=== design 1 ===
Fig. 1: design 1, layout detail
Window x 39 to 64, y 39 to 64 um. Cells in grey, sequential cells in the stronger grey; small squares are vias.
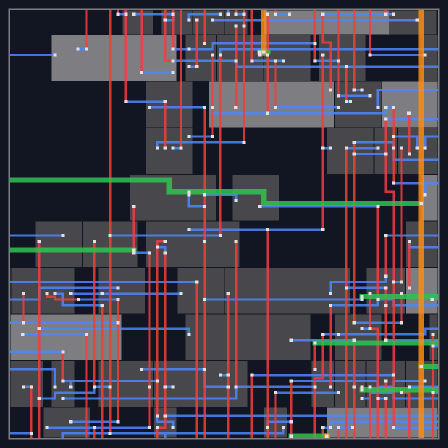

--- config.mk ---
export PLATFORM = sky130hd
export DESIGN_NAME = fetch_unit
export DESIGN_NICKNAME = d
export VERILOG_FILES = /design/src/rtl/fetch_pkg.sv /design/src/rtl/fetch_unit.sv
export SDC_FILE = /design/constraint.sdc
export NUM_CORES = 1
export LEC_CHECK = 0
export CORE_UTILIZATION = 44
export DETAILED_ROUTE_END_ITERATION = 8
export GPL_ROUTABILITY_DRIVEN = 0
export PLACE_DENSITY = 0.84
export SLEW_MARGIN = 20
export SYNTH_ARGS = -nofsm -noshare
export SYNTH_HDL_FRONTEND = slang
export SYNTH_SLANG_ARGS = --single-unit
--- constraint.sdc ---
create_clock -name clk -period 2.49 [get_ports clk]
set_clock_uncertainty 0.2 [all_clocks]
set_input_delay 0.6225 -clock clk [delete_from_list [all_inputs] [get_ports clk]]
set_output_delay 0.6225 -clock clk [all_outputs]
set_load 0.05 [all_outputs]
--- src/rtl/fetch_pkg.sv ---
// Shared fetch-stage types and the RV32I opcode constants also used by the control unit.
package fetch_pkg;

   typedef enum logic [1:0] {
      IDLE  = 2'd0,
      FETCH = 2'd1,
      WAIT  = 2'd2,
      HOLD  = 2'd3
   } fetch_state_t;

   localparam logic [31:0] NOP_INST  = 32'h0000_0013;

   localparam logic [6:0] OP_RTYPE  = 7'b0110011;
   localparam logic [6:0] OP_LOAD   = 7'b0000011;
   localparam logic [6:0] OP_ITYPE  = 7'b0010011;
   localparam logic [6:0] OP_STORE  = 7'b0100011;
   localparam logic [6:0] OP_BRANCH = 7'b1100011;
   localparam logic [6:0] OP_JAL    = 7'b1101111;
   localparam logic [6:0] OP_JALR   = 7'b1100111;

endpackage

--- src/rtl/fetch_unit.sv ---
// Non-pipelined instruction fetch: one outstanding imem request, one held instruction,
// redirects from execute squash wrong-path fetches.
module fetch_unit
   import fetch_pkg::*;
#(
   parameter int unsigned     XLEN     = 32,
   parameter logic [XLEN-1:0] RESET_PC = '0
) (
   input  logic            clk,
   input  logic            rst,
   output logic            imem_req_valid,
   input  logic            imem_req_ready,
   output logic [XLEN-1:0] imem_req_addr,
   input  logic            imem_rsp_valid,
   input  logic [XLEN-1:0] imem_rsp_data,
   output logic            inst_valid,
   input  logic            inst_ready,
   output logic [XLEN-1:0] inst,
   output logic [XLEN-1:0] inst_pc,
   output logic [6:0]      opcode,
   input  logic            redirect_valid,
   input  logic [XLEN-1:0] redirect_target
);

   localparam logic [XLEN-1:0] NOP = XLEN'(NOP_INST);

   fetch_state_t    state, state_next;
   logic [XLEN-1:0] pc, pc_next;
   logic            discard, discard_next;
   logic [XLEN-1:0] inst_q, inst_next;
   logic [XLEN-1:0] inst_pc_q, inst_pc_next;

   always_ff @(posedge clk) begin
      if (rst) begin
         state     <= IDLE;
         pc        <= RESET_PC;
         discard   <= 1'b0;
         inst_q    <= NOP;
         inst_pc_q <= RESET_PC;
      end else begin
         state     <= state_next;
         pc        <= pc_next;
         discard   <= discard_next;
         inst_q    <= inst_next;
         inst_pc_q <= inst_pc_next;
      end
   end

   always_comb begin
      state_next   = state;
      pc_next      = pc;
      discard_next = discard;
      inst_next    = inst_q;
      inst_pc_next = inst_pc_q;
      case (state)
         IDLE:  state_next = FETCH;
         FETCH: begin
            if (imem_req_ready) begin
               state_next   = WAIT;
               discard_next = redirect_valid;
            end
         end
         WAIT: begin
            if (imem_rsp_valid) begin
               // A squashed or same-cycle-redirected response just returns to FETCH.
               state_next   = FETCH;
               discard_next = 1'b0;
               if (!discard && !redirect_valid) begin
                  state_next   = HOLD;
                  inst_next    = imem_rsp_data;
                  inst_pc_next = pc;
                  pc_next      = pc + XLEN'(4);
               end
            end else if (redirect_valid) begin
               discard_next = 1'b1;
            end
         end
         HOLD: begin
            if (inst_ready || redirect_valid) begin
               state_next = FETCH;
               inst_next  = NOP;
            end
         end
         default: state_next = IDLE;
      endcase
      if (redirect_valid && state != IDLE)
         pc_next = {redirect_target[XLEN-1:2], 2'b00};
   end

   assign imem_req_valid = (state == FETCH);
   assign imem_req_addr  = pc;
   assign inst_valid     = (state == HOLD);
   assign inst           = inst_q;
   assign inst_pc        = inst_pc_q;
   assign opcode         = inst_q[6:0];

   // Memory only ever answers an accepted request, so a response elsewhere is a protocol bug.
   rsp_only_in_wait: assert property (@(posedge clk) disable iff (rst)
      imem_rsp_valid |-> (state == WAIT));

endmodule

=== design 2 ===
`config.mk`:
```
export PLATFORM = sky130hd
export DESIGN_NAME = serial_subtractor
export DESIGN_NICKNAME = d
export VERILOG_FILES = /design/src/rtl/serial_subtractor.sv
export SDC_FILE = /design/constraint.sdc
export NUM_CORES = 1
export LEC_CHECK = 0
export ABC_AREA = 1
export CAP_MARGIN = 30
export CORE_UTILIZATION = 25
export DETAILED_ROUTE_END_ITERATION = 16
export GPL_TIMING_DRIVEN = 0
export PLACE_DENSITY = 0.4
export SLEW_MARGIN = 5
export SYNTH_ARGS = -nofsm -noshare
export SYNTH_HDL_FRONTEND = slang
export SYNTH_SLANG_ARGS = --single-unit
```
`constraint.sdc`:
```
create_clock -name clk -period 2 [get_ports clk]
set_input_delay 0.4 -clock clk [delete_from_list [all_inputs] [get_ports clk]]
set_output_delay 0.4 -clock clk [all_outputs]
set_load 0.05 [all_outputs]
```
`src/rtl/serial_subtractor.sv`:
```
// Bit-serial unsigned subtractor: one full-subtractor cell processes the operands
// LSB first, one bit per clock, and registers the full difference on completion.
module serial_subtractor #(
  parameter int WIDTH = 8
) (
  input  logic             clk,
  input  logic             rst_n,
  input  logic             start,
  input  logic [WIDTH-1:0] a,
  input  logic [WIDTH-1:0] b,
  input  logic             borrow_in,
  output logic             busy,
  output logic             done,
  output logic [WIDTH-1:0] differ,
  output logic             barrow
);

  localparam int CW = $clog2(WIDTH);

  typedef enum logic [1:0] {IDLE, SHIFT, DONE} state_t;

  state_t           state, state_next;
  logic [WIDTH-1:0] a_reg, b_reg, res_reg;
  logic             br_reg;
  logic [CW-1:0]    cnt;
  logic             accept, last_bit;
  logic             a_bit, b_bit, d_bit, br_next;

  assign accept   = start && (state != SHIFT);
  assign last_bit = (cnt == CW'(WIDTH - 1));
  assign a_bit    = a_reg[cnt];
  assign b_bit    = b_reg[cnt];
  assign d_bit    = a_bit ^ b_bit ^ br_reg;
  assign br_next  = (~a_bit & b_bit) | (~(a_bit ^ b_bit) & br_reg);

  always_ff @(posedge clk or negedge rst_n) begin
    if (!rst_n) state <= IDLE;
    else        state <= state_next;
  end

  always_comb begin
    state_next = state;
    case (state)
      IDLE:    if (start) state_next = SHIFT;
      SHIFT:   if (last_bit) state_next = DONE;
      DONE:    state_next = start ? SHIFT : IDLE;
      default: state_next = IDLE;
    endcase
  end

  always_comb begin
    busy = 1'b0;
    done = 1'b0;
    case (state)
      SHIFT:   busy = 1'b1;
      DONE:    done = 1'b1;
      default: ;
    endcase
  end

  // Result bits enter at the top and walk down, so bit 0 lands in place after WIDTH shifts.
  always_ff @(posedge clk or negedge rst_n) begin
    if (!rst_n) begin
      a_reg   <= '0;
      b_reg   <= '0;
      res_reg <= '0;
      br_reg  <= 1'b0;
      cnt     <= '0;
      differ  <= '0;
      barrow  <= 1'b0;
    end else if (accept) begin
      a_reg   <= a;
      b_reg   <= b;
      br_reg  <= borrow_in;
      res_reg <= '0;
      cnt     <= '0;
    end else if (state == SHIFT) begin
      res_reg <= {d_bit, res_reg[WIDTH-1:1]};
      br_reg  <= br_next;
      if (last_bit) begin
        cnt    <= '0;
        differ <= {d_bit, res_reg[WIDTH-1:1]};
        barrow <= br_next;
      end else begin
        cnt <= cnt + CW'(1);
      end
    end
  end

endmodule

```
Fig. 2: design 2, metal 2
Drawn at 4 px/um.
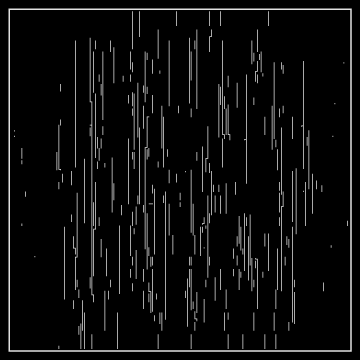
main direction = vertical
longest straight run = 48.3 um
nets with wire on the layer = 190
share of all routed wire = 42%
GR Layer Usage met2: 18.2%
drt total wl: 3780 um
vias: 1,287

Fig. 3: design 2, layout detail
Window x 30 to 55, y 30 to 55 um. Cells in grey, sequential cells in the stronger grey; small squares are vias.
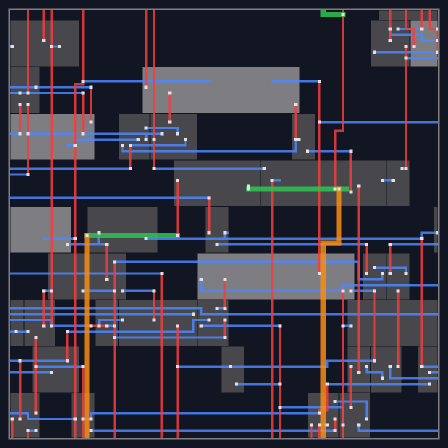
metal 1 -> blue
metal 4 -> orange
metal 3 -> green
metal 2 -> red
most frequent = nand3_1 (5), inv_1 (4), nand2_1 (4)
sequential cells in the window = 3
cells with their middle in the window = 30

==> run summary, design 2 <==
status = completed
Residual DRC = 0
crit-path max cell delay = 0.80 ns
FF-to-FF path depth = 10
Yosys chip area = 0.00172 sq mm
H-tree depth = 2
Leakage Power = 1.09 nW
R2R Path Start = cnt[0]
area leader, netlist = dfrtp_1
M1 WL = 1990 um
Slew Viols, Final = 0
R2R setup slack = 0.17 ns
worst hold margin = 0.481 ns
EDFF count, synth = 0
Final ANT Viol Nets = 0
fraction of layout cells with a size suffix above 1 = 16.7%
Distinct lib cells used = 18
synth warn = 0
GRT busiest layer = met2
slowest stage cell, crit path = clkdlybuf4s50_1
Simple-Gate Area Share = 17.4%
PortBufs = 30
clk buf depth = 2
ant diodes = 0
final hold vios = 0
Psw = 0.00166 W
Layout Nets = 249
combinational gate count = 110
Reg clk slew, reported paths = 0.08 ns
first-pass GRT wire length = 6690 um
Num Clock Sinks = 38
Seq pwr share = 32.3%
CP Max Fanout = 2
Die Y = 85.0 um
Synthesized Nets = 209
fa+ha+maj area frac = 2.61%
WL/cell = 12.4 um
Fig. 4: design 1, register map, names as in the netlist
Drawn at 4 px/um. Other sequential cells in the stronger grey, the rest of the logic in the fainter grey.
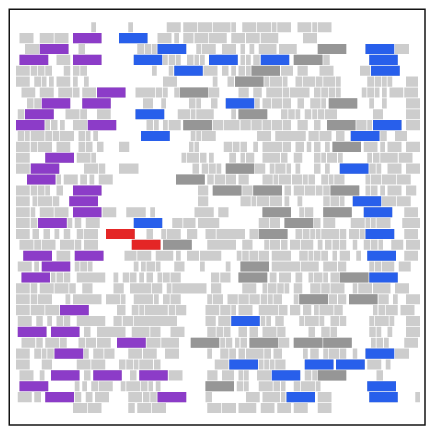
`inst` -> purple  # flops 32, where a column on the left
`state` -> red  # flops 2
`inst_pc` -> blue  # flops 30
Core Util, Final: 68.1%
Reg area: 0.00190 sq mm
flop share of the area: 28.2%
Seq. pwr: 0.00162 W

About Fig. 1:
metal 4 -> orange
metal 2 -> red
metal 3 -> green
metal 1 -> blue
sequential cells in the window = 5
most frequent = buf_4 (13), dfxtp_1 (5), nor2_1 (4)
cells with their middle in the window = 43
netlist names of flops here include = `imem_req_addr` (4), `discard` (1)

==> run summary, design 1 <==
crit path to = imem_req_addr[6]
row count = 36
Max Clk Rate = 416 MHz
ant diodes = 0
CTS Buf Count = 9
GRT busiest layer = met2
dpl cell area = 0.00654 sq mm
# Taps = 133
DRT Pass-1 Iters = 4
Worst setup SP type = flop
Top class by area = combinational gates
initial core utilization = 45.8%
io pins = 175
post-route cell area = 0.00675 sq mm
Layout Nets = 841
CP Max Fanout = 3
number of cells on the critical path = 1
CTS tree = done
Pwr top = sequential cells
tool warning count = 31
capturing point of the worst reg2reg path = imem_req_addr[26]
Max Used Layer = met4
Iteration-0 DRC Markers = 226
post-synthesis cell area = 0.00454 sq mm
CP startpoint = imem_req_addr[6]
HPWL after DPL = 10,200 um
R2R setup slack = 0.11 ns
final setup fails = 0
status = completed
Critical Path RT = 1.67 ns
fraction of layout cells with a size suffix above 1 = 11.4%
clk buf depth = 2
Post-CTS Hold Buffers = 0
FF-to-FF path depth = 6
combinational group share of total power = 22.5%
Simple-Gate Area Share = 27.3%
clk cell area share = 2.74%
Top cell excl fill/tap = clkdlybuf4s50_1
Die Wd = 104 um
Peak VDD IR = 0.237 mV
slowest stage cell, crit path = clkdlybuf4s50_1
H-tree depth = 3
Int Pwr = 0.00234 W
chain of cells forming the critical path = clkdlybuf4s50_1

## Gallery

Congestion heat map.
shot_01.png
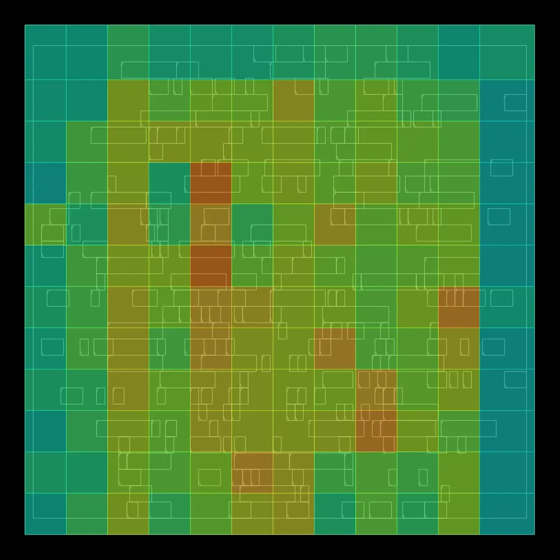
shot_02.png
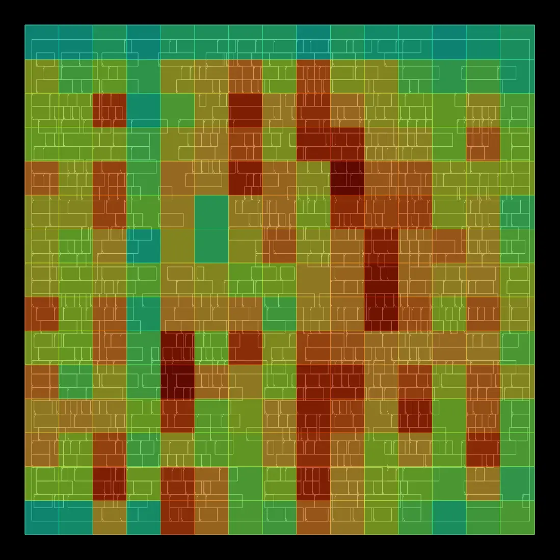
shot_02.png comes from design 1.
shot_01.png comes from design 2.
- most wire per cell: shot_02.png
- highest utilization: shot_02.png


=== design 3 ===
Fig. 5: design 3, congestion heat map
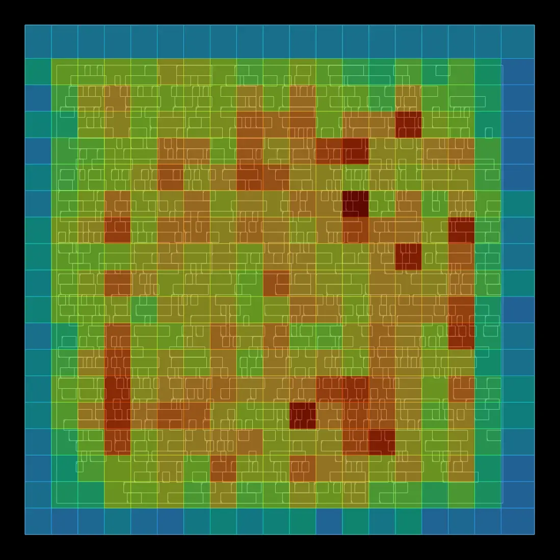

**src/rtl/dsp_pkg.sv**
```systemverilog
// Shared DSP definitions: decimation helpers, Q1.14 constants and the
// occupancy states of the small output FIFO.
package dsp_pkg;

   localparam int unsigned Q14_FRAC_W = 14;
   localparam logic signed [15:0] Q14_ONE = 16'sh4000;
   localparam logic signed [15:0] Q14_MAX = 16'sh7FFF;
   localparam logic signed [15:0] Q14_MIN = 16'sh8000;

   typedef enum logic [1:0] {
      FIFO_EMPTY = 2'd0,
      FIFO_ONE   = 2'd1,
      FIFO_FULL  = 2'd2
   } fifo_state_e;

   function automatic int unsigned decim_log2(input int unsigned decim);
      return $clog2(decim);
   endfunction

   // Accumulator must hold DECIM full-scale samples without overflow.
   function automatic int unsigned acc_width(input int unsigned data_w,
                                             input int unsigned decim);
      return data_w + decim_log2(decim);
   endfunction

endpackage

```
**src/rtl/axis_fifo2.sv**
```systemverilog
// Two-entry AXI-stream FIFO with registered head data, valid and ready.
module axis_fifo2
   import dsp_pkg::*;
#(
   parameter int unsigned DATA_W = 32
) (
   input  logic              clk,
   input  logic              rst,
   input  logic              in_valid,
   input  logic [DATA_W-1:0] in_data,
   output logic              in_ready,
   output logic              out_valid,
   output logic [DATA_W-1:0] out_data,
   input  logic              out_ready
);

   fifo_state_e       state_q, state_d;
   logic [DATA_W-1:0] head_q, head_d, tail_q, tail_d;
   logic              push, pop;

   always_comb begin
      state_d = state_q;
      head_d  = head_q;
      tail_d  = tail_q;
      push    = in_valid && in_ready;
      pop     = out_valid && out_ready;
      case (state_q)
         FIFO_EMPTY: begin
            if (push) begin
               head_d  = in_data;
               state_d = FIFO_ONE;
            end
         end
         FIFO_ONE: begin
            if (push && pop) begin
               head_d = in_data;
            end else if (push) begin
               tail_d  = in_data;
               state_d = FIFO_FULL;
            end else if (pop) begin
               state_d = FIFO_EMPTY;
            end
         end
         default: begin
            if (pop) begin
               head_d = tail_q;
               if (push) tail_d = in_data;
               else      state_d = FIFO_ONE;
            end
         end
      endcase
   end

   // Valid/ready are registered from next occupancy so they track the state exactly.
   always_ff @(posedge clk or posedge rst) begin
      if (rst) begin
         state_q   <= FIFO_EMPTY;
         head_q    <= '0;
         tail_q    <= '0;
         out_valid <= 1'b0;
         in_ready  <= 1'b0;
      end else begin
         state_q   <= state_d;
         head_q    <= head_d;
         tail_q    <= tail_d;
         out_valid <= (state_d != FIFO_EMPTY);
         in_ready  <= (state_d != FIFO_FULL);
      end
   end

   assign out_data = head_q;

endmodule

```
**src/rtl/sincos_decimator.sv**
```systemverilog
// Boxcar-averaging decimator for CORDIC {sin, cos} samples; one averaged
// beat per DECIM accepted input beats, buffered in a 2-entry FIFO.
module sincos_decimator
   import dsp_pkg::*;
#(
   parameter int unsigned DECIM  = 4,
   parameter int unsigned DATA_W = 16
) (
   input  logic                aclk,
   input  logic                areset,
   input  logic                s_axis_dout_tvalid,
   input  logic [2*DATA_W-1:0] s_axis_dout_tdata,
   output logic                s_axis_dout_tready,
   output logic                m_axis_tvalid,
   output logic [2*DATA_W-1:0] m_axis_tdata,
   input  logic                m_axis_tready
);

   localparam int unsigned LOG2  = decim_log2(DECIM);
   localparam int unsigned ACC_W = acc_width(DATA_W, DECIM);
   localparam int unsigned DW2   = 2 * DATA_W;

   logic signed [DATA_W-1:0] in_sin, in_cos;
   logic signed [ACC_W-1:0]  acc_sin, acc_cos, sum_sin, sum_cos;
   logic [LOG2-1:0]          beat_cnt;
   logic                     accept, dump;
   logic [DW2-1:0]           push_data;

   assign in_sin = s_axis_dout_tdata[DW2-1:DATA_W];
   assign in_cos = s_axis_dout_tdata[DATA_W-1:0];

   always_comb begin
      accept    = s_axis_dout_tvalid && s_axis_dout_tready;
      dump      = accept && (beat_cnt == LOG2'(DECIM - 1));
      sum_sin   = acc_sin + ACC_W'(in_sin);
      sum_cos   = acc_cos + ACC_W'(in_cos);
      push_data = {DATA_W'(sum_sin >>> LOG2), DATA_W'(sum_cos >>> LOG2)};
   end

   // Dump beat restarts the window from zero rather than from the current sample.
   always_ff @(posedge aclk or posedge areset) begin
      if (areset) begin
         acc_sin  <= '0;
         acc_cos  <= '0;
         beat_cnt <= '0;
      end else if (accept) begin
         if (dump) begin
            acc_sin  <= '0;
            acc_cos  <= '0;
            beat_cnt <= '0;
         end else begin
            acc_sin  <= sum_sin;
            acc_cos  <= sum_cos;
            beat_cnt <= beat_cnt + LOG2'(1);
         end
      end
   end

   axis_fifo2 #(
      .DATA_W (DW2)
   ) u_fifo (
      .clk       (aclk),
      .rst       (areset),
      .in_valid  (dump),
      .in_data   (push_data),
      .in_ready  (s_axis_dout_tready),
      .out_valid (m_axis_tvalid),
      .out_data  (m_axis_tdata),
      .out_ready (m_axis_tready)
   );

endmodule

```
**config.mk**
```make
export PLATFORM = sky130hd
export DESIGN_NAME = sincos_decimator
export DESIGN_NICKNAME = d
export VERILOG_FILES = /design/src/rtl/dsp_pkg.sv /design/src/rtl/axis_fifo2.sv /design/src/rtl/sincos_decimator.sv
export SDC_FILE = /design/constraint.sdc
export NUM_CORES = 1
export LEC_CHECK = 0
export CAP_MARGIN = 0
export CELL_PAD_IN_SITES_DETAIL_PLACEMENT = 1
export CELL_PAD_IN_SITES_GLOBAL_PLACEMENT = 1
export CORE_MARGIN = 8
export CORE_UTILIZATION = 44
export CTS_CLUSTER_DIAMETER = 60
export DETAILED_ROUTE_END_ITERATION = 10
export PLACE_DENSITY_LB_ADDON = 0.1
export SYNTH_ARGS = -nofsm -noshare
export SYNTH_HDL_FRONTEND = slang
export SYNTH_SLANG_ARGS = --single-unit
export TNS_END_PERCENT = 20
```
**constraint.sdc**
```tcl
create_clock -name aclk -period 8.6 [get_ports aclk]
set_clock_uncertainty 0.1 [all_clocks]
set_input_delay 0.86 -clock aclk [delete_from_list [all_inputs] [get_ports aclk]]
set_output_delay 0.86 -clock aclk [all_outputs]
set_load 0.02 [all_outputs]
```
=== design 4 ===
===== src/rtl/fun_sched.sv =====
// Job scheduler around one multi-cycle fun unit (a * floor(cbrt(b))):
// FIFO-queued tagged jobs, one in flight, results through a valid/ready register.
module fun #(
    parameter int DATA_W = 8,
    parameter int RES_W  = 11
) (
    input  logic              clk,
    input  logic              rst,
    input  logic              start,
    input  logic [DATA_W-1:0] a_i,
    input  logic [DATA_W-1:0] b_i,
    output logic              busy,
    output logic [RES_W-1:0]  result
);
    logic       rst_sub;
    logic       vld_p0;
    logic       vld_p1;
    logic [2:0] root_p0;
    logic       root_done;

    function automatic logic [9:0] cube(input logic [2:0] r);
        return {7'd0, r} * {7'd0, r} * {7'd0, r};
    endfunction

    assign root_done = (10'(b_i) < cube(root_p0 + 3'd1));
    assign busy      = vld_p0 | vld_p1;

    // The datapath leaves reset one cycle after rst deasserts.
    always_ff @(posedge clk) rst_sub <= rst;

    // stage p0: iterative cube-root search over b_i; p1: product ready
    always_ff @(posedge clk) begin
        if (rst || rst_sub) begin
            vld_p0 <= 1'b0;
            vld_p1 <= 1'b0;
        end else begin
            if (start && !busy)
                vld_p0 <= 1'b1;
            else if (vld_p0 && root_done)
                vld_p0 <= 1'b0;
            vld_p1 <= vld_p0 && root_done;
        end
    end

    always_ff @(posedge clk) begin
        if (start && !busy)
            root_p0 <= 3'd0;
        else if (vld_p0 && !root_done)
            root_p0 <= root_p0 + 3'd1;
        if (vld_p0 && root_done)
            result <= RES_W'(a_i) * RES_W'(root_p0);
    end
endmodule

module fun_sched #(
    parameter int DEPTH = 4,
    parameter int TAG_W = 2
) (
    input  logic                       clk,
    input  logic                       rst_n,
    input  logic                       in_valid,
    output logic                       in_ready,
    input  logic [7:0]                 in_a,
    input  logic [7:0]                 in_b,
    input  logic [TAG_W-1:0]           in_tag,
    output logic                       out_valid,
    input  logic                       out_ready,
    output logic [10:0]                out_result,
    output logic [TAG_W-1:0]           out_tag,
    output logic [$clog2(DEPTH):0]     count,
    output logic [7:0]                 jobs_done
);
    localparam int AW = $clog2(DEPTH);
    localparam int CW = AW + 1;

    typedef enum logic [2:0] {INIT, IDLE, ISSUE, WAIT, DONE} state_t;
    state_t state, state_nxt;

    logic [7:0]       mem_a   [DEPTH];
    logic [7:0]       mem_b   [DEPTH];
    logic [TAG_W-1:0] mem_tag [DEPTH];
    logic [AW-1:0]    wr_ptr, rd_ptr;
    logic [CW-1:0]    count_nxt;
    logic             push, pop, empty;
    logic             ready_q, init_cnt, busy_seen;
    logic [7:0]       job_a, job_b;
    logic [TAG_W-1:0] job_tag;
    logic             start, fun_busy, load_out;
    logic [10:0]      fun_result;

    assign empty     = (count == '0);
    assign push      = in_valid && ready_q;
    assign in_ready  = ready_q;
    assign pop       = (state == IDLE) && !empty;
    assign start     = (state == ISSUE);
    assign load_out  = (state == DONE) && (!out_valid || out_ready);
    assign count_nxt = count + CW'(push) - CW'(pop);

    fun #(.DATA_W(8), .RES_W(11)) u_fun (
        .clk    (clk),
        .rst    (~rst_n),
        .start  (start),
        .a_i    (job_a),
        .b_i    (job_b),
        .busy   (fun_busy),
        .result (fun_result)
    );

    always_comb begin
        state_nxt = state;
        unique case (state)
            INIT:    if (init_cnt) state_nxt = IDLE;
            IDLE:    if (!empty) state_nxt = ISSUE;
            ISSUE:   state_nxt = WAIT;
            WAIT:    if (busy_seen && !fun_busy) state_nxt = DONE;
            DONE:    if (!out_valid || out_ready) state_nxt = IDLE;
            default: state_nxt = INIT;
        endcase
    end

    // in_ready is registered from the next count so it never sees out_ready.
    always_ff @(posedge clk or negedge rst_n) begin
        if (!rst_n) begin
            state      <= INIT;
            init_cnt   <= 1'b0;
            busy_seen  <= 1'b0;
            count      <= '0;
            wr_ptr     <= '0;
            rd_ptr     <= '0;
            ready_q    <= 1'b0;
            out_valid  <= 1'b0;
            out_result <= '0;
            out_tag    <= '0;
            jobs_done  <= '0;
        end else begin
            state   <= state_nxt;
            count   <= count_nxt;
            ready_q <= (count_nxt != CW'(DEPTH));
            if (push) wr_ptr <= wr_ptr + AW'(1);
            if (pop)  rd_ptr <= rd_ptr + AW'(1);
            if (state == INIT) init_cnt <= 1'b1;
            if (state == ISSUE)
                busy_seen <= 1'b0;
            else if (state == WAIT && fun_busy)
                busy_seen <= 1'b1;
            if (load_out) begin
                out_valid  <= 1'b1;
                out_result <= fun_result;
                out_tag    <= job_tag;
            end else if (out_ready) begin
                out_valid <= 1'b0;
            end
            if (out_valid && out_ready) jobs_done <= jobs_done + 8'd1;
        end
    end

    always_ff @(posedge clk) begin
        if (push) begin
            mem_a[wr_ptr]   <= in_a;
            mem_b[wr_ptr]   <= in_b;
            mem_tag[wr_ptr] <= in_tag;
        end
        if (pop) begin
            job_a   <= mem_a[rd_ptr];
            job_b   <= mem_b[rd_ptr];
            job_tag <= mem_tag[rd_ptr];
        end
    end
endmodule

===== config.mk =====
export PLATFORM = sky130hd
export DESIGN_NAME = fun_sched
export DESIGN_NICKNAME = d
export VERILOG_FILES = /design/src/rtl/fun_sched.sv
export SDC_FILE = /design/constraint.sdc
export NUM_CORES = 1
export LEC_CHECK = 0
export CAP_MARGIN = 20
export CORE_ASPECT_RATIO = 0.5
export CORE_UTILIZATION = 44
export DETAILED_ROUTE_END_ITERATION = 12
export PLACE_DENSITY_LB_ADDON = 0.25
export SETUP_SLACK_MARGIN = 0.2
export SYNTH_ARGS = -nofsm -noshare
export SYNTH_HDL_FRONTEND = slang
export SYNTH_HIERARCHICAL = 1
export SYNTH_SLANG_ARGS = --single-unit

===== constraint.sdc =====
create_clock -name clk -period 5.6 [get_ports clk]
set_clock_uncertainty 0.2 [all_clocks]
set_input_delay 0.84 -clock clk [delete_from_list [all_inputs] [get_ports clk]]
set_output_delay 0.84 -clock clk [all_outputs]
set_load 0.03 [all_outputs]

=== design 5 ===
[src/rtl/dec_hazard_ctrl.sv]
`default_nettype none
// ============================================================================
// Module  : dec_hazard_ctrl
// Brief   : Decode-stage pipeline control: load-use bubbles and interrupt entry.
// Revision: 1.0 - initial release
// ============================================================================
module dec_hazard_ctrl #(
    parameter int REG_W     = 3,
    parameter int DRAIN_CYC = 3,
    parameter int VEC_CYC   = 2
) (
    input  logic             clk,
    input  logic             rst,
    input  logic [REG_W-1:0] id_Rsrc1,
    input  logic [REG_W-1:0] id_Rsrc2,
    input  logic             id_use1,
    input  logic             id_use2,
    input  logic             ex_mem_read,
    input  logic             ex_wb_en,
    input  logic [REG_W-1:0] ex_Rdst,
    input  logic             in_INT,
    output logic             o_pc_en,
    output logic             o_fd_en,
    output logic             o_fd_flush,
    output logic             o_de_en,
    output logic             o_de_flush,
    output logic             o_int_push,
    output logic             o_pc_vec_sel,
    output logic             o_int_ack
);

    typedef enum logic [1:0] {
        ST_IDLE  = 2'd0,
        ST_DRAIN = 2'd1,
        ST_PUSH  = 2'd2,
        ST_VEC   = 2'd3
    } state_t;

    localparam logic [3:0] DRAIN_LOAD = 4'(DRAIN_CYC - 1);
    localparam logic [3:0] VEC_LOAD   = 4'(VEC_CYC - 1);

    state_t     st_q, st_d;
    logic [3:0] cnt_q, cnt_d;
    logic       int_q;
    logic       pend_q, pend_d;
    logic       luh;
    logic       rise;

    assign luh  = ex_mem_read & ex_wb_en &
                  ((id_use1 & (id_Rsrc1 == ex_Rdst)) |
                   (id_use2 & (id_Rsrc2 == ex_Rdst)));
    assign rise = in_INT & ~int_q;

    always_ff @(posedge clk or posedge rst) begin
        if (rst) begin
            st_q   <= ST_IDLE;
            cnt_q  <= 4'd0;
            int_q  <= 1'b0;
            pend_q <= 1'b0;
        end else begin
            st_q   <= st_d;
            cnt_q  <= cnt_d;
            int_q  <= in_INT;
            pend_q <= pend_d;
        end
    end

    always_comb begin
        st_d         = st_q;
        cnt_d        = cnt_q;
        // One-deep request latch: a rise while already pending is absorbed.
        pend_d       = pend_q | rise;
        o_pc_en      = 1'b1;
        o_fd_en      = 1'b1;
        o_fd_flush   = 1'b0;
        o_de_en      = 1'b1;
        o_de_flush   = 1'b0;
        o_int_push   = 1'b0;
        o_pc_vec_sel = 1'b0;
        o_int_ack    = 1'b0;

        case (st_q)
            ST_IDLE: begin
                if (luh) begin
                    o_pc_en    = 1'b0;
                    o_fd_en    = 1'b0;
                    o_de_flush = 1'b1;
                end else if (pend_q | rise) begin
                    st_d   = ST_DRAIN;
                    cnt_d  = DRAIN_LOAD;
                    pend_d = 1'b0;
                end
            end
            ST_DRAIN: begin
                o_pc_en    = 1'b0;
                o_fd_en    = 1'b0;
                o_de_flush = 1'b1;
                if (cnt_q == 4'd0) begin
                    st_d = ST_PUSH;
                end else begin
                    cnt_d = cnt_q - 4'd1;
                end
            end
            ST_PUSH: begin
                o_pc_en    = 1'b0;
                o_fd_en    = 1'b0;
                o_de_flush = 1'b1;
                o_int_push = 1'b1;
                st_d       = ST_VEC;
                cnt_d      = VEC_LOAD;
            end
            ST_VEC: begin
                o_pc_vec_sel = 1'b1;
                o_fd_flush   = 1'b1;
                o_de_flush   = 1'b1;
                if (cnt_q == 4'd0) begin
                    o_int_ack = 1'b1;
                    st_d      = ST_IDLE;
                end else begin
                    cnt_d = cnt_q - 4'd1;
                end
            end
            default: st_d = ST_IDLE;
        endcase

        // Reset freezes the front end and bubbles both buffers immediately.
        if (rst) begin
            o_pc_en      = 1'b0;
            o_fd_en      = 1'b0;
            o_fd_flush   = 1'b1;
            o_de_en      = 1'b1;
            o_de_flush   = 1'b1;
            o_int_push   = 1'b0;
            o_pc_vec_sel = 1'b0;
            o_int_ack    = 1'b0;
        end
    end

endmodule
`default_nettype wire

[config.mk]
export PLATFORM = sky130hd
export DESIGN_NAME = dec_hazard_ctrl
export DESIGN_NICKNAME = d
export VERILOG_FILES = /design/src/rtl/dec_hazard_ctrl.sv
export SDC_FILE = /design/constraint.sdc
export NUM_CORES = 1
export LEC_CHECK = 0
export ABC_AREA = 0
export CAP_MARGIN = 20
export CORE_MARGIN = 4
export CORE_UTILIZATION = 47
export DETAILED_ROUTE_END_ITERATION = 8
export MAX_ROUTING_LAYER = met4
export PLACE_DENSITY = 0.9
export SETUP_SLACK_MARGIN = 0.5
export SYNTH_ARGS = -nofsm -noshare
export SYNTH_HDL_FRONTEND = slang
export SYNTH_SLANG_ARGS = --single-unit
export TNS_END_PERCENT = 1
[constraint.sdc]
create_clock -name clk -period 5.7 [get_ports clk]
set_input_delay 1.14 -clock clk [delete_from_list [all_inputs] [get_ports clk]]
set_output_delay 1.14 -clock clk [all_outputs]
set_load 0.05 [all_outputs]
=== design 6 ===
<file path="src/rtl/md_issue_decode.sv">
// Registered MIPS-I decode stage with MULT/DIV issue sequencing and HI/LO interlock.
// Latency 1 cycle; in_ready drops while EX stalls or while a HI/LO access must wait on MD.
module md_issue_decode #(
    parameter int MUL_LAT = 2,
    parameter int DIV_LAT = 32,
    parameter int CNT_W   = 6
) (
    input  logic             clk,
    input  logic             rst,
    input  logic             in_valid,
    input  logic [31:0]      inst,
    output logic             in_ready,
    output logic             out_valid,
    input  logic             out_ready,
    input  logic             flush,
    output logic [3:0]       ALUop,
    output logic [3:0]       RegWrite,
    output logic             MemEn,
    output logic [3:0]       MemWrite,
    output logic [1:0]       MFHL,
    output logic [1:0]       MTHL,
    output logic             md_start,
    output logic [1:0]       md_op,
    output logic             md_busy,
    output logic             exc_valid,
    output logic [4:0]       exc_code,
    output logic             eret
);

    localparam logic [3:0] ALU_AND  = 4'b0000;
    localparam logic [3:0] ALU_OR   = 4'b0001;
    localparam logic [3:0] ALU_ADD  = 4'b0010;
    localparam logic [3:0] ALU_LUI  = 4'b0011;
    localparam logic [3:0] ALU_SLTU = 4'b0100;
    localparam logic [3:0] ALU_SLL  = 4'b0101;
    localparam logic [3:0] ALU_SUB  = 4'b0110;
    localparam logic [3:0] ALU_SLT  = 4'b0111;
    localparam logic [3:0] ALU_NOR  = 4'b1001;
    localparam logic [3:0] ALU_XOR  = 4'b1010;
    localparam logic [3:0] ALU_SRA  = 4'b1011;
    localparam logic [3:0] ALU_SRL  = 4'b1100;

    localparam logic [CNT_W-1:0] MUL_CNT = CNT_W'(MUL_LAT);
    localparam logic [CNT_W-1:0] DIV_CNT = CNT_W'(DIV_LAT);

    logic [5:0] op, func;
    logic [4:0] rt;
    assign op   = inst[31:26];
    assign func = inst[5:0];
    assign rt   = inst[20:16];

    logic [3:0] d_alu, d_rw, d_mw;
    logic       d_memen, d_md, d_ri, d_sys, d_bp, d_eret, d_exc;
    logic [1:0] d_mfhl, d_mthl, d_mdop;
    logic [4:0] d_code;

    always_comb begin
        d_alu   = ALU_AND;
        d_rw    = 4'h0;
        d_memen = 1'b0;
        d_mw    = 4'h0;
        d_mfhl  = 2'b00;
        d_mthl  = 2'b00;
        d_md    = 1'b0;
        d_mdop  = 2'b00;
        d_ri    = 1'b0;
        d_sys   = 1'b0;
        d_bp    = 1'b0;
        d_eret  = 1'b0;
        case (op)
            6'b000000: begin
                case (func)
                    6'b000000, 6'b000100: begin d_alu = ALU_SLL; d_rw = 4'hF; end
                    6'b000010, 6'b000110: begin d_alu = ALU_SRL; d_rw = 4'hF; end
                    6'b000011, 6'b000111: begin d_alu = ALU_SRA; d_rw = 4'hF; end
                    6'b001000: ;
                    6'b001001: begin d_alu = ALU_ADD; d_rw = 4'hF; end
                    6'b001100: d_sys = 1'b1;
                    6'b001101: d_bp  = 1'b1;
                    6'b010000: begin d_mfhl = 2'b10; d_rw = 4'hF; end
                    6'b010001: d_mthl = 2'b10;
                    6'b010010: begin d_mfhl = 2'b01; d_rw = 4'hF; end
                    6'b010011: d_mthl = 2'b01;
                    6'b011000, 6'b011001, 6'b011010, 6'b011011: begin
                        d_md   = 1'b1;
                        d_mdop = func[1:0];
                    end
                    6'b100000, 6'b100001: begin d_alu = ALU_ADD;  d_rw = 4'hF; end
                    6'b100010, 6'b100011: begin d_alu = ALU_SUB;  d_rw = 4'hF; end
                    6'b100100: begin d_alu = ALU_AND;  d_rw = 4'hF; end
                    6'b100101: begin d_alu = ALU_OR;   d_rw = 4'hF; end
                    6'b100110: begin d_alu = ALU_XOR;  d_rw = 4'hF; end
                    6'b100111: begin d_alu = ALU_NOR;  d_rw = 4'hF; end
                    6'b101010: begin d_alu = ALU_SLT;  d_rw = 4'hF; end
                    6'b101011: begin d_alu = ALU_SLTU; d_rw = 4'hF; end
                    default:   d_ri = 1'b1;
                endcase
            end
            6'b000001: begin
                case (rt)
                    5'b00000, 5'b00001: ;
                    5'b10000, 5'b10001: begin d_alu = ALU_ADD; d_rw = 4'hF; end
                    default: d_ri = 1'b1;
                endcase
            end
            6'b000010: ;
            6'b000011: begin d_alu = ALU_ADD; d_rw = 4'hF; end
            6'b000100, 6'b000101: d_alu = ALU_SUB;
            6'b000110, 6'b000111: ;
            6'b001000, 6'b001001: begin d_alu = ALU_ADD;  d_rw = 4'hF; end
            6'b001010: begin d_alu = ALU_SLT;  d_rw = 4'hF; end
            6'b001011: begin d_alu = ALU_SLTU; d_rw = 4'hF; end
            6'b001100: begin d_alu = ALU_AND;  d_rw = 4'hF; end
            6'b001101: begin d_alu = ALU_OR;   d_rw = 4'hF; end
            6'b001110: begin d_alu = ALU_XOR;  d_rw = 4'hF; end
            6'b001111: begin d_alu = ALU_LUI;  d_rw = 4'hF; end
            // COP0: only the canonical ERET encoding is accepted
            6'b010000: begin
                if (inst[25] && inst[24:6] == 19'd0 && func == 6'b011000)
                    d_eret = 1'b1;
                else
                    d_ri = 1'b1;
            end
            6'b100000, 6'b100001, 6'b100010, 6'b100011,
            6'b100100, 6'b100101, 6'b100110: begin
                d_alu = ALU_ADD; d_rw = 4'hF; d_memen = 1'b1;
            end
            6'b101000: begin d_alu = ALU_ADD; d_memen = 1'b1; d_mw = 4'b0001; end
            6'b101001: begin d_alu = ALU_ADD; d_memen = 1'b1; d_mw = 4'b0011; end
            6'b101010, 6'b101011, 6'b101110: begin
                d_alu = ALU_ADD; d_memen = 1'b1; d_mw = 4'b1111;
            end
            default: d_ri = 1'b1;
        endcase
    end

    assign d_exc  = d_ri | d_sys | d_bp;
    assign d_code = d_sys ? 5'd8 : d_bp ? 5'd9 : d_ri ? 5'd10 : 5'd0;

    logic             held_md;
    logic [CNT_W-1:0] md_cnt;
    logic             hilo_use, hazard, accept;

    // A HI/LO consumer must also wait while an un-issued MD op sits in the register
    assign hilo_use = d_md | (|d_mfhl) | (|d_mthl);
    assign md_busy  = (md_cnt != '0);
    assign hazard   = hilo_use & (md_busy | (out_valid & held_md));
    assign in_ready = ~rst & (~out_valid | out_ready) & ~hazard;
    assign accept   = in_valid & in_ready & ~flush;
    assign md_start = out_valid & out_ready & held_md & ~exc_valid;

    always_ff @(posedge clk) begin
        if (rst) begin
            out_valid <= 1'b0;
            ALUop     <= '0;
            RegWrite  <= '0;
            MemEn     <= 1'b0;
            MemWrite  <= '0;
            MFHL      <= '0;
            MTHL      <= '0;
            md_op     <= '0;
            held_md   <= 1'b0;
            exc_valid <= 1'b0;
            exc_code  <= '0;
            eret      <= 1'b0;
            md_cnt    <= '0;
        end else begin
            if (accept) begin
                out_valid <= 1'b1;
                ALUop     <= d_alu;
                RegWrite  <= d_exc ? 4'h0 : d_rw;
                MemEn     <= d_memen & ~d_exc;
                MemWrite  <= d_exc ? 4'h0 : d_mw;
                MFHL      <= d_mfhl;
                MTHL      <= d_exc ? 2'b00 : d_mthl;
                md_op     <= d_mdop;
                held_md   <= d_md & ~d_exc;
                exc_valid <= d_exc;
                exc_code  <= d_code;
                eret      <= d_eret;
            end else if (flush || out_ready) begin
                out_valid <= 1'b0;
                held_md   <= 1'b0;
                exc_valid <= 1'b0;
                exc_code  <= '0;
            end

            // An issued MD op always runs to completion, flush or not
            if (md_start)
                md_cnt <= md_op[1] ? DIV_CNT : MUL_CNT;
            else if (md_busy)
                md_cnt <= md_cnt - 1'b1;
        end
    end

endmodule

</file>
<file path="config.mk">
export PLATFORM = sky130hd
export DESIGN_NAME = md_issue_decode
export DESIGN_NICKNAME = d
export VERILOG_FILES = /design/src/rtl/md_issue_decode.sv
export SDC_FILE = /design/constraint.sdc
export NUM_CORES = 1
export LEC_CHECK = 0
export ABC_AREA = 1
export CAP_MARGIN = 10
export CORE_MARGIN = 2
export CORE_UTILIZATION = 35
export CTS_CLUSTER_SIZE = 14
export DETAILED_ROUTE_END_ITERATION = 10
export HOLD_SLACK_MARGIN = 0.1
export PLACE_DENSITY = 0.65
export SYNTH_ARGS = -nofsm -noshare
export SYNTH_HDL_FRONTEND = slang
export SYNTH_SLANG_ARGS = --single-unit
</file>
<file path="constraint.sdc">
create_clock -name clk -period 2 [get_ports clk]
set_input_delay 0.6 -clock clk [delete_from_list [all_inputs] [get_ports clk]]
set_output_delay 0.6 -clock clk [all_outputs]
set_load 0.05 [all_outputs]
</file>
Fig. 6: design 6, layout detail
Window x 29 to 54, y 29 to 54 um. Cells in grey, sequential cells in the stronger grey; small squares are vias.
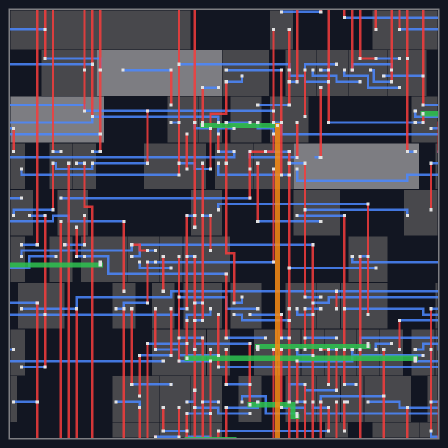
metal 4 -> orange
metal 2 -> red
metal 3 -> green
metal 1 -> blue
most frequent = nand2_1 (14), buf_4 (9), a21oi_1 (6)
sequential cells in the window = 3
cells with their middle in the window = 59

Fig. 7: design 6, congestion heat map
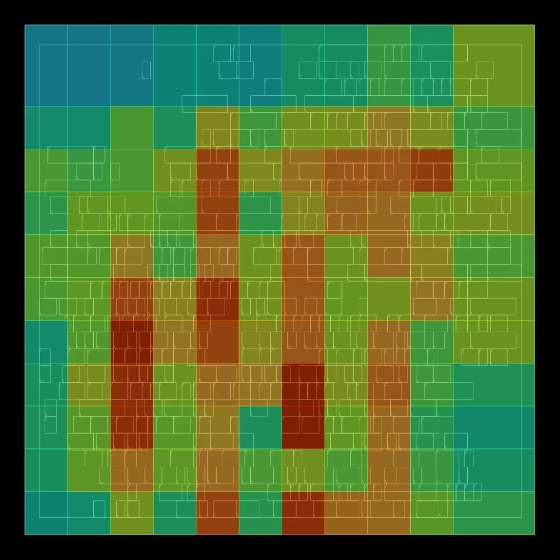
GRT busiest layer: met2
GR Layer Usage met2: 38.4%
WL/cell: 12.2 um
grt met3 use: 2.93%

==> run summary, design 6 <==
chain of cells forming the critical path = inv_2, ha_4, nand3_4, clkinv_4, nand2_4, o211ai_4, and2_4, buf_8
final setup TNS = -0.0449 ns
family with the most delay on the worst path = flip-flops
DRT Pass-1 Iters = 4
Worst setup EP type = primary output
ant diodes = 0
WS Path Type = reg2out
Async S/R FF share, synth = 0%
final worst slack = -0.0449 ns
combinational gate count = 249
fa+ha+maj area frac = 0.586%
final hold vios = 0
status = finished, violations left
Seq. pwr = 0.000682 W
Hold EP = MemWrite[0]
Vias/cell = 4.80
Layout area overhead = 64.3%
fraction of layout cells with a size suffix above 1 = 38.6%
Comb gate area = 0.00139 sq mm
# Taps = 75
DR WL met2 = 3410 um
CP startpoint = md_cnt[0]
Max Used Layer = met4
# clk buffers = 3
#FFs+latches synth = 28
Die Wd = 82.1 um
Iteration-0 DRC Markers = 153
Layout Nets = 511
Pwr top = combinational cells
Root Driver = clkbuf_8
min-delay src = MemWrite[0]
violated checks = negative setup slack
routability cong. = 0.963
GRT Total Usage = 20.4%
Commonest cells post-synth = nand2_1 (76), nor2_1 (43), inv_1 (35)
FF+latch count = 28
clk cell area share = 2.03%
area share, top type = 26.3%
Seq pwr share = 30.8%
WP buf/inv = 3
final non-filler cell total = 547
RSZ-0062 raised after global routing = yes
M1 WL = 2930 um
Core Util, Final = 59.2%
final setup fails = 1
area leader, netlist = dfxtp_1
Distinct lib cells used = 37
remaining global-route overflow = 0
Hold Path Depth = 2
post-CTS sizing = 38
core area = 0.00592 sq mm
Final Total Pwr = 0.00222 W
vias = 2,624
maxcap violations = 0
Int Pwr = 0.00140 W
Final Cycle Share = 102%
combinational group share of total power = 49.2%
FF-to-FF path depth = 10
R2R Path Start = out_valid
Buffers, non-clock = 150
buffer share of cell area = 34.7%
io pins = 67
capturing point of the worst reg2reg path = out_valid
Reg clk slew, reported paths = 0.10 ns
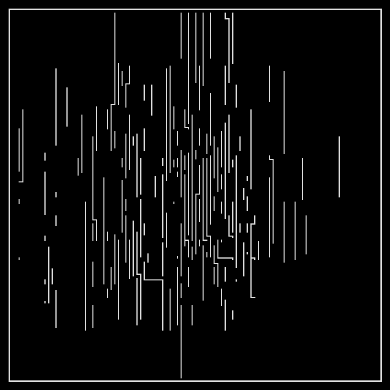
Fig. 8. Metal 2 (design 5).
Drawn at 8 px/um.
longest straight run = 16.0 um
wire length on this layer = 728 um
GR Layer Usage met2: 27.2%
drt total wl: 1530 um
vias: 647

==> run summary, design 5 <==
GRT busiest layer = met2
comb pwr = 0.000311 W
CP Data Arrival Time = 3.51 ns
DRT Pass-1 Iters = 4
GRT Total Usage = 17.7%
Top Layout Cells = clkdlybuf4s50_1 (22), inv_1 (8), dfrtp_1 (8)
initial antenna violation count = 0
Max Used Layer = met4
Top reg by flops = cnt_q
Slew headroom = 66.5%
area share, top type = 29.0%
Seq pwr share = 21.3%
WP buf/inv = 2
Seq. pwr = 0.0000967 W
family with the most delay on the worst path = buffers and inverters
Post CTS Setup Buffer Count = 0
power per cell area = 485 mW/mm^2
Regs by FF count = cnt_q x4, st_q x2
fa+ha+maj area frac = 10.9%
#FFs+latches synth = 8
M1 WL = 663 um
Layout Nets = 126
combinational group share of total power = 68.5%
final non-filler cell total = 117
Distinct lib cells used = 32
row count = 13
maxcap violations = 0
Commonest cells post-synth = dfrtp_1 (8), inv_1 (8), ha_1 (6), nor2_1 (6), nand3_1 (5)
R2R setup slack = 3.78 ns
final hold vios = 0
fin crit period = 4.65 ns
vias in the first global route = 640
clk buf depth = 2
capturing point of the worst reg2reg path = cnt_q[0]
met3 wire length = 113 um
ao+oa area frac = 19.6%
Psw = 0.000224 W
Max Clk Rate = 215 MHz
ys flop type = dfrtp_1
max reg flops = 4
Top cell excl fill/tap = clkdlybuf4s50_1
initial core utilization = 51.7%
Critical Path RT = 4.56 ns
Die Wd = 46.3 um
Vias/cell = 5.53
routability cong. = 0.839
number of cells on the critical path = 6
Core Util, Final = 70.2%
min-delay src = st_q[0]
xor/xnor share = 7.62%
Slew Viols, Final = 0
Int Pwr = 0.000230 W
Worst setup SP type = input port
PortBufs = 22
dpl cell area = 913 sq um
Peak VDD IR = 0.295 mV
pre-CTS setup slack = 1.05 ns
status = completed
# Taps = 15
Residual DRC = 0
Synthesized Nets = 101
DR WL met2 = 728 um
Clock Skew = 0.00182 ns
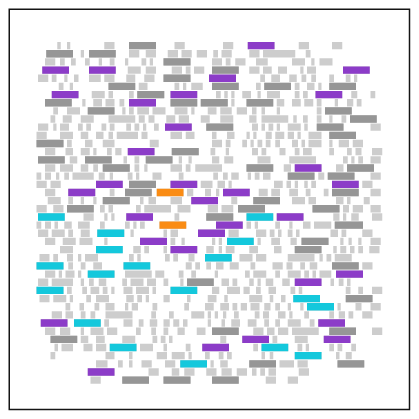
Fig. 9. Register map, names as in the netlist (design 3).
Drawn at 3 px/um. Other sequential cells in the stronger grey, the rest of the logic in the fainter grey.
`acc_cos` -> cyan  # flops 18
`u_fifo.tail_q` -> purple  # flops 32, where widely spread
`beat_cnt` -> orange  # flops 2
not coloured = 54
Seq. pwr: 0.000883 W
Core Util, Final: 53.3%
Reg area: 0.00265 sq mm

About Fig. 5:
GR Layer Usage met2: 32.4%
grt met3 use: 3.41%

==> run summary, design 3 <==
WP buf/inv = 1
top cells by area = dfrtp_1 (44%), o21ai_0 (7.8%), ha_1 (7.3%)
clock power share = 14.4%
RSZ-0062 raised after global routing = no
Top cell excl fill/tap = dfrtp_1
Layout area overhead = 17.9%
Worst setup SP type = input port
routability cong. = 0.855
vias = 4,934
combinational gate count = 482
Commonest cells post-synth = dfrtp_1 (106), o21ai_0 (94), nand2_1 (86)
min-delay src = u_fifo.tail_q[11]
status = completed
slowest stage cell, crit path = a31oi_1
Max Used Layer = met4
Post-Syn Instances = 630
Post-CTS Hold Buffers = 0
worst hold path type = reg2reg
Inverters, non-clock = 8
Sw Ratio = 44.3%
Logic family by area = AND-OR/OR-AND gates
Mean Syn Cell Area = 9.54 sq um
number of cells on the critical path = 10
ao+oa area frac = 21.5%
tool warning count = 26
Seq pwr share = 29.7%
Critical Path RT = 8.71 ns
Num Clock Sinks = 106
clk buf depth = 2
die area = 0.0177 sq mm
post-route cell area = 0.00709 sq mm
Iteration-0 DRC Markers = 245
post-CTS sizing = 0
final setup fails = 0
CP Data Arrival Time = 3.81 ns
final worst slack = 4.90 ns
clock latency (worst-skew pair) = 0.35 ns
FF+latch count = 106
DR WL met2 = 8020 um
Synthesized Nets = 703
io pins = 70
Final ANT Viol Nets = 0
initial antenna violation count = 0
Async S/R FF share, synth = 100%
Hold Path Depth = 2
core area = 0.0133 sq mm
Worst setup EP type = flop
Int Pwr = 0.00165 W
# clk buffers = 10
Die Wd = 133 um
Post-synth seq share = 44.1%
H-tree depth = 3
pre-CTS setup slack = 4.56 ns
crit-path max cell delay = 0.60 ns
Reg clk slew, reported paths = 0.07 ns
CP Max Fanout = 6
CP startpoint = s_axis_dout_tdata[16]
worst hold margin = 0.380 ns
area leader, netlist = dfrtp_1
fa+ha+maj area frac = 7.95%
synth warn = 0
comb pwr = 0.00166 W
Cells after DPL = 847
R2R Path Start = acc_sin[0]
# Taps = 176
Final Total Pwr = 0.00297 W
met1 Use GR = 25.5%
drt total wl = 16,600 um
R2R setup slack = 5.45 ns
final non-filler cell total = 863
Fig. 10: design 4, cell sizes after repair
Drawn at 4 px/um.
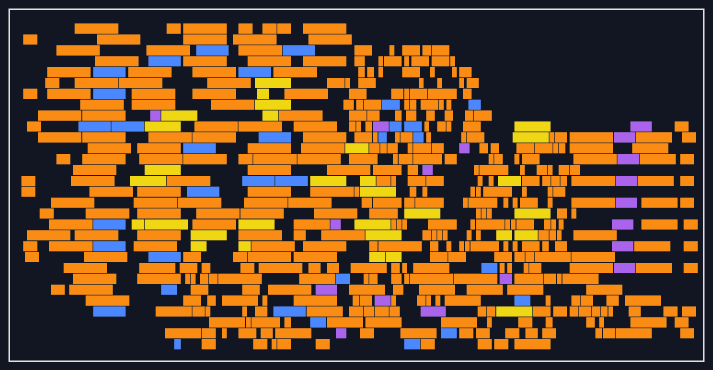
_6 and larger -> yellow  # cells 30
_2 cells -> blue  # cells 32
_3 and _4 cells -> purple  # cells 18
_0 and _1 cells -> orange  # cells 417
final worst slack: 0.641 ns
post-route cell area: 0.00774 sq mm
Layout area overhead: 20.0%
Buffers, non-clock: 51

Fig. 11: design 4, congestion heat map
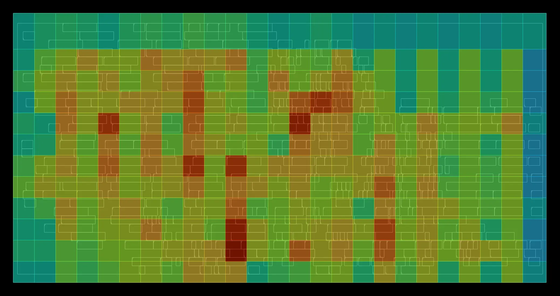
GR Layer Usage met2: 23.4%
Core Util, Final: 55.6%

==> run summary, design 4 <==
status = completed
met3 wire length = 250 um
initial antenna violation count = 0
CTS Buf Count = 17
comb pwr = 0.00114 W
DRT Pass-1 Iters = 6
met1 Use GR = 21.5%
PortBufs = 47
Max Used Layer = met4
Hold Path Depth = 1
Slew @ Worst Pin = 0.973 ns
crit-path max cell delay = 0.56 ns
family with the most delay on the worst path = adder cells
Post-CTS Hold Buffers = 0
vias = 3,334

=== design 7 ===
Fig. 12: design 7, layout detail
Window x 76 to 101, y 78 to 103 um. Cells in grey, sequential cells in the stronger grey; small squares are vias.
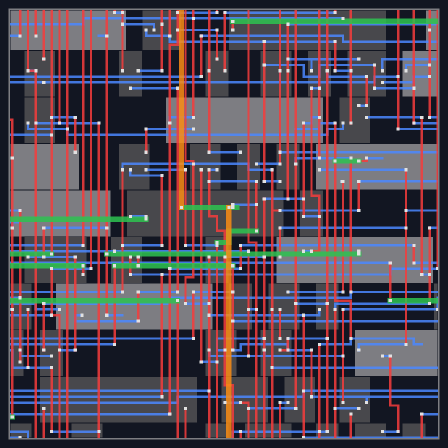

==> src/rtl/ad9958_spi_responder.sv <==
`timescale 1ns/1ps
// AD9958 serial-port responder: oversampled SCLK/CS_B/SDIO/IO_UPDATE feed shadow buffers that IO_UPDATE copies to the active words.
// Strobes are registered one clk after the decoding edge; there is no backpressure. Optional readback port: `AD9958_READBACK_EN.
module ad9958_spi_responder #(
  parameter int SYNC_STAGES = 2
) (
  input  logic        clk,
  input  logic        resetq,
  input  logic        sclk,
  input  logic        csb,
  input  logic        sdio,
  input  logic        io_update,
  output logic [31:0] ftw0,
  output logic [31:0] ftw1,
  output logic [13:0] pow0,
  output logic [13:0] pow1,
  output logic [9:0]  amp0,
  output logic [9:0]  amp1,
  output logic        wr_valid,
  output logic [4:0]  wr_addr,
  output logic [31:0] wr_data,
  output logic        update_pulse,
`ifdef AD9958_READBACK_EN
  output logic        sdo,
  output logic        sdo_oe,
`endif
  output logic        frame_err
);

  typedef enum logic [1:0] {ST_IDLE, ST_INSTR, ST_DATA} state_t;

  function automatic logic [2:0] byte_count(input logic [4:0] a);
    case (a)
      5'h00:               byte_count = 3'd1;
      5'h01, 5'h03, 5'h06: byte_count = 3'd3;
      5'h02, 5'h05, 5'h07: byte_count = 3'd2;
      default:             byte_count = 3'd4;
    endcase
  endfunction

  logic [SYNC_STAGES-1:0] sclk_sync_q, csb_sync_q, sdio_sync_q, iou_sync_q;
  logic sclk_s, csb_s, sdio_s, iou_s;
  logic sclk_prev_q, csb_prev_q, iou_prev_q;
  logic sclk_rise, csb_fall, iou_rise, bit_take;

  // csb synchronizer resets low so a frame already in flight at reset release is not seen as a new falling edge
  always_ff @(posedge clk or negedge resetq) begin
    if (!resetq) begin
      sclk_sync_q <= '0;
      csb_sync_q  <= '0;
      sdio_sync_q <= '0;
      iou_sync_q  <= '0;
      sclk_prev_q <= 1'b0;
      csb_prev_q  <= 1'b0;
      iou_prev_q  <= 1'b0;
    end else begin
      sclk_sync_q <= {sclk_sync_q[SYNC_STAGES-2:0], sclk};
      csb_sync_q  <= {csb_sync_q[SYNC_STAGES-2:0], csb};
      sdio_sync_q <= {sdio_sync_q[SYNC_STAGES-2:0], sdio};
      iou_sync_q  <= {iou_sync_q[SYNC_STAGES-2:0], io_update};
      sclk_prev_q <= sclk_s;
      csb_prev_q  <= csb_s;
      iou_prev_q  <= iou_s;
    end
  end

  assign sclk_s    = sclk_sync_q[SYNC_STAGES-1];
  assign csb_s     = csb_sync_q[SYNC_STAGES-1];
  assign sdio_s    = sdio_sync_q[SYNC_STAGES-1];
  assign iou_s     = iou_sync_q[SYNC_STAGES-1];
  assign sclk_rise = sclk_s & ~sclk_prev_q;
  assign csb_fall  = ~csb_s & csb_prev_q;
  assign iou_rise  = iou_s & ~iou_prev_q;
  assign bit_take  = sclk_rise & ~csb_s;

  state_t      state_q, state_d;
  logic [5:0]  bit_cnt_q, bit_cnt_d;
  logic [30:0] shift_q, shift_d;
  logic        rw_q, rw_d;
  logic [4:0]  addr_q, addr_d;
  logic [2:0]  nbytes_q, nbytes_d;
  logic        done, abort_err;
  logic [31:0] data_full;
  logic [5:0]  last_idx;

  assign data_full = {shift_q, sdio_s};
  assign last_idx  = {nbytes_q, 3'b000} - 6'd1;

  always_comb begin
    state_d   = state_q;
    bit_cnt_d = bit_cnt_q;
    shift_d   = shift_q;
    rw_d      = rw_q;
    addr_d    = addr_q;
    nbytes_d  = nbytes_q;
    done      = 1'b0;
    abort_err = 1'b0;
    case (state_q)
      ST_IDLE: begin
        if (csb_fall) begin
          state_d   = ST_INSTR;
          bit_cnt_d = '0;
          shift_d   = '0;
        end
      end
      ST_INSTR: begin
        if (csb_s) begin
          state_d   = ST_IDLE;
          abort_err = (bit_cnt_q != 6'd0);
          bit_cnt_d = '0;
        end else if (bit_take) begin
          if (bit_cnt_q == 6'd7) begin
            rw_d      = shift_q[6];
            addr_d    = {shift_q[3:0], sdio_s};
            nbytes_d  = byte_count({shift_q[3:0], sdio_s});
            state_d   = ST_DATA;
            bit_cnt_d = '0;
            shift_d   = '0;
          end else begin
            shift_d   = {shift_q[29:0], sdio_s};
            bit_cnt_d = bit_cnt_q + 6'd1;
          end
        end
      end
      ST_DATA: begin
        if (csb_s) begin
          state_d   = ST_IDLE;
          abort_err = (bit_cnt_q != 6'd0);
          bit_cnt_d = '0;
        end else if (bit_take) begin
          if (bit_cnt_q == last_idx) begin
            done      = 1'b1;
            state_d   = ST_INSTR;
            bit_cnt_d = '0;
            shift_d   = '0;
          end else begin
            shift_d   = {shift_q[29:0], sdio_s};
            bit_cnt_d = bit_cnt_q + 6'd1;
          end
        end
      end
      default: state_d = ST_IDLE;
    endcase
  end

  always_ff @(posedge clk or negedge resetq) begin
    if (!resetq) begin
      state_q   <= ST_IDLE;
      bit_cnt_q <= '0;
      shift_q   <= '0;
      rw_q      <= 1'b0;
      addr_q    <= '0;
      nbytes_q  <= 3'd1;
    end else begin
      state_q   <= state_d;
      bit_cnt_q <= bit_cnt_d;
      shift_q   <= shift_d;
      rw_q      <= rw_d;
      addr_q    <= addr_d;
      nbytes_q  <= nbytes_d;
    end
  end

  logic [7:0]  csr_q;
  logic [31:0] ftw_buf0_q, ftw_buf1_q, ftw_buf0_d, ftw_buf1_d;
  logic [13:0] pow_buf0_q, pow_buf1_q, pow_buf0_d, pow_buf1_d;
  logic [9:0]  amp_buf0_q, amp_buf1_q, amp_buf0_d, amp_buf1_d;
  logic [31:0] ftw0_q, ftw1_q;
  logic [13:0] pow0_q, pow1_q;
  logic [9:0]  amp0_q, amp1_q;
  logic        wr_valid_q, update_pulse_q, frame_err_q;
  logic [4:0]  wr_addr_q;
  logic [31:0] wr_data_q;
  logic        wr_ok, rd_ok, bad, wr_ch0, wr_ch1;

  assign wr_ok  = done & ~rw_q & (addr_q <= 5'h18);
  assign bad    = done & ~wr_ok & ~rd_ok;
  assign wr_ch0 = wr_ok & csr_q[6];
  assign wr_ch1 = wr_ok & csr_q[7];

  // next-buffer values also feed the active copy, so a commit coinciding with io_update is included
  assign ftw_buf0_d = (wr_ch0 && addr_q == 5'h04) ? data_full        : ftw_buf0_q;
  assign ftw_buf1_d = (wr_ch1 && addr_q == 5'h04) ? data_full        : ftw_buf1_q;
  assign pow_buf0_d = (wr_ch0 && addr_q == 5'h05) ? data_full[13:0] : pow_buf0_q;
  assign pow_buf1_d = (wr_ch1 && addr_q == 5'h05) ? data_full[13:0] : pow_buf1_q;
  assign amp_buf0_d = (wr_ch0 && addr_q == 5'h06) ? data_full[9:0]  : amp_buf0_q;
  assign amp_buf1_d = (wr_ch1 && addr_q == 5'h06) ? data_full[9:0]  : amp_buf1_q;

  always_ff @(posedge clk or negedge resetq) begin
    if (!resetq) begin
      csr_q          <= 8'hF0;
      ftw_buf0_q     <= '0;
      ftw_buf1_q     <= '0;
      pow_buf0_q     <= '0;
      pow_buf1_q     <= '0;
      amp_buf0_q     <= '0;
      amp_buf1_q     <= '0;
      ftw0_q         <= '0;
      ftw1_q         <= '0;
      pow0_q         <= '0;
      pow1_q         <= '0;
      amp0_q         <= '0;
      amp1_q         <= '0;
      wr_valid_q     <= 1'b0;
      wr_addr_q      <= '0;
      wr_data_q      <= '0;
      update_pulse_q <= 1'b0;
      frame_err_q    <= 1'b0;
    end else begin
      if (wr_ok && addr_q == 5'h00) begin
        csr_q <= data_full[7:0];
      end
      ftw_buf0_q     <= ftw_buf0_d;
      ftw_buf1_q     <= ftw_buf1_d;
      pow_buf0_q     <= pow_buf0_d;
      pow_buf1_q     <= pow_buf1_d;
      amp_buf0_q     <= amp_buf0_d;
      amp_buf1_q     <= amp_buf1_d;
      update_pulse_q <= iou_rise;
      if (iou_rise) begin
        ftw0_q <= ftw_buf0_d;
        ftw1_q <= ftw_buf1_d;
        pow0_q <= pow_buf0_d;
        pow1_q <= pow_buf1_d;
        amp0_q <= amp_buf0_d;
        amp1_q <= amp_buf1_d;
      end
      wr_valid_q <= wr_ok;
      if (wr_ok) begin
        wr_addr_q <= addr_q;
        wr_data_q <= data_full;
      end
      frame_err_q <= abort_err | bad;
    end
  end

`ifdef AD9958_READBACK_EN
  function automatic logic rb_addr_ok(input logic [4:0] a);
    rb_addr_ok = (a == 5'h00) || (a >= 5'h04 && a <= 5'h06);
  endfunction

  logic        sclk_fall, instr_done;
  logic [31:0] rb_val, rd_sh_q;
  logic        rd_act_q;

  assign sclk_fall  = ~sclk_s & sclk_prev_q;
  assign instr_done = (state_q == ST_INSTR) & bit_take & (bit_cnt_q == 6'd7);
  assign rd_ok      = done & rw_q & rb_addr_ok(addr_q);

  // readback words are left-aligned to the register's byte count so the MSB leaves first
  always_comb begin
    rb_val = '0;
    case (addr_d)
      5'h00:   rb_val = {csr_q, 24'h0};
      5'h04:   rb_val = ftw_buf0_q;
      5'h05:   rb_val = {2'b00, pow_buf0_q, 16'h0};
      5'h06:   rb_val = {14'h0, amp_buf0_q, 8'h0};
      default: rb_val = '0;
    endcase
  end

  // the fall right after the instruction byte must not shift: the first bit is already on sdo
  always_ff @(posedge clk or negedge resetq) begin
    if (!resetq) begin
      rd_sh_q  <= '0;
      rd_act_q <= 1'b0;
    end else if (instr_done) begin
      rd_sh_q  <= rb_val;
      rd_act_q <= rw_d & rb_addr_ok(addr_d);
    end else if (state_q == ST_DATA && sclk_fall && !csb_s && bit_cnt_q != 6'd0) begin
      rd_sh_q  <= {rd_sh_q[30:0], 1'b0};
    end
  end

  assign sdo    = rd_sh_q[31];
  assign sdo_oe = (state_q == ST_DATA) & rd_act_q;
`else
  logic unused_csr;
  assign rd_ok      = 1'b0;
  assign unused_csr = ^csr_q[5:0];
`endif

  assign ftw0         = ftw0_q;
  assign ftw1         = ftw1_q;
  assign pow0         = pow0_q;
  assign pow1         = pow1_q;
  assign amp0         = amp0_q;
  assign amp1         = amp1_q;
  assign wr_valid     = wr_valid_q;
  assign wr_addr      = wr_addr_q;
  assign wr_data      = wr_data_q;
  assign update_pulse = update_pulse_q;
  assign frame_err    = frame_err_q;

endmodule

==> config.mk <==
export PLATFORM = sky130hd
export DESIGN_NAME = ad9958_spi_responder
export DESIGN_NICKNAME = d
export VERILOG_FILES = /design/src/rtl/ad9958_spi_responder.sv
export SDC_FILE = /design/constraint.sdc
export NUM_CORES = 1
export LEC_CHECK = 0
export CAP_MARGIN = 25
export CELL_PAD_IN_SITES_DETAIL_PLACEMENT = 1
export CELL_PAD_IN_SITES_GLOBAL_PLACEMENT = 1
export CORE_AREA = 2 2 176 178
export DETAILED_ROUTE_END_ITERATION = 7
export DIE_AREA = 0 0 178 180
export GPL_TIMING_DRIVEN = 0
export HOLD_SLACK_MARGIN = 0.1
export MAX_ROUTING_LAYER = met4
export PLACE_DENSITY_LB_ADDON = 0.2
export SYNTH_ARGS = -nofsm -noshare
export SYNTH_HDL_FRONTEND = slang
export SYNTH_SLANG_ARGS = --single-unit
==> constraint.sdc <==
create_clock -name clk -period 2.85 [get_ports clk]
set_input_delay 0.57 -clock clk [delete_from_list [all_inputs] [get_ports clk]]
set_output_delay 0.57 -clock clk [all_outputs]
set_load 0.005 [all_outputs]
=== design 8 ===
`src/rtl/lbm_stream_writer_if.sv`:
```
// Collider-result input stream and lattice-memory write port of the D2Q9 streaming stage.
// master: the stream writer itself; slave: the collider/memory side driving it.
interface lbm_stream_writer_if #(
  parameter int ADDR_W = 12
);
  localparam int DATA_W = 16;

  logic                     in_valid;
  logic                     in_ready;
  logic [9*DATA_W-1:0]      f_in;
  logic                     mem_we;
  logic                     mem_ready;
  logic [3:0]               mem_dir;
  logic [ADDR_W-1:0]        mem_addr;
  logic signed [DATA_W-1:0] mem_wdata;
  logic                     frame_done;

  modport master (
    input  in_valid, f_in, mem_ready,
    output in_ready, mem_we, mem_dir, mem_addr, mem_wdata, frame_done
  );

  modport slave (
    output in_valid, f_in, mem_ready,
    input  in_ready, mem_we, mem_dir, mem_addr, mem_wdata, frame_done
  );
endinterface

```
`src/rtl/lbm_stream_writer.sv`:
```
// D2Q9 streaming stage: latches one cell's nine distributions and writes each one
// to its periodic-wrapped neighbour cell in its own direction plane.
module lbm_stream_writer #(
  parameter int NX     = 64,
  parameter int NY     = 64,
  parameter int ADDR_W = 12
) (
  input  logic              clk,
  input  logic              rst,
  lbm_stream_writer_if.master bus
);
  localparam int DATA_W = 16;
  localparam int XW     = $clog2(NX);
  localparam int YW     = $clog2(NY);
  localparam logic [XW-1:0] X_ONE = 1;
  localparam logic [YW-1:0] Y_ONE = 1;
  localparam logic [XW-1:0] X_MAX = '1;
  localparam logic [YW-1:0] Y_MAX = '1;

  typedef enum logic {IDLE, WRITE} state_t;

  state_t                   state;
  logic [XW-1:0]            x;
  logic [YW-1:0]            y;
  logic [3:0]               dir;
  logic [8:0][DATA_W-1:0]   hold;
  logic [3:0]               dir_nxt;

  assign dir_nxt = dir + 4'd1;

  // Power-of-two lattice: +/-1 in the native counter width is the periodic wrap.
  function automatic logic [ADDR_W-1:0] dest(input logic [XW-1:0] cx,
                                             input logic [YW-1:0] cy,
                                             input logic [3:0]    d);
    logic [XW-1:0] xd;
    logic [YW-1:0] yd;
    xd = cx;
    yd = cy;
    case (d)
      4'd1: yd = cy + Y_ONE;
      4'd2: begin xd = cx + X_ONE; yd = cy + Y_ONE; end
      4'd3: xd = cx + X_ONE;
      4'd4: begin xd = cx + X_ONE; yd = cy - Y_ONE; end
      4'd5: yd = cy - Y_ONE;
      4'd6: begin xd = cx - X_ONE; yd = cy - Y_ONE; end
      4'd7: xd = cx - X_ONE;
      4'd8: begin xd = cx - X_ONE; yd = cy + Y_ONE; end
      default: ;
    endcase
    return {yd, xd};
  endfunction

  always_ff @(posedge clk or negedge rst) begin
    if (!rst) begin
      state          <= IDLE;
      x              <= '0;
      y              <= '0;
      dir            <= '0;
      hold           <= '0;
      bus.in_ready   <= 1'b1;
      bus.mem_we     <= 1'b0;
      bus.mem_dir    <= '0;
      bus.mem_addr   <= '0;
      bus.mem_wdata  <= '0;
      bus.frame_done <= 1'b0;
    end else begin
      bus.frame_done <= 1'b0;
      case (state)
        IDLE: begin
          if (bus.in_valid) begin
            hold          <= bus.f_in;
            dir           <= 4'd0;
            bus.mem_dir   <= 4'd0;
            bus.mem_addr  <= dest(x, y, 4'd0);
            bus.mem_wdata <= bus.f_in[DATA_W-1:0];
            bus.mem_we    <= 1'b1;
            bus.in_ready  <= 1'b0;
            state         <= WRITE;
          end
        end
        WRITE: begin
          // Outputs only move on an accepted write, so backpressure holds them.
          if (bus.mem_ready) begin
            if (dir < 4'd8) begin
              dir           <= dir_nxt;
              bus.mem_dir   <= dir_nxt;
              bus.mem_addr  <= dest(x, y, dir_nxt);
              bus.mem_wdata <= hold[dir_nxt];
            end else begin
              bus.mem_we   <= 1'b0;
              bus.in_ready <= 1'b1;
              state        <= IDLE;
              x            <= x + X_ONE;
              if (x == X_MAX) begin
                y <= y + Y_ONE;
                if (y == Y_MAX) bus.frame_done <= 1'b1;
              end
            end
          end
        end
        default: state <= IDLE;
      endcase
    end
  end
endmodule

```
`src/flat_wrapper.sv`:
```
// flat-port wrapper written by rule: the top's interface ports become plain ports
module lbm_stream_writer_flat 
#(
  parameter int NX     = 64,
  parameter int NY     = 64,
  parameter int ADDR_W = 12
)
  (clk, rst, bus_in_valid, bus_f_in, bus_mem_ready, bus_in_ready, bus_mem_we, bus_mem_dir, bus_mem_addr, bus_mem_wdata, bus_frame_done);
  lbm_stream_writer_if #(.ADDR_W(ADDR_W)) bus_i ();
  input  logic clk;
  input  logic rst;
  input wire logic [$bits(bus_i.in_valid)-1:0] bus_in_valid;
  input wire logic [$bits(bus_i.f_in)-1:0] bus_f_in;
  input wire logic [$bits(bus_i.mem_ready)-1:0] bus_mem_ready;
  output wire logic [$bits(bus_i.in_ready)-1:0] bus_in_ready;
  output wire logic [$bits(bus_i.mem_we)-1:0] bus_mem_we;
  output wire logic [$bits(bus_i.mem_dir)-1:0] bus_mem_dir;
  output wire logic [$bits(bus_i.mem_addr)-1:0] bus_mem_addr;
  output wire logic [$bits(bus_i.mem_wdata)-1:0] bus_mem_wdata;
  output wire logic [$bits(bus_i.frame_done)-1:0] bus_frame_done;
  assign bus_i.in_valid = bus_in_valid;
  assign bus_i.f_in = bus_f_in;
  assign bus_i.mem_ready = bus_mem_ready;
  assign bus_in_ready = bus_i.in_ready;
  assign bus_mem_we = bus_i.mem_we;
  assign bus_mem_dir = bus_i.mem_dir;
  assign bus_mem_addr = bus_i.mem_addr;
  assign bus_mem_wdata = bus_i.mem_wdata;
  assign bus_frame_done = bus_i.frame_done;
  lbm_stream_writer #(.NX(NX), .NY(NY), .ADDR_W(ADDR_W)) u_core (.clk(clk), .rst(rst), .bus(bus_i));
endmodule
```
`config.mk`:
```
export PLATFORM = sky130hd
export DESIGN_NAME = lbm_stream_writer_flat
export DESIGN_NICKNAME = d
export VERILOG_FILES = /design/src/rtl/lbm_stream_writer_if.sv /design/src/rtl/lbm_stream_writer.sv /design/src/flat_wrapper.sv
export SDC_FILE = /design/constraint.sdc
export NUM_CORES = 1
export LEC_CHECK = 0
export CORE_MARGIN = 2
export CORE_UTILIZATION = 45
export CTS_CLUSTER_SIZE = 14
export DETAILED_ROUTE_END_ITERATION = 7
export PLACE_DENSITY = 0.71
export REMOVE_ABC_BUFFERS = 1
export SLEW_MARGIN = 20
export SYNTH_ARGS = -nofsm -noshare
export SYNTH_HDL_FRONTEND = slang
export SYNTH_SLANG_ARGS = --single-unit
```
`constraint.sdc`:
```
create_clock -name clk -period 4.4 [get_ports clk]
set_clock_uncertainty 0.1 [all_clocks]
set_input_delay 0.88 -clock clk [delete_from_list [all_inputs] [get_ports clk]]
set_output_delay 0.88 -clock clk [all_outputs]
set_load 0.02 [all_outputs]
```
=== design 9 ===
`config.mk`:
```
export PLATFORM = sky130hd
export DESIGN_NAME = execute_cycle
export DESIGN_NICKNAME = d
export VERILOG_FILES = /design/src/rtl/riscv_pkg.sv /design/src/rtl/alu.sv /design/src/rtl/execute_cycle.sv
export SDC_FILE = /design/constraint.sdc
export NUM_CORES = 1
export LEC_CHECK = 0
export CAP_MARGIN = 20
export CORE_UTILIZATION = 51
export DETAILED_ROUTE_END_ITERATION = 10
export PLACE_DENSITY = 0.79
export SLEW_MARGIN = 20
export SYNTH_ARGS = -nofsm -noshare
export SYNTH_HDL_FRONTEND = slang
export SYNTH_SLANG_ARGS = --single-unit
```
`constraint.sdc`:
```
create_clock -name clk -period 6.3 [get_ports clk]
set_input_delay 0.945 -clock clk [delete_from_list [all_inputs] [get_ports clk]]
set_output_delay 0.945 -clock clk [all_outputs]
set_load 0.1 [all_outputs]
```
`src/rtl/riscv_pkg.sv`:
```
// Shared RV32I pipeline constants: ALU operations, forwarding selects and
// branch funct3 codes, plus the branch comparator used by the execute stage.
package riscv_pkg;

  localparam logic [2:0] ALU_ADD  = 3'b000;
  localparam logic [2:0] ALU_SUB  = 3'b001;
  localparam logic [2:0] ALU_AND  = 3'b010;
  localparam logic [2:0] ALU_OR   = 3'b011;
  localparam logic [2:0] ALU_XOR  = 3'b100;
  localparam logic [2:0] ALU_SLT  = 3'b101;
  localparam logic [2:0] ALU_SLTU = 3'b110;
  localparam logic [2:0] ALU_SLL  = 3'b111;

  localparam logic [1:0] FWD_RF  = 2'b00;
  localparam logic [1:0] FWD_WB  = 2'b01;
  localparam logic [1:0] FWD_MEM = 2'b10;

  localparam logic [2:0] BR_BEQ  = 3'b000;
  localparam logic [2:0] BR_BNE  = 3'b001;
  localparam logic [2:0] BR_BLT  = 3'b100;
  localparam logic [2:0] BR_BGE  = 3'b101;
  localparam logic [2:0] BR_BLTU = 3'b110;
  localparam logic [2:0] BR_BGEU = 3'b111;

  // Branch condition on the forwarded register operands; 010/011 never taken.
  function automatic logic branch_cond(input logic [2:0]  f3,
                                       input logic [31:0] a,
                                       input logic [31:0] b);
    logic taken;
    case (f3)
      BR_BEQ:  taken = (a == b);
      BR_BNE:  taken = (a != b);
      BR_BLT:  taken = ($signed(a) <  $signed(b));
      BR_BGE:  taken = ($signed(a) >= $signed(b));
      BR_BLTU: taken = (a <  b);
      BR_BGEU: taken = (a >= b);
      default: taken = 1'b0;
    endcase
    return taken;
  endfunction

endpackage

```
`src/rtl/alu.sv`:
```
// Combinational RV32I ALU: add/sub/logic, signed and unsigned set-less-than,
// and logical left shift by the low five bits of SrcB.
module alu
  import riscv_pkg::*;
#(
  parameter int XLEN = 32
) (
  input  logic [XLEN-1:0] SrcA,
  input  logic [XLEN-1:0] SrcB,
  input  logic [2:0]      ALUControl,
  output logic [XLEN-1:0] ALUResult,
  output logic            Zero
);

  logic [XLEN-1:0] w_result;

  // Operation select.
  always_comb begin
    case (ALUControl)
      ALU_ADD:  w_result = SrcA + SrcB;
      ALU_SUB:  w_result = SrcA - SrcB;
      ALU_AND:  w_result = SrcA & SrcB;
      ALU_OR:   w_result = SrcA | SrcB;
      ALU_XOR:  w_result = SrcA ^ SrcB;
      ALU_SLT:  w_result = {{(XLEN-1){1'b0}}, ($signed(SrcA) < $signed(SrcB))};
      ALU_SLTU: w_result = {{(XLEN-1){1'b0}}, (SrcA < SrcB)};
      ALU_SLL:  w_result = SrcA << SrcB[4:0];
      default:  w_result = {XLEN{1'b0}};
    endcase
  end

  assign ALUResult = w_result;
  assign Zero      = (w_result == {XLEN{1'b0}});

endmodule

```
`src/rtl/execute_cycle.sv`:
```
// RV32I execute stage: operand forwarding, ALU, branch/jump redirect and the
// EX/MEM pipeline register.
module execute_cycle
  import riscv_pkg::*;
#(
  parameter int XLEN = 32
) (
  input  logic            clk,
  input  logic            rst,
  input  logic [XLEN-1:0] RD1_E,
  input  logic [XLEN-1:0] RD2_E,
  input  logic [XLEN-1:0] ImmExtE,
  input  logic [XLEN-1:0] PCE,
  input  logic [XLEN-1:0] PCPlus4E,
  input  logic [XLEN-1:0] InstrE,
  input  logic [4:0]      RdE,
  input  logic            RegWriteE,
  input  logic            MemWriteE,
  input  logic            JumpE,
  input  logic            jalrE,
  input  logic            BranchE,
  input  logic            ALUSrcE,
  input  logic [2:0]      ALUControlE,
  input  logic [1:0]      ResultSrcE,
  input  logic [1:0]      ForwardAE,
  input  logic [1:0]      ForwardBE,
  input  logic [XLEN-1:0] ResultW,
  output logic            PCSrcE,
  output logic [XLEN-1:0] PCTargetE,
  output logic [XLEN-1:0] ALUResultM,
  output logic [XLEN-1:0] WriteDataM,
  output logic [XLEN-1:0] PCPlus4M,
  output logic [4:0]      RdM,
  output logic [2:0]      funct3M,
  output logic            RegWriteM,
  output logic            MemWriteM,
  output logic [1:0]      ResultSrcM
);

  logic [XLEN-1:0] w_fwd_a;
  logic [XLEN-1:0] w_fwd_b;
  logic [XLEN-1:0] w_src_b;
  logic [XLEN-1:0] w_alu_result;
  logic            w_zero;
  logic [XLEN-1:0] w_jalr_sum;
  logic [2:0]      w_funct3;
  logic            w_unused;

  logic [XLEN-1:0] r_alu_result;
  logic [XLEN-1:0] r_write_data;
  logic [XLEN-1:0] r_pc_plus4;
  logic [4:0]      r_rd;
  logic [2:0]      r_funct3;
  logic            r_reg_write;
  logic            r_mem_write;
  logic [1:0]      r_result_src;

  assign w_funct3 = InstrE[14:12];
  // Branches compare registers directly, so Zero and the other Instr bits are not consumed here.
  assign w_unused = ^{InstrE[XLEN-1:15], InstrE[11:0], w_zero};

  // Forward mux A: 10 picks our own registered result from the previous instruction.
  always_comb begin
    case (ForwardAE)
      FWD_WB:  w_fwd_a = ResultW;
      FWD_MEM: w_fwd_a = r_alu_result;
      default: w_fwd_a = RD1_E;
    endcase
  end

  // Forward mux B, also the store data source.
  always_comb begin
    case (ForwardBE)
      FWD_WB:  w_fwd_b = ResultW;
      FWD_MEM: w_fwd_b = r_alu_result;
      default: w_fwd_b = RD2_E;
    endcase
  end

  assign w_src_b = ALUSrcE ? ImmExtE : w_fwd_b;

  alu #(.XLEN(XLEN)) u_alu (
    .SrcA       (w_fwd_a),
    .SrcB       (w_src_b),
    .ALUControl (ALUControlE),
    .ALUResult  (w_alu_result),
    .Zero       (w_zero)
  );

  assign w_jalr_sum = w_fwd_a + ImmExtE;
  assign PCTargetE  = jalrE ? {w_jalr_sum[XLEN-1:1], 1'b0} : (PCE + ImmExtE);
  assign PCSrcE     = JumpE | jalrE | (BranchE & branch_cond(w_funct3, w_fwd_a, w_fwd_b));

  // EX/MEM register: loads every cycle, cleared by synchronous reset.
  always_ff @(posedge clk) begin
    if (rst) begin
      r_alu_result <= {XLEN{1'b0}};
      r_write_data <= {XLEN{1'b0}};
      r_pc_plus4   <= {XLEN{1'b0}};
      r_rd         <= 5'd0;
      r_funct3     <= 3'd0;
      r_reg_write  <= 1'b0;
      r_mem_write  <= 1'b0;
      r_result_src <= 2'd0;
    end else begin
      r_alu_result <= w_alu_result;
      r_write_data <= w_fwd_b;
      r_pc_plus4   <= PCPlus4E;
      r_rd         <= RdE;
      r_funct3     <= w_funct3;
      r_reg_write  <= RegWriteE;
      r_mem_write  <= MemWriteE;
      r_result_src <= ResultSrcE;
    end
  end

  assign ALUResultM = r_alu_result;
  assign WriteDataM = r_write_data;
  assign PCPlus4M   = r_pc_plus4;
  assign RdM        = r_rd;
  assign funct3M    = r_funct3;
  assign RegWriteM  = r_reg_write;
  assign MemWriteM  = r_mem_write;
  assign ResultSrcM = r_result_src;

endmodule

```
Fig. 13: design 7, cell sizes after repair
Drawn at 3 px/um.
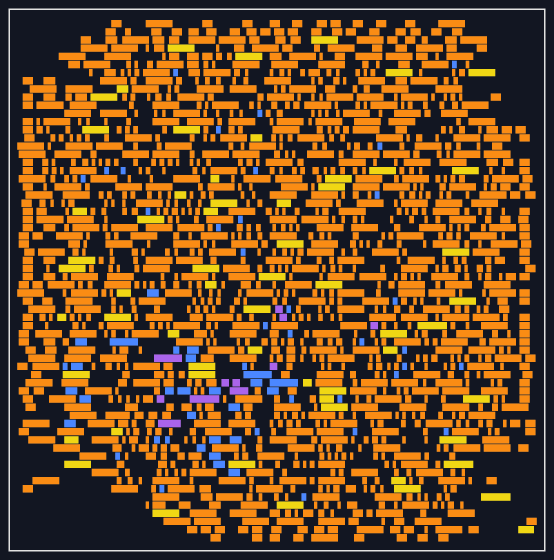
_3 and _4 cells -> purple  # cells 11
_0 and _1 cells -> orange  # cells 1,342
_6 and larger -> yellow  # cells 59
_2 cells -> blue  # cells 60
Buffers, non-clock: 268
Layout area overhead: 25.6%
final worst slack: 0.122 ns
post-route cell area: 0.0164 sq mm

## Picture notes: Fig. 12
metal 4 -> orange
metal 3 -> green
metal 2 -> red
metal 1 -> blue
most frequent = dfrtp_1 (7)
netlist names of flops here include = `ftw_buf0_q` (3), `shift_q` (3)
cells with their middle in the window = 37
sequential cells in the window = 7

==> run summary, design 7 <==
first-pass GRT wire length = 65,000 um
clock latency (worst-skew pair) = 0.53 ns
CP Max Fanout = 10
Synthesized Nets = 1,257
power per cell area = 690 mW/mm^2
Logic family by area = simple AND/OR/NAND/NOR gates
worst hold path type = reg2reg
top cells by area = dfrtp_1 (62%), nand3_1 (5.6%), o21ai_0 (5.5%)
Num Clock Sinks = 325
largest net degree at the start of global routing = 120
combinational gate count = 806
Max Used Layer = met4
Die Wd = 178 um
status = completed
remaining global-route overflow = 0
Critical Path RT = 3.23 ns
Final Total Pwr = 0.0113 W
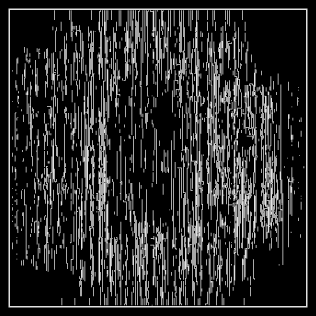
Fig. 14. Metal 2 (design 8).
Drawn at 2 px/um.
main direction = vertical
wire length on this layer = 11,200 um
longest straight run = 57.8 um
nets with wire on the layer = 1,020
vias: 7,585
GR Layer Usage met2: 35.2%

==> run summary, design 8 <==
Seq. pwr = 0.00307 W
Vias/cell = 5.26
core area = 0.0203 sq mm
clock latency (worst-skew pair) = 0.43 ns
Async S/R FF share, synth = 100%
Post CTS Setup Buffer Count = 0
maxcap violations = 0
Max Used Layer = met5
Sw Ratio = 38.2%
buffer share of cell area = 16.2%
# Cells Yosys = 1,016
remaining global-route overflow = 0
final setup fails = 0
chain of cells forming the critical path = ha_1, nand2_2, nor2_1, a21oi_1, nor3_4, a22oi_1, a31oi_1
Slew Viols, Final = 0
initial core utilization = 45.9%
post-route cell area = 0.0120 sq mm
Core Util, Final = 58.9%
Final Total Pwr = 0.00850 W
met1 Use GR = 31.0%
CP startpoint = u_core.bus.mem_dir[1]
ao+oa area frac = 9.04%
final worst slack = 1.21 ns
drt total wl = 23,600 um
Post-synth seq share = 51.5%
tool warning count = 32
clk cell area share = 5.28%
met3 wire length = 1390 um
flop share of the area = 40.2%
Int Pwr = 0.00525 W
Slew @ Worst Pin = 1.11 ns
WL/cell = 16.4 um
Distinct lib cells used = 63
Slew headroom = 26.0%
Root Driver = clkbuf_16
CP Data Arrival Time = 3.44 ns
max reg flops = 144
Reg clk slew, reported paths = 0.07 ns
clk buf depth = 2
vias in the first global route = 7,428
Final ANT Viol Nets = 0
FILL cells = 1,776
Leakage Power = 5.50 nW
capturing point of the worst reg2reg path = u_core.bus.mem_wdata[4]
status = completed
#FFs+latches synth = 192
fin crit period = 3.19 ns
Iteration-0 DRC Markers = 434
power per cell area = 711 mW/mm^2
Inverters, non-clock = 10
Peak VDD IR = 0.397 mV
# Taps = 270
Buffers, non-clock = 194
Post-CTS Hold Buffers = 0
Pwr top = combinational cells
most numerous cell in the Yosys netlist = nand2_1
area share, top type = 51.3%
pre-CTS setup slack = 1.19 ns
Post-Syn Instances = 1,016
Psw = 0.00325 W
row count = 52
family with the most delay on the worst path = simple AND/OR/NAND/NOR gates
combinational share of cell area = 35.1%
io pins = 183
fa+ha+maj area frac = 1.07%
Die Y = 148 um
Fig. 15: design 9, metal 2
Drawn at 2 px/um.
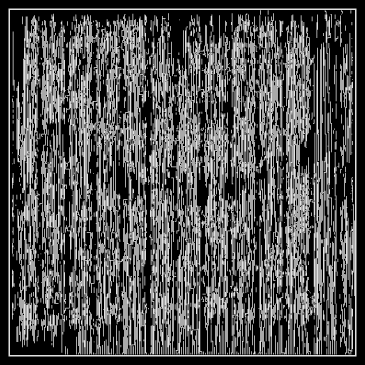
main direction = vertical
share of all routed wire = 45%
longest straight run = 75.1 um
wire length on this layer = 30.2 mm
drt total wl: 67,000 um
vias: 18,100
GR Layer Usage met2: 70.1%

==> run summary, design 9 <==
status = completed
Mean Syn Cell Area = 7.21 sq um
combinational group share of total power = 71.4%
grt met3 use = 7.85%
Buffers, non-clock = 472
Clock Power = 0.000605 W
Iteration-0 DRC Markers = 2,327
mux cell area share after synthesis = 3.86%
Top Layout Cells = clkdlybuf4s50_1 (321), nand2_1 (195), ha_1 (191)
FF+latch count = 108
family with the most delay on the worst path = AND-OR/OR-AND gates
Final Cycle Share = 98.7%
Distinct lib cells used = 85
initial antenna violation count = 16
Top class by area = combinational gates
Post-CTS Hold Buffers = 0
HPWL after DPL = 53,300 um
FILL cells = 2,343
row count = 62
Final ANT Viol Nets = 0
fa+ha+maj area frac = 16.9%
Synthesized Nets = 2,501
routability cong. = 1.06
Max Clk Rate = 161 MHz
xor/xnor share = 5.14%
Root Driver = clkbuf_16
synth warn = 0
Post-synth seq share = 14.6%
CP Max Fanout = 6
Layout Nets = 2,863
FF-to-FF path depth = 16

=== design 10 ===
===== config.mk =====
export PLATFORM = sky130hd
export DESIGN_NAME = sprite_layer_flat
export DESIGN_NICKNAME = d
export VERILOG_FILES = /design/src/rtl/sprite_pkg.sv /design/src/rtl/sprite_layer_if.sv /design/src/rtl/sprite_palette.sv /design/src/rtl/sprite_layer.sv /design/src/flat_wrapper.sv
export SDC_FILE = /design/constraint.sdc
export NUM_CORES = 1
export LEC_CHECK = 0
export ABC_AREA = 1
export CAP_MARGIN = 25
export CELL_PAD_IN_SITES_DETAIL_PLACEMENT = 0
export CELL_PAD_IN_SITES_GLOBAL_PLACEMENT = 2
export CORE_MARGIN = 4
export CORE_UTILIZATION = 33
export DETAILED_ROUTE_END_ITERATION = 16
export GPL_TIMING_DRIVEN = 0
export PLACE_DENSITY = 0.84
export SLEW_MARGIN = 40
export SYNTH_ARGS = -nofsm -noshare
export SYNTH_HDL_FRONTEND = slang
export SYNTH_HIERARCHICAL = 1
export SYNTH_SLANG_ARGS = --single-unit

===== constraint.sdc =====
create_clock -name vga_clk -period 2.55 [get_ports vga_clk]
set_input_delay 0.51 -clock vga_clk [delete_from_list [all_inputs] [get_ports vga_clk]]
set_output_delay 0.51 -clock vga_clk [all_outputs]
set_load 0.02 [all_outputs]

===== src/rtl/sprite_pkg.sv =====
// Shared types and constants for the sprite layer.
//   rgb12_t      : {r,g,b} 4 bits each
//   sprite_pos_t : sprite top-left position plus enable
//   SPR_IDX_W    : width of a ROM colour index
//   H_ACTIVE     : first non-visible column
package sprite_pkg;
  localparam int SPR_IDX_W = 4;
  localparam int H_ACTIVE  = 640;

  typedef logic [11:0] rgb12_t;

  typedef struct packed {
    logic [9:0] x;
    logic [9:0] y;
    logic       en;
  } sprite_pos_t;
endpackage


===== src/rtl/sprite_layer_if.sv =====
// Position-update handshake for the sprite layer.
//   master : drives load_valid/load_id/load_x/load_y/load_en, sees load_ready
//   slave  : the sprite layer, drives load_ready
interface sprite_layer_if;
  logic       load_valid;
  logic       load_ready;
  logic [1:0] load_id;
  logic [9:0] load_x;
  logic [9:0] load_y;
  logic       load_en;

  modport master (output load_valid, load_id, load_x, load_y, load_en,
                  input  load_ready);
  modport slave  (input  load_valid, load_id, load_x, load_y, load_en,
                  output load_ready);
endinterface


===== src/rtl/sprite_palette.sv =====
// Combinational 16-entry colour lookup: ROM index -> 12-bit RGB.
//   idx : colour index
//   rgb : {r,g,b}
module sprite_palette
  import sprite_pkg::*;
(
  input  logic [SPR_IDX_W-1:0] idx,
  output rgb12_t               rgb
);
  always_comb begin
    rgb = 12'h000;
    case (idx)
      4'h0: rgb = 12'h000;
      4'h1: rgb = 12'hF00;
      4'h2: rgb = 12'h0F0;
      4'h3: rgb = 12'h00F;
      4'h4: rgb = 12'hFF0;
      4'h5: rgb = 12'h0FF;
      4'h6: rgb = 12'hF0F;
      4'h7: rgb = 12'hFFF;
      4'h8: rgb = 12'h888;
      4'h9: rgb = 12'h800;
      4'hA: rgb = 12'h080;
      4'hB: rgb = 12'h008;
      4'hC: rgb = 12'h880;
      4'hD: rgb = 12'h088;
      4'hE: rgb = 12'h808;
      4'hF: rgb = 12'h444;
      default: rgb = 12'h000;
    endcase
  end
endmodule


===== src/rtl/sprite_layer.sv =====
// Multi-sprite overlay with double-buffered positions.
//   vga_clk, reset_n : pixel clock, async active-low reset
//   DrawX, DrawY     : current pixel coordinate
//   blank            : high on visible pixels
//   ld               : position-update handshake (slave side)
//   rom_addr, rom_q  : per-sprite external ROM address / data (data one cycle later)
//   red/green/blue   : registered pixel colour, 3 cycles after DrawX/DrawY/blank
// Pipeline: stage 0 hit test + address, stage 1 ROM data + opacity,
// stage 2 priority select + palette into the output registers.
module sprite_layer
  import sprite_pkg::*;
#(
  parameter int          NUM_SPRITES = 2,
  parameter int          SPR_LOG2    = 5,
  parameter int          SCALE_SHIFT = 0,
  parameter logic [3:0]  TRANSP_IDX  = 4'd0,
  parameter rgb12_t      BG_RGB      = 12'h000,
  parameter int          V_ACTIVE    = 480
)(
  input  logic                                       vga_clk,
  input  logic                                       reset_n,
  input  logic [9:0]                                 DrawX,
  input  logic [9:0]                                 DrawY,
  input  logic                                       blank,
  sprite_layer_if.slave                              ld,
  output logic [NUM_SPRITES-1:0][2*SPR_LOG2-1:0]     rom_addr,
  input  logic [NUM_SPRITES-1:0][SPR_IDX_W-1:0]      rom_q,
  output logic [3:0]                                 red,
  output logic [3:0]                                 green,
  output logic [3:0]                                 blue
);
  localparam int          AW    = 2*SPR_LOG2;
  localparam int          PIPE  = 1;
  localparam logic [10:0] EDGE  = 11'(1 << (SPR_LOG2+SCALE_SHIFT));

  sprite_pos_t [NUM_SPRITES-1:0]         act_q, act_d, shd_q, shd_d;
  logic [NUM_SPRITES-1:0]                pend_q, pend_d;
  logic [NUM_SPRITES-1:0][AW-1:0]        addr_q, addr_d;
  logic [NUM_SPRITES-1:0]                hit0_q, hit0_d, hit1_q, hit1_d;
  logic [PIPE:0]                         vld_pipe_q, vld_pipe_d;
  rgb12_t                                rgb_q, rgb_d;

  logic                                  commit, accept;
  logic [SPR_IDX_W-1:0]                  sel_idx;
  logic                                  sel_any;
  rgb12_t                                pal_rgb;

  // Shadows swap into the active set once per frame, on the first
  // invisible line, so every visible row sees the same positions.
  assign commit        = (DrawX == 10'd0) && (DrawY == 10'(V_ACTIVE));
  assign ld.load_ready = ~reset_n | ~commit;
  assign accept        = ld.load_valid & ld.load_ready;

  always_comb begin
    act_d  = act_q;
    shd_d  = shd_q;
    pend_d = pend_q;
    if (commit) begin
      for (int s = 0; s < NUM_SPRITES; s++) begin
        if (pend_q[s]) begin
          act_d[s]  = shd_q[s];
          pend_d[s] = 1'b0;
        end
      end
    end
    // Ids past NUM_SPRITES match nothing and fall away silently.
    if (accept) begin
      for (int s = 0; s < NUM_SPRITES; s++) begin
        if (int'(ld.load_id) == s) begin
          shd_d[s].x  = ld.load_x;
          shd_d[s].y  = ld.load_y;
          shd_d[s].en = ld.load_en;
          pend_d[s]   = 1'b1;
        end
      end
    end
  end

  // Stage 0: offsets are only meaningful when the pixel is at or past the
  // top-left corner; the explicit >= keeps a wrapped difference from hitting.
  for (genvar s = 0; s < NUM_SPRITES; s++) begin : g_spr
    logic [9:0] dx, dy;
    assign dx = DrawX - act_q[s].x;
    assign dy = DrawY - act_q[s].y;
    assign hit0_d[s] = act_q[s].en
                     && (DrawX >= act_q[s].x) && (DrawY >= act_q[s].y)
                     && ({1'b0, dx} < EDGE) && ({1'b0, dy} < EDGE)
                     && (DrawX < 10'(H_ACTIVE)) && (DrawY < 10'(V_ACTIVE));
    assign addr_d[s] = {dy[SCALE_SHIFT +: SPR_LOG2], dx[SCALE_SHIFT +: SPR_LOG2]};
  end

  assign hit1_d     = hit0_q;
  assign vld_pipe_d = {vld_pipe_q[PIPE-1:0], blank};

  // Stage 1/2: walk from highest index down so the lowest opaque one wins.
  always_comb begin
    sel_idx = '0;
    sel_any = 1'b0;
    for (int s = NUM_SPRITES-1; s >= 0; s--) begin
      if (hit1_q[s] && (rom_q[s] != TRANSP_IDX)) begin
        sel_idx = rom_q[s];
        sel_any = 1'b1;
      end
    end
  end

  sprite_palette u_pal (
    .idx (sel_idx),
    .rgb (pal_rgb)
  );

  always_comb begin
    rgb_d = 12'h000;
    if (vld_pipe_q[PIPE]) rgb_d = sel_any ? pal_rgb : BG_RGB;
  end

  always_ff @(posedge vga_clk or negedge reset_n) begin
    if (!reset_n) begin
      act_q      <= '0;
      shd_q      <= '0;
      pend_q     <= '0;
      addr_q     <= '0;
      hit0_q     <= '0;
      hit1_q     <= '0;
      vld_pipe_q <= '0;
      rgb_q      <= '0;
    end else begin
      act_q      <= act_d;
      shd_q      <= shd_d;
      pend_q     <= pend_d;
      addr_q     <= addr_d;
      hit0_q     <= hit0_d;
      hit1_q     <= hit1_d;
      vld_pipe_q <= vld_pipe_d;
      rgb_q      <= rgb_d;
    end
  end

  assign rom_addr = addr_q;
  assign red      = rgb_q[11:8];
  assign green    = rgb_q[7:4];
  assign blue     = rgb_q[3:0];
endmodule


===== src/flat_wrapper.sv =====
// flat-port wrapper written by rule: the top's interface ports become plain ports
module sprite_layer_flat import sprite_pkg::*;
#(
  parameter int          NUM_SPRITES = 2,
  parameter int          SPR_LOG2    = 5,
  parameter int          SCALE_SHIFT = 0,
  parameter logic [3:0]  TRANSP_IDX  = 4'd0,
  parameter rgb12_t      BG_RGB      = 12'h000,
  parameter int          V_ACTIVE    = 480
)
  (vga_clk, reset_n, DrawX, DrawY, blank, rom_addr, rom_q, red, green, blue, ld_load_valid, ld_load_id, ld_load_x, ld_load_y, ld_load_en, ld_load_ready);
  sprite_layer_if ld_i ();
  input  logic vga_clk;
  input  logic reset_n;
  input  logic [9:0] DrawX;
  input  logic [9:0] DrawY;
  input  logic blank;
  output logic [NUM_SPRITES-1:0][2*SPR_LOG2-1:0] rom_addr;
  input  logic [NUM_SPRITES-1:0][SPR_IDX_W-1:0] rom_q;
  output logic [3:0] red;
  output logic [3:0] green;
  output logic [3:0] blue;
  input wire logic [$bits(ld_i.load_valid)-1:0] ld_load_valid;
  input wire logic [$bits(ld_i.load_id)-1:0] ld_load_id;
  input wire logic [$bits(ld_i.load_x)-1:0] ld_load_x;
  input wire logic [$bits(ld_i.load_y)-1:0] ld_load_y;
  input wire logic [$bits(ld_i.load_en)-1:0] ld_load_en;
  output wire logic [$bits(ld_i.load_ready)-1:0] ld_load_ready;
  assign ld_i.load_valid = ld_load_valid;
  assign ld_i.load_id = ld_load_id;
  assign ld_i.load_x = ld_load_x;
  assign ld_i.load_y = ld_load_y;
  assign ld_i.load_en = ld_load_en;
  assign ld_load_ready = ld_i.load_ready;
  sprite_layer #(.NUM_SPRITES(NUM_SPRITES), .SPR_LOG2(SPR_LOG2), .SCALE_SHIFT(SCALE_SHIFT), .TRANSP_IDX(TRANSP_IDX), .BG_RGB(BG_RGB), .V_ACTIVE(V_ACTIVE)) u_core (.vga_clk(vga_clk), .reset_n(reset_n), .DrawX(DrawX), .DrawY(DrawY), .blank(blank), .ld(ld_i), .rom_addr(rom_addr), .rom_q(rom_q), .red(red), .green(green), .blue(blue));
endmodule

=== design 11 ===
$ cat src/rtl/ransac_fixed_pkg.sv
// Signed Q16.16 fixed-point type shared by the RANSAC distance pipeline,
// plus the saturating magnitude used for inlier classification.
package ransac_fixed;

  localparam int FIXED_BITS = 32;

  typedef logic signed [FIXED_BITS-1:0] fixed_t;

  localparam fixed_t FIXED_MAX = {1'b0, {(FIXED_BITS-1){1'b1}}};
  localparam fixed_t FIXED_MIN = {1'b1, {(FIXED_BITS-1){1'b0}}};

  // The most-negative code has no positive twin, so it clamps to FIXED_MAX.
  function automatic fixed_t fixed_abs_sat(input fixed_t d);
    fixed_t r;
    r = d;
    if (d[FIXED_BITS-1]) begin
      r = (d == FIXED_MIN) ? FIXED_MAX : -d;
    end
    return r;
  endfunction

endpackage

$ cat src/rtl/fast_inlier_accumulator_fifo.sv
// Generic synchronous result FIFO; head reads zero while empty.
// A push into a full FIFO succeeds only when a pop happens in the same cycle.
module fast_result_fifo #(
  parameter type data_t = logic [7:0],
  parameter int  depth  = 4
) (
  input  logic  clock,
  input  logic  reset_n,
  input  logic  push,
  input  data_t push_data,
  input  logic  pop,
  output logic  full,
  output logic  empty,
  output data_t head
);

  localparam int AW = $clog2(depth);

  data_t        mem_q [depth];
  logic [AW:0]  wr_ptr_q;
  logic [AW:0]  rd_ptr_q;
  logic         pop_en;
  logic         push_en;

  // Pointers carry one wrap bit so full and empty are distinguishable.
  assign empty   = (wr_ptr_q == rd_ptr_q);
  assign full    = (wr_ptr_q[AW] != rd_ptr_q[AW]) &&
                   (wr_ptr_q[AW-1:0] == rd_ptr_q[AW-1:0]);
  assign pop_en  = pop && !empty;
  assign push_en = push && (!full || pop_en);
  assign head    = empty ? data_t'('0) : mem_q[rd_ptr_q[AW-1:0]];

  always_ff @(posedge clock or negedge reset_n) begin
    if (!reset_n) begin
      wr_ptr_q <= '0;
      rd_ptr_q <= '0;
    end else begin
      if (push_en) wr_ptr_q <= wr_ptr_q + 1'b1;
      if (pop_en)  rd_ptr_q <= rd_ptr_q + 1'b1;
    end
  end

  always_ff @(posedge clock) begin
    if (push_en) mem_q[wr_ptr_q[AW-1:0]] <= push_data;
  end

endmodule

$ cat src/rtl/fast_inlier_accumulator.sv
// Counts inliers and points per candidate plane from a no-stall distance stream
// and queues one result per set into a small FIFO drained by valid/ready.
module fast_inlier_accumulator
  import ransac_fixed::*;
#(
  parameter int count_bits        = 32,
  parameter int plane_id_bits     = 8,
  parameter int result_fifo_depth = 4
) (
  input  logic                     clock,
  input  logic                     reset_n,
  input  fixed_t                   threshold,
  input  logic                     distance_valid,
  input  fixed_t                   distance,
  input  logic [plane_id_bits-1:0] distance_plane_id,
  input  logic                     distance_last,
  output logic                     result_valid,
  input  logic                     result_ready,
  output logic [plane_id_bits-1:0] result_plane_id,
  output logic [count_bits-1:0]    result_inliers,
  output logic [count_bits-1:0]    result_points,
  output logic                     busy,
  output logic                     overflow,
  output logic                     protocol_error
);

  typedef struct packed {
    logic [plane_id_bits-1:0] plane_id;
    logic [count_bits-1:0]    inliers;
    logic [count_bits-1:0]    points;
  } inlier_result_t;

  logic [count_bits-1:0]    points_acc_q, points_acc_d, points_inc;
  logic [count_bits-1:0]    inliers_acc_q, inliers_acc_d, inliers_inc;
  logic [plane_id_bits-1:0] set_id_q, set_id_d, beat_id;
  logic                     busy_q, busy_d;
  logic                     overflow_q, overflow_d;
  logic                     perr_q, perr_d;
  logic                     is_inlier;
  logic                     push, pop, fifo_full, fifo_empty;
  inlier_result_t           push_data, head;

  always_comb begin
    is_inlier   = (fixed_abs_sat(distance) <= threshold);
    points_inc  = (&points_acc_q) ? points_acc_q : points_acc_q + 1'b1;
    inliers_inc = (is_inlier && !(&inliers_acc_q)) ? inliers_acc_q + 1'b1 : inliers_acc_q;
    beat_id     = busy_q ? set_id_q : distance_plane_id;

    points_acc_d       = points_acc_q;
    inliers_acc_d      = inliers_acc_q;
    set_id_d           = set_id_q;
    busy_d             = busy_q;
    overflow_d         = overflow_q;
    perr_d             = perr_q;
    push               = 1'b0;
    push_data.plane_id = beat_id;
    push_data.inliers  = inliers_inc;
    push_data.points   = points_inc;

    if (distance_valid) begin
      // A mismatched tag is flagged but the beat still counts toward the open set.
      if (busy_q && (distance_plane_id != set_id_q)) perr_d = 1'b1;
      if (distance_last) begin
        push          = 1'b1;
        points_acc_d  = '0;
        inliers_acc_d = '0;
        busy_d        = 1'b0;
        if (fifo_full && !pop) overflow_d = 1'b1;
      end else begin
        points_acc_d  = points_inc;
        inliers_acc_d = inliers_inc;
        set_id_d      = beat_id;
        busy_d        = 1'b1;
      end
    end
  end

  always_ff @(posedge clock or negedge reset_n) begin
    if (!reset_n) begin
      points_acc_q  <= '0;
      inliers_acc_q <= '0;
      set_id_q      <= '0;
      busy_q        <= 1'b0;
      overflow_q    <= 1'b0;
      perr_q        <= 1'b0;
    end else begin
      points_acc_q  <= points_acc_d;
      inliers_acc_q <= inliers_acc_d;
      set_id_q      <= set_id_d;
      busy_q        <= busy_d;
      overflow_q    <= overflow_d;
      perr_q        <= perr_d;
    end
  end

  assign pop = !fifo_empty && result_ready;

  fast_result_fifo #(
    .data_t (inlier_result_t),
    .depth  (result_fifo_depth)
  ) u_result_fifo (
    .clock     (clock),
    .reset_n   (reset_n),
    .push      (push),
    .push_data (push_data),
    .pop       (pop),
    .full      (fifo_full),
    .empty     (fifo_empty),
    .head      (head)
  );

  assign result_valid    = !fifo_empty;
  assign result_plane_id = head.plane_id;
  assign result_inliers  = head.inliers;
  assign result_points   = head.points;
  assign busy            = busy_q;
  assign overflow        = overflow_q;
  assign protocol_error  = perr_q;

endmodule

$ cat config.mk
export PLATFORM = sky130hd
export DESIGN_NAME = fast_inlier_accumulator
export DESIGN_NICKNAME = d
export VERILOG_FILES = /design/src/rtl/ransac_fixed_pkg.sv /design/src/rtl/fast_inlier_accumulator_fifo.sv /design/src/rtl/fast_inlier_accumulator.sv
export SDC_FILE = /design/constraint.sdc
export NUM_CORES = 1
export LEC_CHECK = 0
export CORE_MARGIN = 2
export CORE_UTILIZATION = 60
export CTS_BUF_LIST = sky130_fd_sc_hd__clkbuf_8
export DETAILED_ROUTE_END_ITERATION = 16
export PLACE_DENSITY = 0.91
export SKIP_CTS_REPAIR_TIMING = 1
export SLEW_MARGIN = 20
export SYNTH_ARGS = -nofsm -noshare
export SYNTH_HDL_FRONTEND = slang
export SYNTH_SLANG_ARGS = --single-unit
export TNS_END_PERCENT = 20
$ cat constraint.sdc
create_clock -name clock -period 3.9 [get_ports clock]
set_input_delay 1.17 -clock clock [delete_from_list [all_inputs] [get_ports clock]]
set_output_delay 1.17 -clock clock [all_outputs]
set_load 0.01 [all_outputs]
Fig. 16: design 10, layout detail
Window x 66 to 91, y 66 to 91 um. Cells in grey, sequential cells in the stronger grey; small squares are vias.
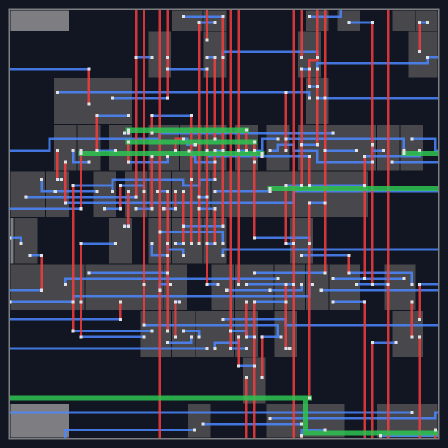
metal 1 -> blue
metal 3 -> green
metal 2 -> red
cells with their middle in the window = 48
sequential cells in the window = 0
most frequent = nand2_1 (14), inv_1 (12), ha_1 (6)

Fig. 17: design 10, register map, names as in the netlist
Drawn at 2 px/um. Other sequential cells in the stronger grey, the rest of the logic in the fainter grey.
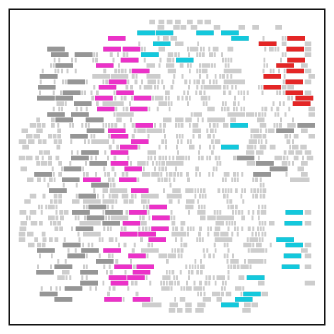
`u_core/rgb_q` -> red  # flops 12, where north-east
`u_core/rom_addr` -> cyan  # flops 20
`u_core/act_q` -> magenta  # flops 42
flop share of the area: 33.5%
Core Util, Final: 42.5%
Reg area: 0.00310 sq mm
Seq. pwr: 0.00217 W

==> run summary, design 10 <==
status = completed
mux cell area share after synthesis = 0%
tool warning count = 31
fraction of layout cells with a size suffix above 1 = 8.02%
clock power share = 47.3%
Int Pwr = 0.00393 W
pre-CTS setup slack = -0.934 ns
Yosys chip area = 0.00732 sq mm
synth warn = 6
Worst setup EP type = primary output
Buffers, non-clock = 122
Pwr top = clock
CP Data Arrival Time = 1.92 ns
Post CTS Setup Buffer Count = 4
family with the most delay on the worst path = simple AND/OR/NAND/NOR gates
initial antenna violation count = 0
# clk buffers = 18
#FFs+latches synth = 124
xor/xnor share = 1.67%
WS Path Type = in2out
dpl cell area = 0.00858 sq mm
M1 WL = 9540 um
FILL cells = 2,261
largest net degree at the start of global routing = 69
most numerous cell in the Yosys netlist = nand2_1
Slew @ Worst Pin = 0.539 ns
Die Wd = 157 um
Top cell excl fill/tap = nand2_1
Post-Syn Instances = 972
initial core utilization = 33.6%
met3 wire length = 686 um
final non-filler cell total = 1,377
Max Used Layer = met4
maxcap violations = 0
Layout Nets = 1,189
Vias/cell = 4.41
final setup fails = 0
R2R Path Start = u_core/act_q[11]
area share, top type = 42.4%
clock latency (worst-skew pair) = 0.42 ns
Sw Ratio = 26.7%
fin crit period = 2.43 ns
Die Y = 157 um
Top class by area = combinational gates
comb pwr = 0.000655 W
FF-to-FF path depth = 11
DR WL met2 = 9010 um
post-synthesis cell area = 0.00732 sq mm
# Cells Yosys = 972
Distinct lib cells used = 33
number of cells on the critical path = 7
CTS Buf Count = 17
ant diodes = 0
slowest stage cell, crit path = nor4_4
ao+oa area frac = 5.47%
chain of cells forming the critical path = dlygate4sd2_1, nand2_1, inv_1, nand3_1, nor4_4, nand3_4, clkdlybuf4s15_2
buffer share of cell area = 12.0%
EDFF count, synth = 0
crit-path max cell delay = 0.40 ns
power per cell area = 578 mW/mm^2
area leader, netlist = dfrtp_1
Critical Path RT = 2.04 ns
drt total wl = 19,500 um
Fig. 18: design 11, metal 2
Drawn at 2 px/um.
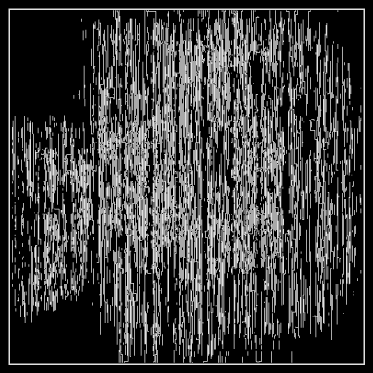
longest straight run = 45.2 um
share of all routed wire = 53%
nets with wire on the layer = 1,583
vias: 12,900
GR Layer Usage met2: 46.8%
drt total wl: 44,900 um

==> run summary, design 11 <==
FILL cells = 1,548
Async S/R FF share, synth = 22.0%
post-route cell area = 0.0225 sq mm
initial core utilization = 60.7%
#FFs+latches synth = 369
number of cells on the critical path = 19
status = finished, violations left
Slew @ Worst Pin = 1.07 ns
Post-synth seq share = 59.7%
GRT Total Usage = 26.6%
min-delay src = protocol_error
worst hold path type = reg2reg
Core Util, Final = 76.3%
violated checks = negative setup slack
crit-path max cell delay = 0.53 ns
Iteration-0 DRC Markers = 1,245
DR WL met2 = 23,600 um
Clock Skew = 0.0248 ns
Cells after DPL = 1,939
max reg flops = 288
Yosys chip area = 0.0179 sq mm
Mean Syn Cell Area = 13.3 sq um
Final ANT Viol Nets = 0
buffer share of cell area = 12.9%
final worst slack = -1.54 ns
final setup fails = 182
# clk buffers = 59
Peak VDD IR = 0.365 mV
combinational group share of total power = 37.9%
CP startpoint = distance[7]
GRT busiest layer = met2

=== design 12 ===
**config.mk**
```make
export PLATFORM = sky130hd
export DESIGN_NAME = gcd_unit_flat
export DESIGN_NICKNAME = d
export VERILOG_FILES = /design/src/rtl/gcd_pkg.sv /design/src/rtl/gcd_unit_if.sv /design/src/rtl/gcd_step.sv /design/src/rtl/gcd_unit.sv /design/src/flat_wrapper.sv
export SDC_FILE = /design/constraint.sdc
export NUM_CORES = 1
export LEC_CHECK = 0
export CAP_MARGIN = 40
export CORE_AREA = 10 10 82 84
export CTS_CLUSTER_DIAMETER = 150
export CTS_CLUSTER_SIZE = 24
export DETAILED_ROUTE_END_ITERATION = 6
export DIE_AREA = 0 0 92 94
export GPL_TIMING_DRIVEN = 0
export PLACE_DENSITY = 0.85
export SYNTH_ARGS = -nofsm -noshare
export SYNTH_HDL_FRONTEND = slang
export SYNTH_HIERARCHICAL = 1
export SYNTH_SLANG_ARGS = --single-unit
```
**constraint.sdc**
```tcl
create_clock -name clock -period 3.7 [get_ports clock]
set_input_delay 0.37 -clock clock [delete_from_list [all_inputs] [get_ports clock]]
set_output_delay 0.37 -clock clock [all_outputs]
set_load 0.005 [all_outputs]
```
**src/rtl/gcd_pkg.sv**
```systemverilog
// gcd_pkg: shared types and helpers for the GCD engine.
// State encoding, default legacy opcode and operand checks.
package gcd_pkg;

  typedef enum logic [1:0] {
    IDLE,
    RUN,
    DONE
  } state_t;

  localparam logic [5:0] GCD_OP_DEFAULT = 6'b101000;

  function automatic logic is_zero_pair(
    input logic [63:0] a,
    input logic [63:0] b
  );
    return (a == 64'd0) && (b == 64'd0);
  endfunction

endpackage

```
**src/rtl/gcd_unit_if.sv**
```systemverilog
// gcd_unit_if: operand/result handshake bundle of the GCD engine.
// master drives operands and consumes results; slave is the engine.
interface gcd_unit_if #(
  parameter int WIDTH = 11
);
  logic             in_valid;
  logic             in_ready;
  logic [WIDTH-1:0] a;
  logic [WIDTH-1:0] b;
  logic             out_valid;
  logic             out_ready;
  logic [WIDTH-1:0] y;
  logic             busy;
  logic             zero_err;

  modport master (
    output in_valid, a, b, out_ready,
    input  in_ready, out_valid, y, busy, zero_err
  );

  modport slave (
    input  in_valid, a, b, out_ready,
    output in_ready, out_valid, y, busy, zero_err
  );
endinterface

```
**src/rtl/gcd_step.sv**
```systemverilog
// gcd_step: next (ra, rb) and completion for one RUN cycle.
// Subtract-swap by default; binary (Stein) steps with GCD_BINARY_EN.
module gcd_step
  import gcd_pkg::*;
#(
  parameter int WIDTH = 11
) (
  input  logic [WIDTH-1:0]         ra,
  input  logic [WIDTH-1:0]         rb,
`ifdef GCD_BINARY_EN
  input  logic [$clog2(WIDTH)-1:0] k,
  output logic [$clog2(WIDTH)-1:0] nk,
`endif
  output logic [WIDTH-1:0]         nra,
  output logic [WIDTH-1:0]         nrb,
  output logic [WIDTH-1:0]         res,
  output logic                     done
);

`ifdef GCD_BINARY_EN
  logic z_a, z_b, nz, e_a, e_b;

  assign z_a = (ra == '0);
  assign z_b = (rb == '0);
  assign nz  = ~z_a & ~z_b;
  assign e_a = ~ra[0];
  assign e_b = ~rb[0];

  // one Stein step: strip shared twos into k, then odd-odd difference
  always_comb begin
    nra  = ra;
    nrb  = rb;
    nk   = k;
    res  = '0;
    done = 1'b0;
    unique case (1'b1)
      z_b: begin
        done = 1'b1;
        res  = ra << k;
      end
      (~z_b & z_a): begin
        done = 1'b1;
        res  = rb << k;
      end
      (nz & e_a & e_b): begin
        nra = ra >> 1;
        nrb = rb >> 1;
        nk  = k + 1'b1;
      end
      (nz & e_a & ~e_b): nra = ra >> 1;
      (nz & ~e_a & e_b): nrb = rb >> 1;
      default: begin
        if (ra >= rb) nra = ra - rb;
        else          nrb = rb - ra;
      end
    endcase
  end
`else
  logic z_b, ge;

  assign z_b = (rb == '0);
  assign ge  = ~z_b & (ra >= rb);

  // one subtract-swap step; the smaller operand never underflows
  always_comb begin
    nra  = ra;
    nrb  = rb;
    res  = '0;
    done = 1'b0;
    unique case (1'b1)
      z_b: begin
        done = 1'b1;
        res  = ra;
      end
      ge: nra = ra - rb;
      default: begin
        nra = rb;
        nrb = ra;
      end
    endcase
  end
`endif

endmodule

```
**src/rtl/gcd_unit.sv**
```systemverilog
// gcd_unit: iterative GCD engine with valid/ready handshake and ALU trigger.
// Define GCD_BINARY_EN to run binary (Stein) steps instead of subtract-swap.
module gcd_unit
  import gcd_pkg::*;
#(
  parameter int               WIDTH  = 11,
  parameter int               SEL_W  = 6,
  parameter logic [SEL_W-1:0] OP_GCD = SEL_W'(GCD_OP_DEFAULT)
) (
  input  logic             clock,
  input  logic             reset,
  input  logic [SEL_W-1:0] sel,
  input  logic             carry_in,
  gcd_unit_if.slave        bus
);

  state_t           state;
  logic [WIDTH-1:0] ra, rb;
  logic [WIDTH-1:0] nra, nrb, res;
  logic             step_done;
  logic [WIDTH-1:0] y_q;
  logic             out_valid_q;
  logic             busy_q;
  logic             zero_err_q;
  logic             in_ready_q;
  logic             zero_pair;
  logic             d0, d1, d2;
  logic             leg_start;
  logic             start;

`ifdef GCD_BINARY_EN
  localparam int KW = $clog2(WIDTH);
  logic [KW-1:0] k, nk;
`endif

  assign leg_start = d1 & ~d2;
  assign start     = (state == IDLE) &
                     ((bus.in_valid & in_ready_q) | leg_start);

  assign bus.in_ready  = in_ready_q;
  assign bus.out_valid = out_valid_q;
  assign bus.y         = y_q;
  assign bus.busy      = busy_q;
  assign bus.zero_err  = zero_err_q;

  gcd_step #(
    .WIDTH (WIDTH)
  ) u_step (
    .ra   (ra),
    .rb   (rb),
`ifdef GCD_BINARY_EN
    .k    (k),
    .nk   (nk),
`endif
    .nra  (nra),
    .nrb  (nrb),
    .res  (res),
    .done (step_done)
  );

  // legacy carry strobe shifts only while the GCD opcode is selected
  always_ff @(posedge clock) begin
    if (!reset) begin
      d0 <= 1'b0;
      d1 <= 1'b0;
      d2 <= 1'b0;
    end else if (sel == OP_GCD) begin
      d0 <= carry_in;
      d1 <= d0;
      d2 <= d1;
    end
  end

  // job FSM with registered handshake and result outputs
  always_ff @(posedge clock) begin
    if (!reset) begin
      state       <= IDLE;
      ra          <= '0;
      rb          <= '0;
      y_q         <= '0;
      out_valid_q <= 1'b0;
      busy_q      <= 1'b0;
      zero_err_q  <= 1'b0;
      zero_pair   <= 1'b0;
      in_ready_q  <= 1'b1;
`ifdef GCD_BINARY_EN
      k           <= '0;
`endif
    end else begin
      unique case (state)
        IDLE: begin
          if (start) begin
            ra         <= bus.a;
            rb         <= bus.b;
            zero_pair  <= is_zero_pair(64'(bus.a), 64'(bus.b));
            busy_q     <= 1'b1;
            in_ready_q <= 1'b0;
            state      <= RUN;
`ifdef GCD_BINARY_EN
            k          <= '0;
`endif
          end
        end
        RUN: begin
          ra <= nra;
          rb <= nrb;
`ifdef GCD_BINARY_EN
          k  <= nk;
`endif
          if (step_done) begin
            y_q         <= res;
            out_valid_q <= 1'b1;
            zero_err_q  <= zero_pair;
            busy_q      <= 1'b0;
            state       <= DONE;
          end
        end
        DONE: begin
          if (bus.out_ready) begin
            y_q         <= '0;
            out_valid_q <= 1'b0;
            zero_err_q  <= 1'b0;
            in_ready_q  <= 1'b1;
            state       <= IDLE;
          end
        end
        default: begin
          state       <= IDLE;
          out_valid_q <= 1'b0;
          busy_q      <= 1'b0;
          in_ready_q  <= 1'b1;
        end
      endcase
    end
  end

endmodule

```
**src/flat_wrapper.sv**
```systemverilog
// flat-port wrapper written by rule: the top's interface ports become plain ports
module gcd_unit_flat import gcd_pkg::*;
#(
  parameter int               WIDTH  = 11,
  parameter int               SEL_W  = 6,
  parameter logic [SEL_W-1:0] OP_GCD = SEL_W'(GCD_OP_DEFAULT)
)
  (clock, reset, sel, carry_in, bus_in_valid, bus_a, bus_b, bus_out_ready, bus_in_ready, bus_out_valid, bus_y, bus_busy, bus_zero_err);
  gcd_unit_if #(.WIDTH(WIDTH)) bus_i ();
  input  logic clock;
  input  logic reset;
  input  logic [SEL_W-1:0] sel;
  input  logic carry_in;
  input wire logic [$bits(bus_i.in_valid)-1:0] bus_in_valid;
  input wire logic [$bits(bus_i.a)-1:0] bus_a;
  input wire logic [$bits(bus_i.b)-1:0] bus_b;
  input wire logic [$bits(bus_i.out_ready)-1:0] bus_out_ready;
  output wire logic [$bits(bus_i.in_ready)-1:0] bus_in_ready;
  output wire logic [$bits(bus_i.out_valid)-1:0] bus_out_valid;
  output wire logic [$bits(bus_i.y)-1:0] bus_y;
  output wire logic [$bits(bus_i.busy)-1:0] bus_busy;
  output wire logic [$bits(bus_i.zero_err)-1:0] bus_zero_err;
  assign bus_i.in_valid = bus_in_valid;
  assign bus_i.a = bus_a;
  assign bus_i.b = bus_b;
  assign bus_i.out_ready = bus_out_ready;
  assign bus_in_ready = bus_i.in_ready;
  assign bus_out_valid = bus_i.out_valid;
  assign bus_y = bus_i.y;
  assign bus_busy = bus_i.busy;
  assign bus_zero_err = bus_i.zero_err;
  gcd_unit #(.WIDTH(WIDTH), .SEL_W(SEL_W), .OP_GCD(OP_GCD)) u_core (.clock(clock), .reset(reset), .sel(sel), .carry_in(carry_in), .bus(bus_i));
endmodule
```
Fig. 19: design 12, layout detail
Window x 34 to 59, y 34 to 59 um. Cells in grey, sequential cells in the stronger grey; small squares are vias.
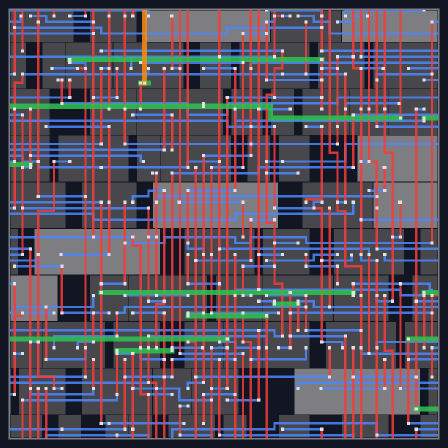
metal 4 -> orange
metal 1 -> blue
metal 2 -> red
metal 3 -> green
netlist names of flops here include = `u_core/rb` (4), `u_core/ra` (3)
cells with their middle in the window = 60
sequential cells in the window = 7
most frequent = o21a_1 (9), dfxtp_1 (7), o221a_2 (6)

Fig. 20: design 12, metal 2
Drawn at 4 px/um.
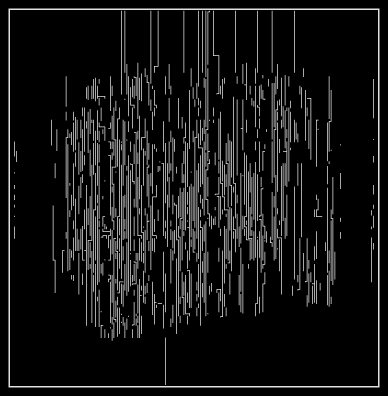
wire length on this layer = 3,920 um
main direction = vertical
longest straight run = 35.0 um
nets with wire on the layer = 370
vias: 2,757
GR Layer Usage met2: 32.5%
drt total wl: 8200 um

Fig. 21: design 12, congestion heat map
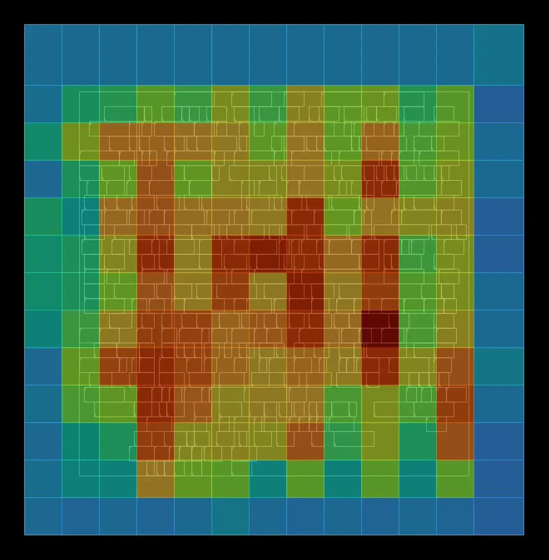
GRT busiest layer: met2
met1 Use GR: 23.5%
GRT Total Usage: 18.9%

==> run summary <==
number of cells on the critical path = 10
CP startpoint = u_core/rb[4]
Distinct lib cells used = 59
Final Total Pwr = 0.00198 W
Comb gate area = 0.00181 sq mm
chain of cells forming the critical path = inv_1, ha_1, a21o_1, o2111a_1, o31ai_4, clkbuf_1, a211oi_1, a211o_1, o21a_1, o221a_2
first-pass GRT wire length = 13,600 um
flop share of the area = 24.2%
Pwr top = combinational cells
Commonest cells post-synth = dfxtp_1 (43), a21oi_1 (25), o21a_1 (22)
die area = 0.00865 sq mm
Worst setup SP type = flop
most numerous cell in the Yosys netlist = dfxtp_1
crit path to = u_core/ra[2]
EDFF count, synth = 0
Root Driver = clkbuf_8
Hold EP = u_core/bus.zero_err
slowest stage cell, crit path = dfxtp_1
Residual DRC = 0
area leader, netlist = dfxtp_1
Post CTS Setup Buffer Count = 0
post-CTS sizing = 0
FF+latch count = 43
combinational share of cell area = 50.8%
Max Used Layer = met4
fa+ha+maj area frac = 5.48%
Cells after DPL = 436
remaining global-route overflow = 0
Psw = 0.000722 W
CTS tree = done
Mean Syn Cell Area = 8.99 sq um
Inverters, non-clock = 19
Buffers, non-clock = 67
Iteration-0 DRC Markers = 239
PortBufs = 46
status = completed
clk buf depth = 2
Seq pwr share = 29.3%
family with the most delay on the worst path = AND-OR/OR-AND gates
Top Layout Cells = clkdlybuf4s50_1 (46), dfxtp_1 (43), a21oi_1 (25)
M1 WL = 3670 um
Layout area overhead = 23.7%
Reg area = 861 sq um
Post-synth seq share = 29.9%
clock latency (worst-skew pair) = 0.29 ns


## Gallery

Register map, names as in the netlist.
Plate I
Drawn at 3 px/um. Other sequential cells in the stronger grey, the rest of the logic in the fainter grey.
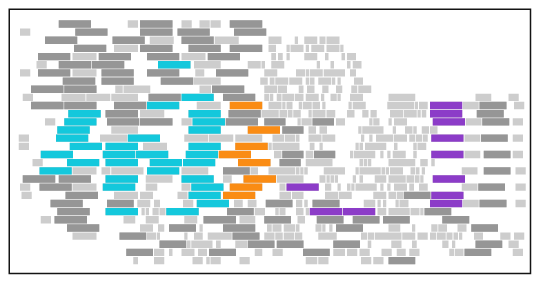
Plate II
Drawn at 2 px/um. Other sequential cells in the stronger grey, the rest of the logic in the fainter grey.
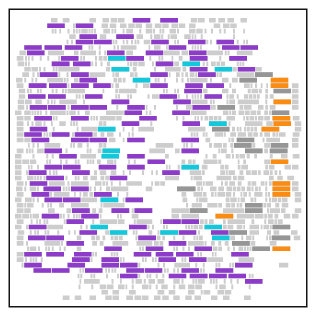
Plate III
Drawn at 2 px/um. Other sequential cells in the stronger grey, the rest of the logic in the fainter grey.
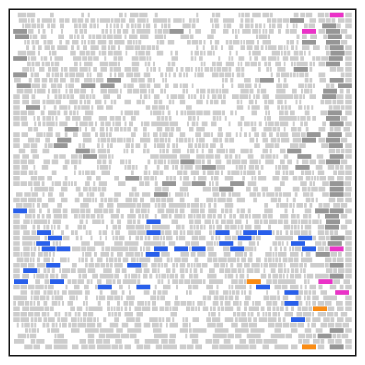
Plate IV
Drawn at 4 px/um. Other sequential cells in the stronger grey, the rest of the logic in the fainter grey.
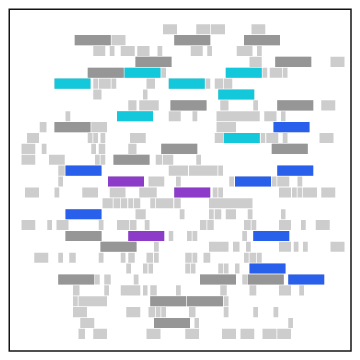
Plate V
Drawn at 4 px/um. Other sequential cells in the stronger grey, the rest of the logic in the fainter grey.
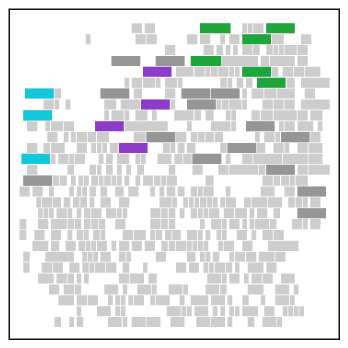
Plate VI
Drawn at 4 px/um. Other sequential cells in the stronger grey, the rest of the logic in the fainter grey.
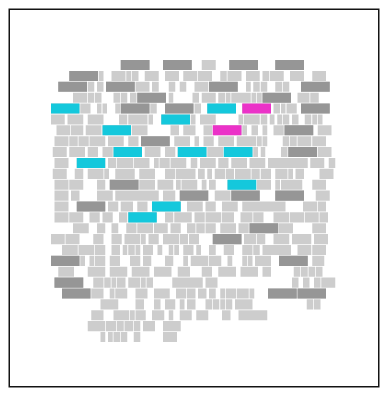
design 12 -> Plate VI
design 9 -> Plate III
design 6 -> Plate V
design 2 -> Plate IV
design 4 -> Plate I
design 8 -> Plate II


## Gallery

Congestion heat map.
image #1
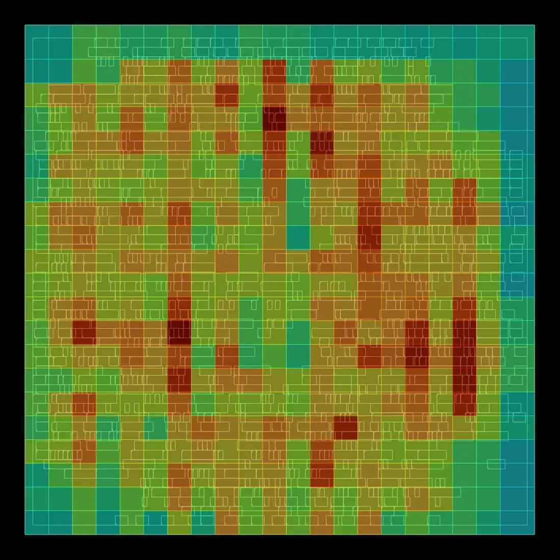
image #2
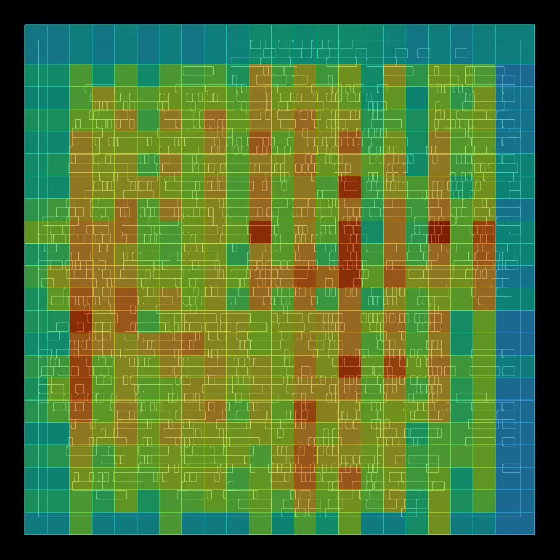
image #3
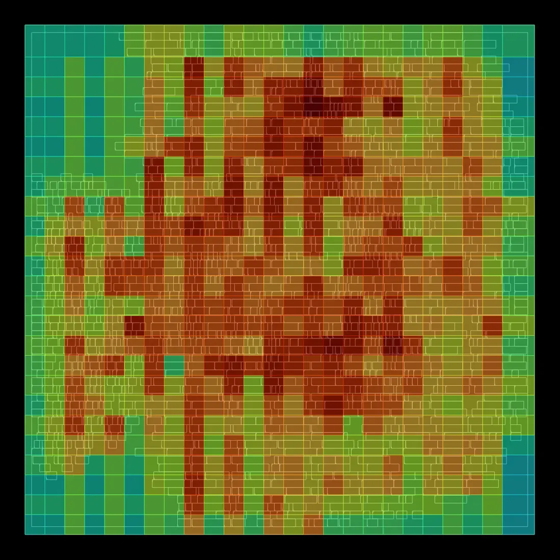
image #4
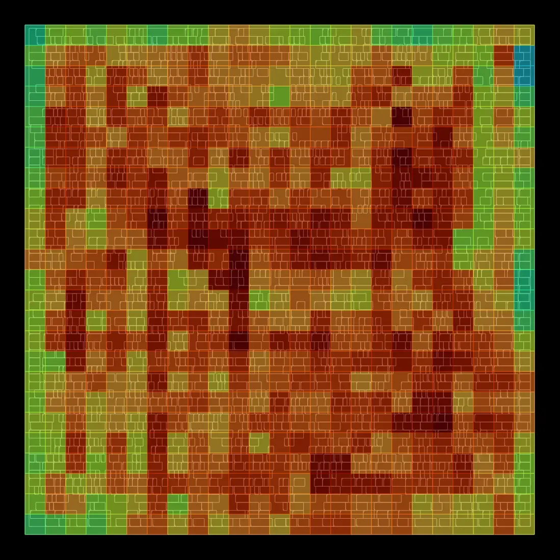
image #5
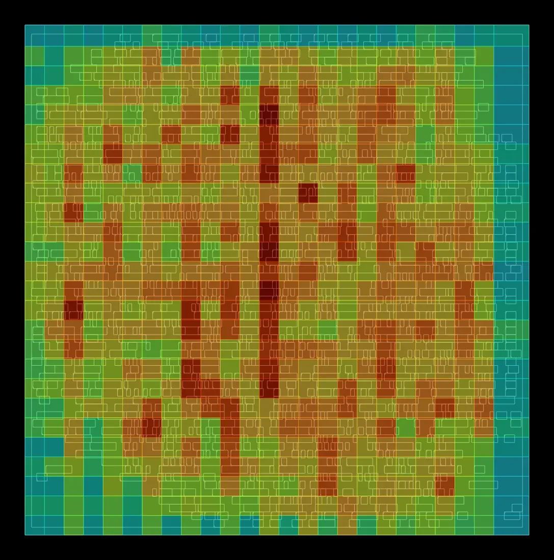
For design 8, see image #1.
For design 11, see image #3.
For design 9, see image #4.
For design 7, see image #5.
For design 10, see image #2.
- highest track usage: image #4

Power figures rest on the tool's default switching activity, not on a simulated workload.
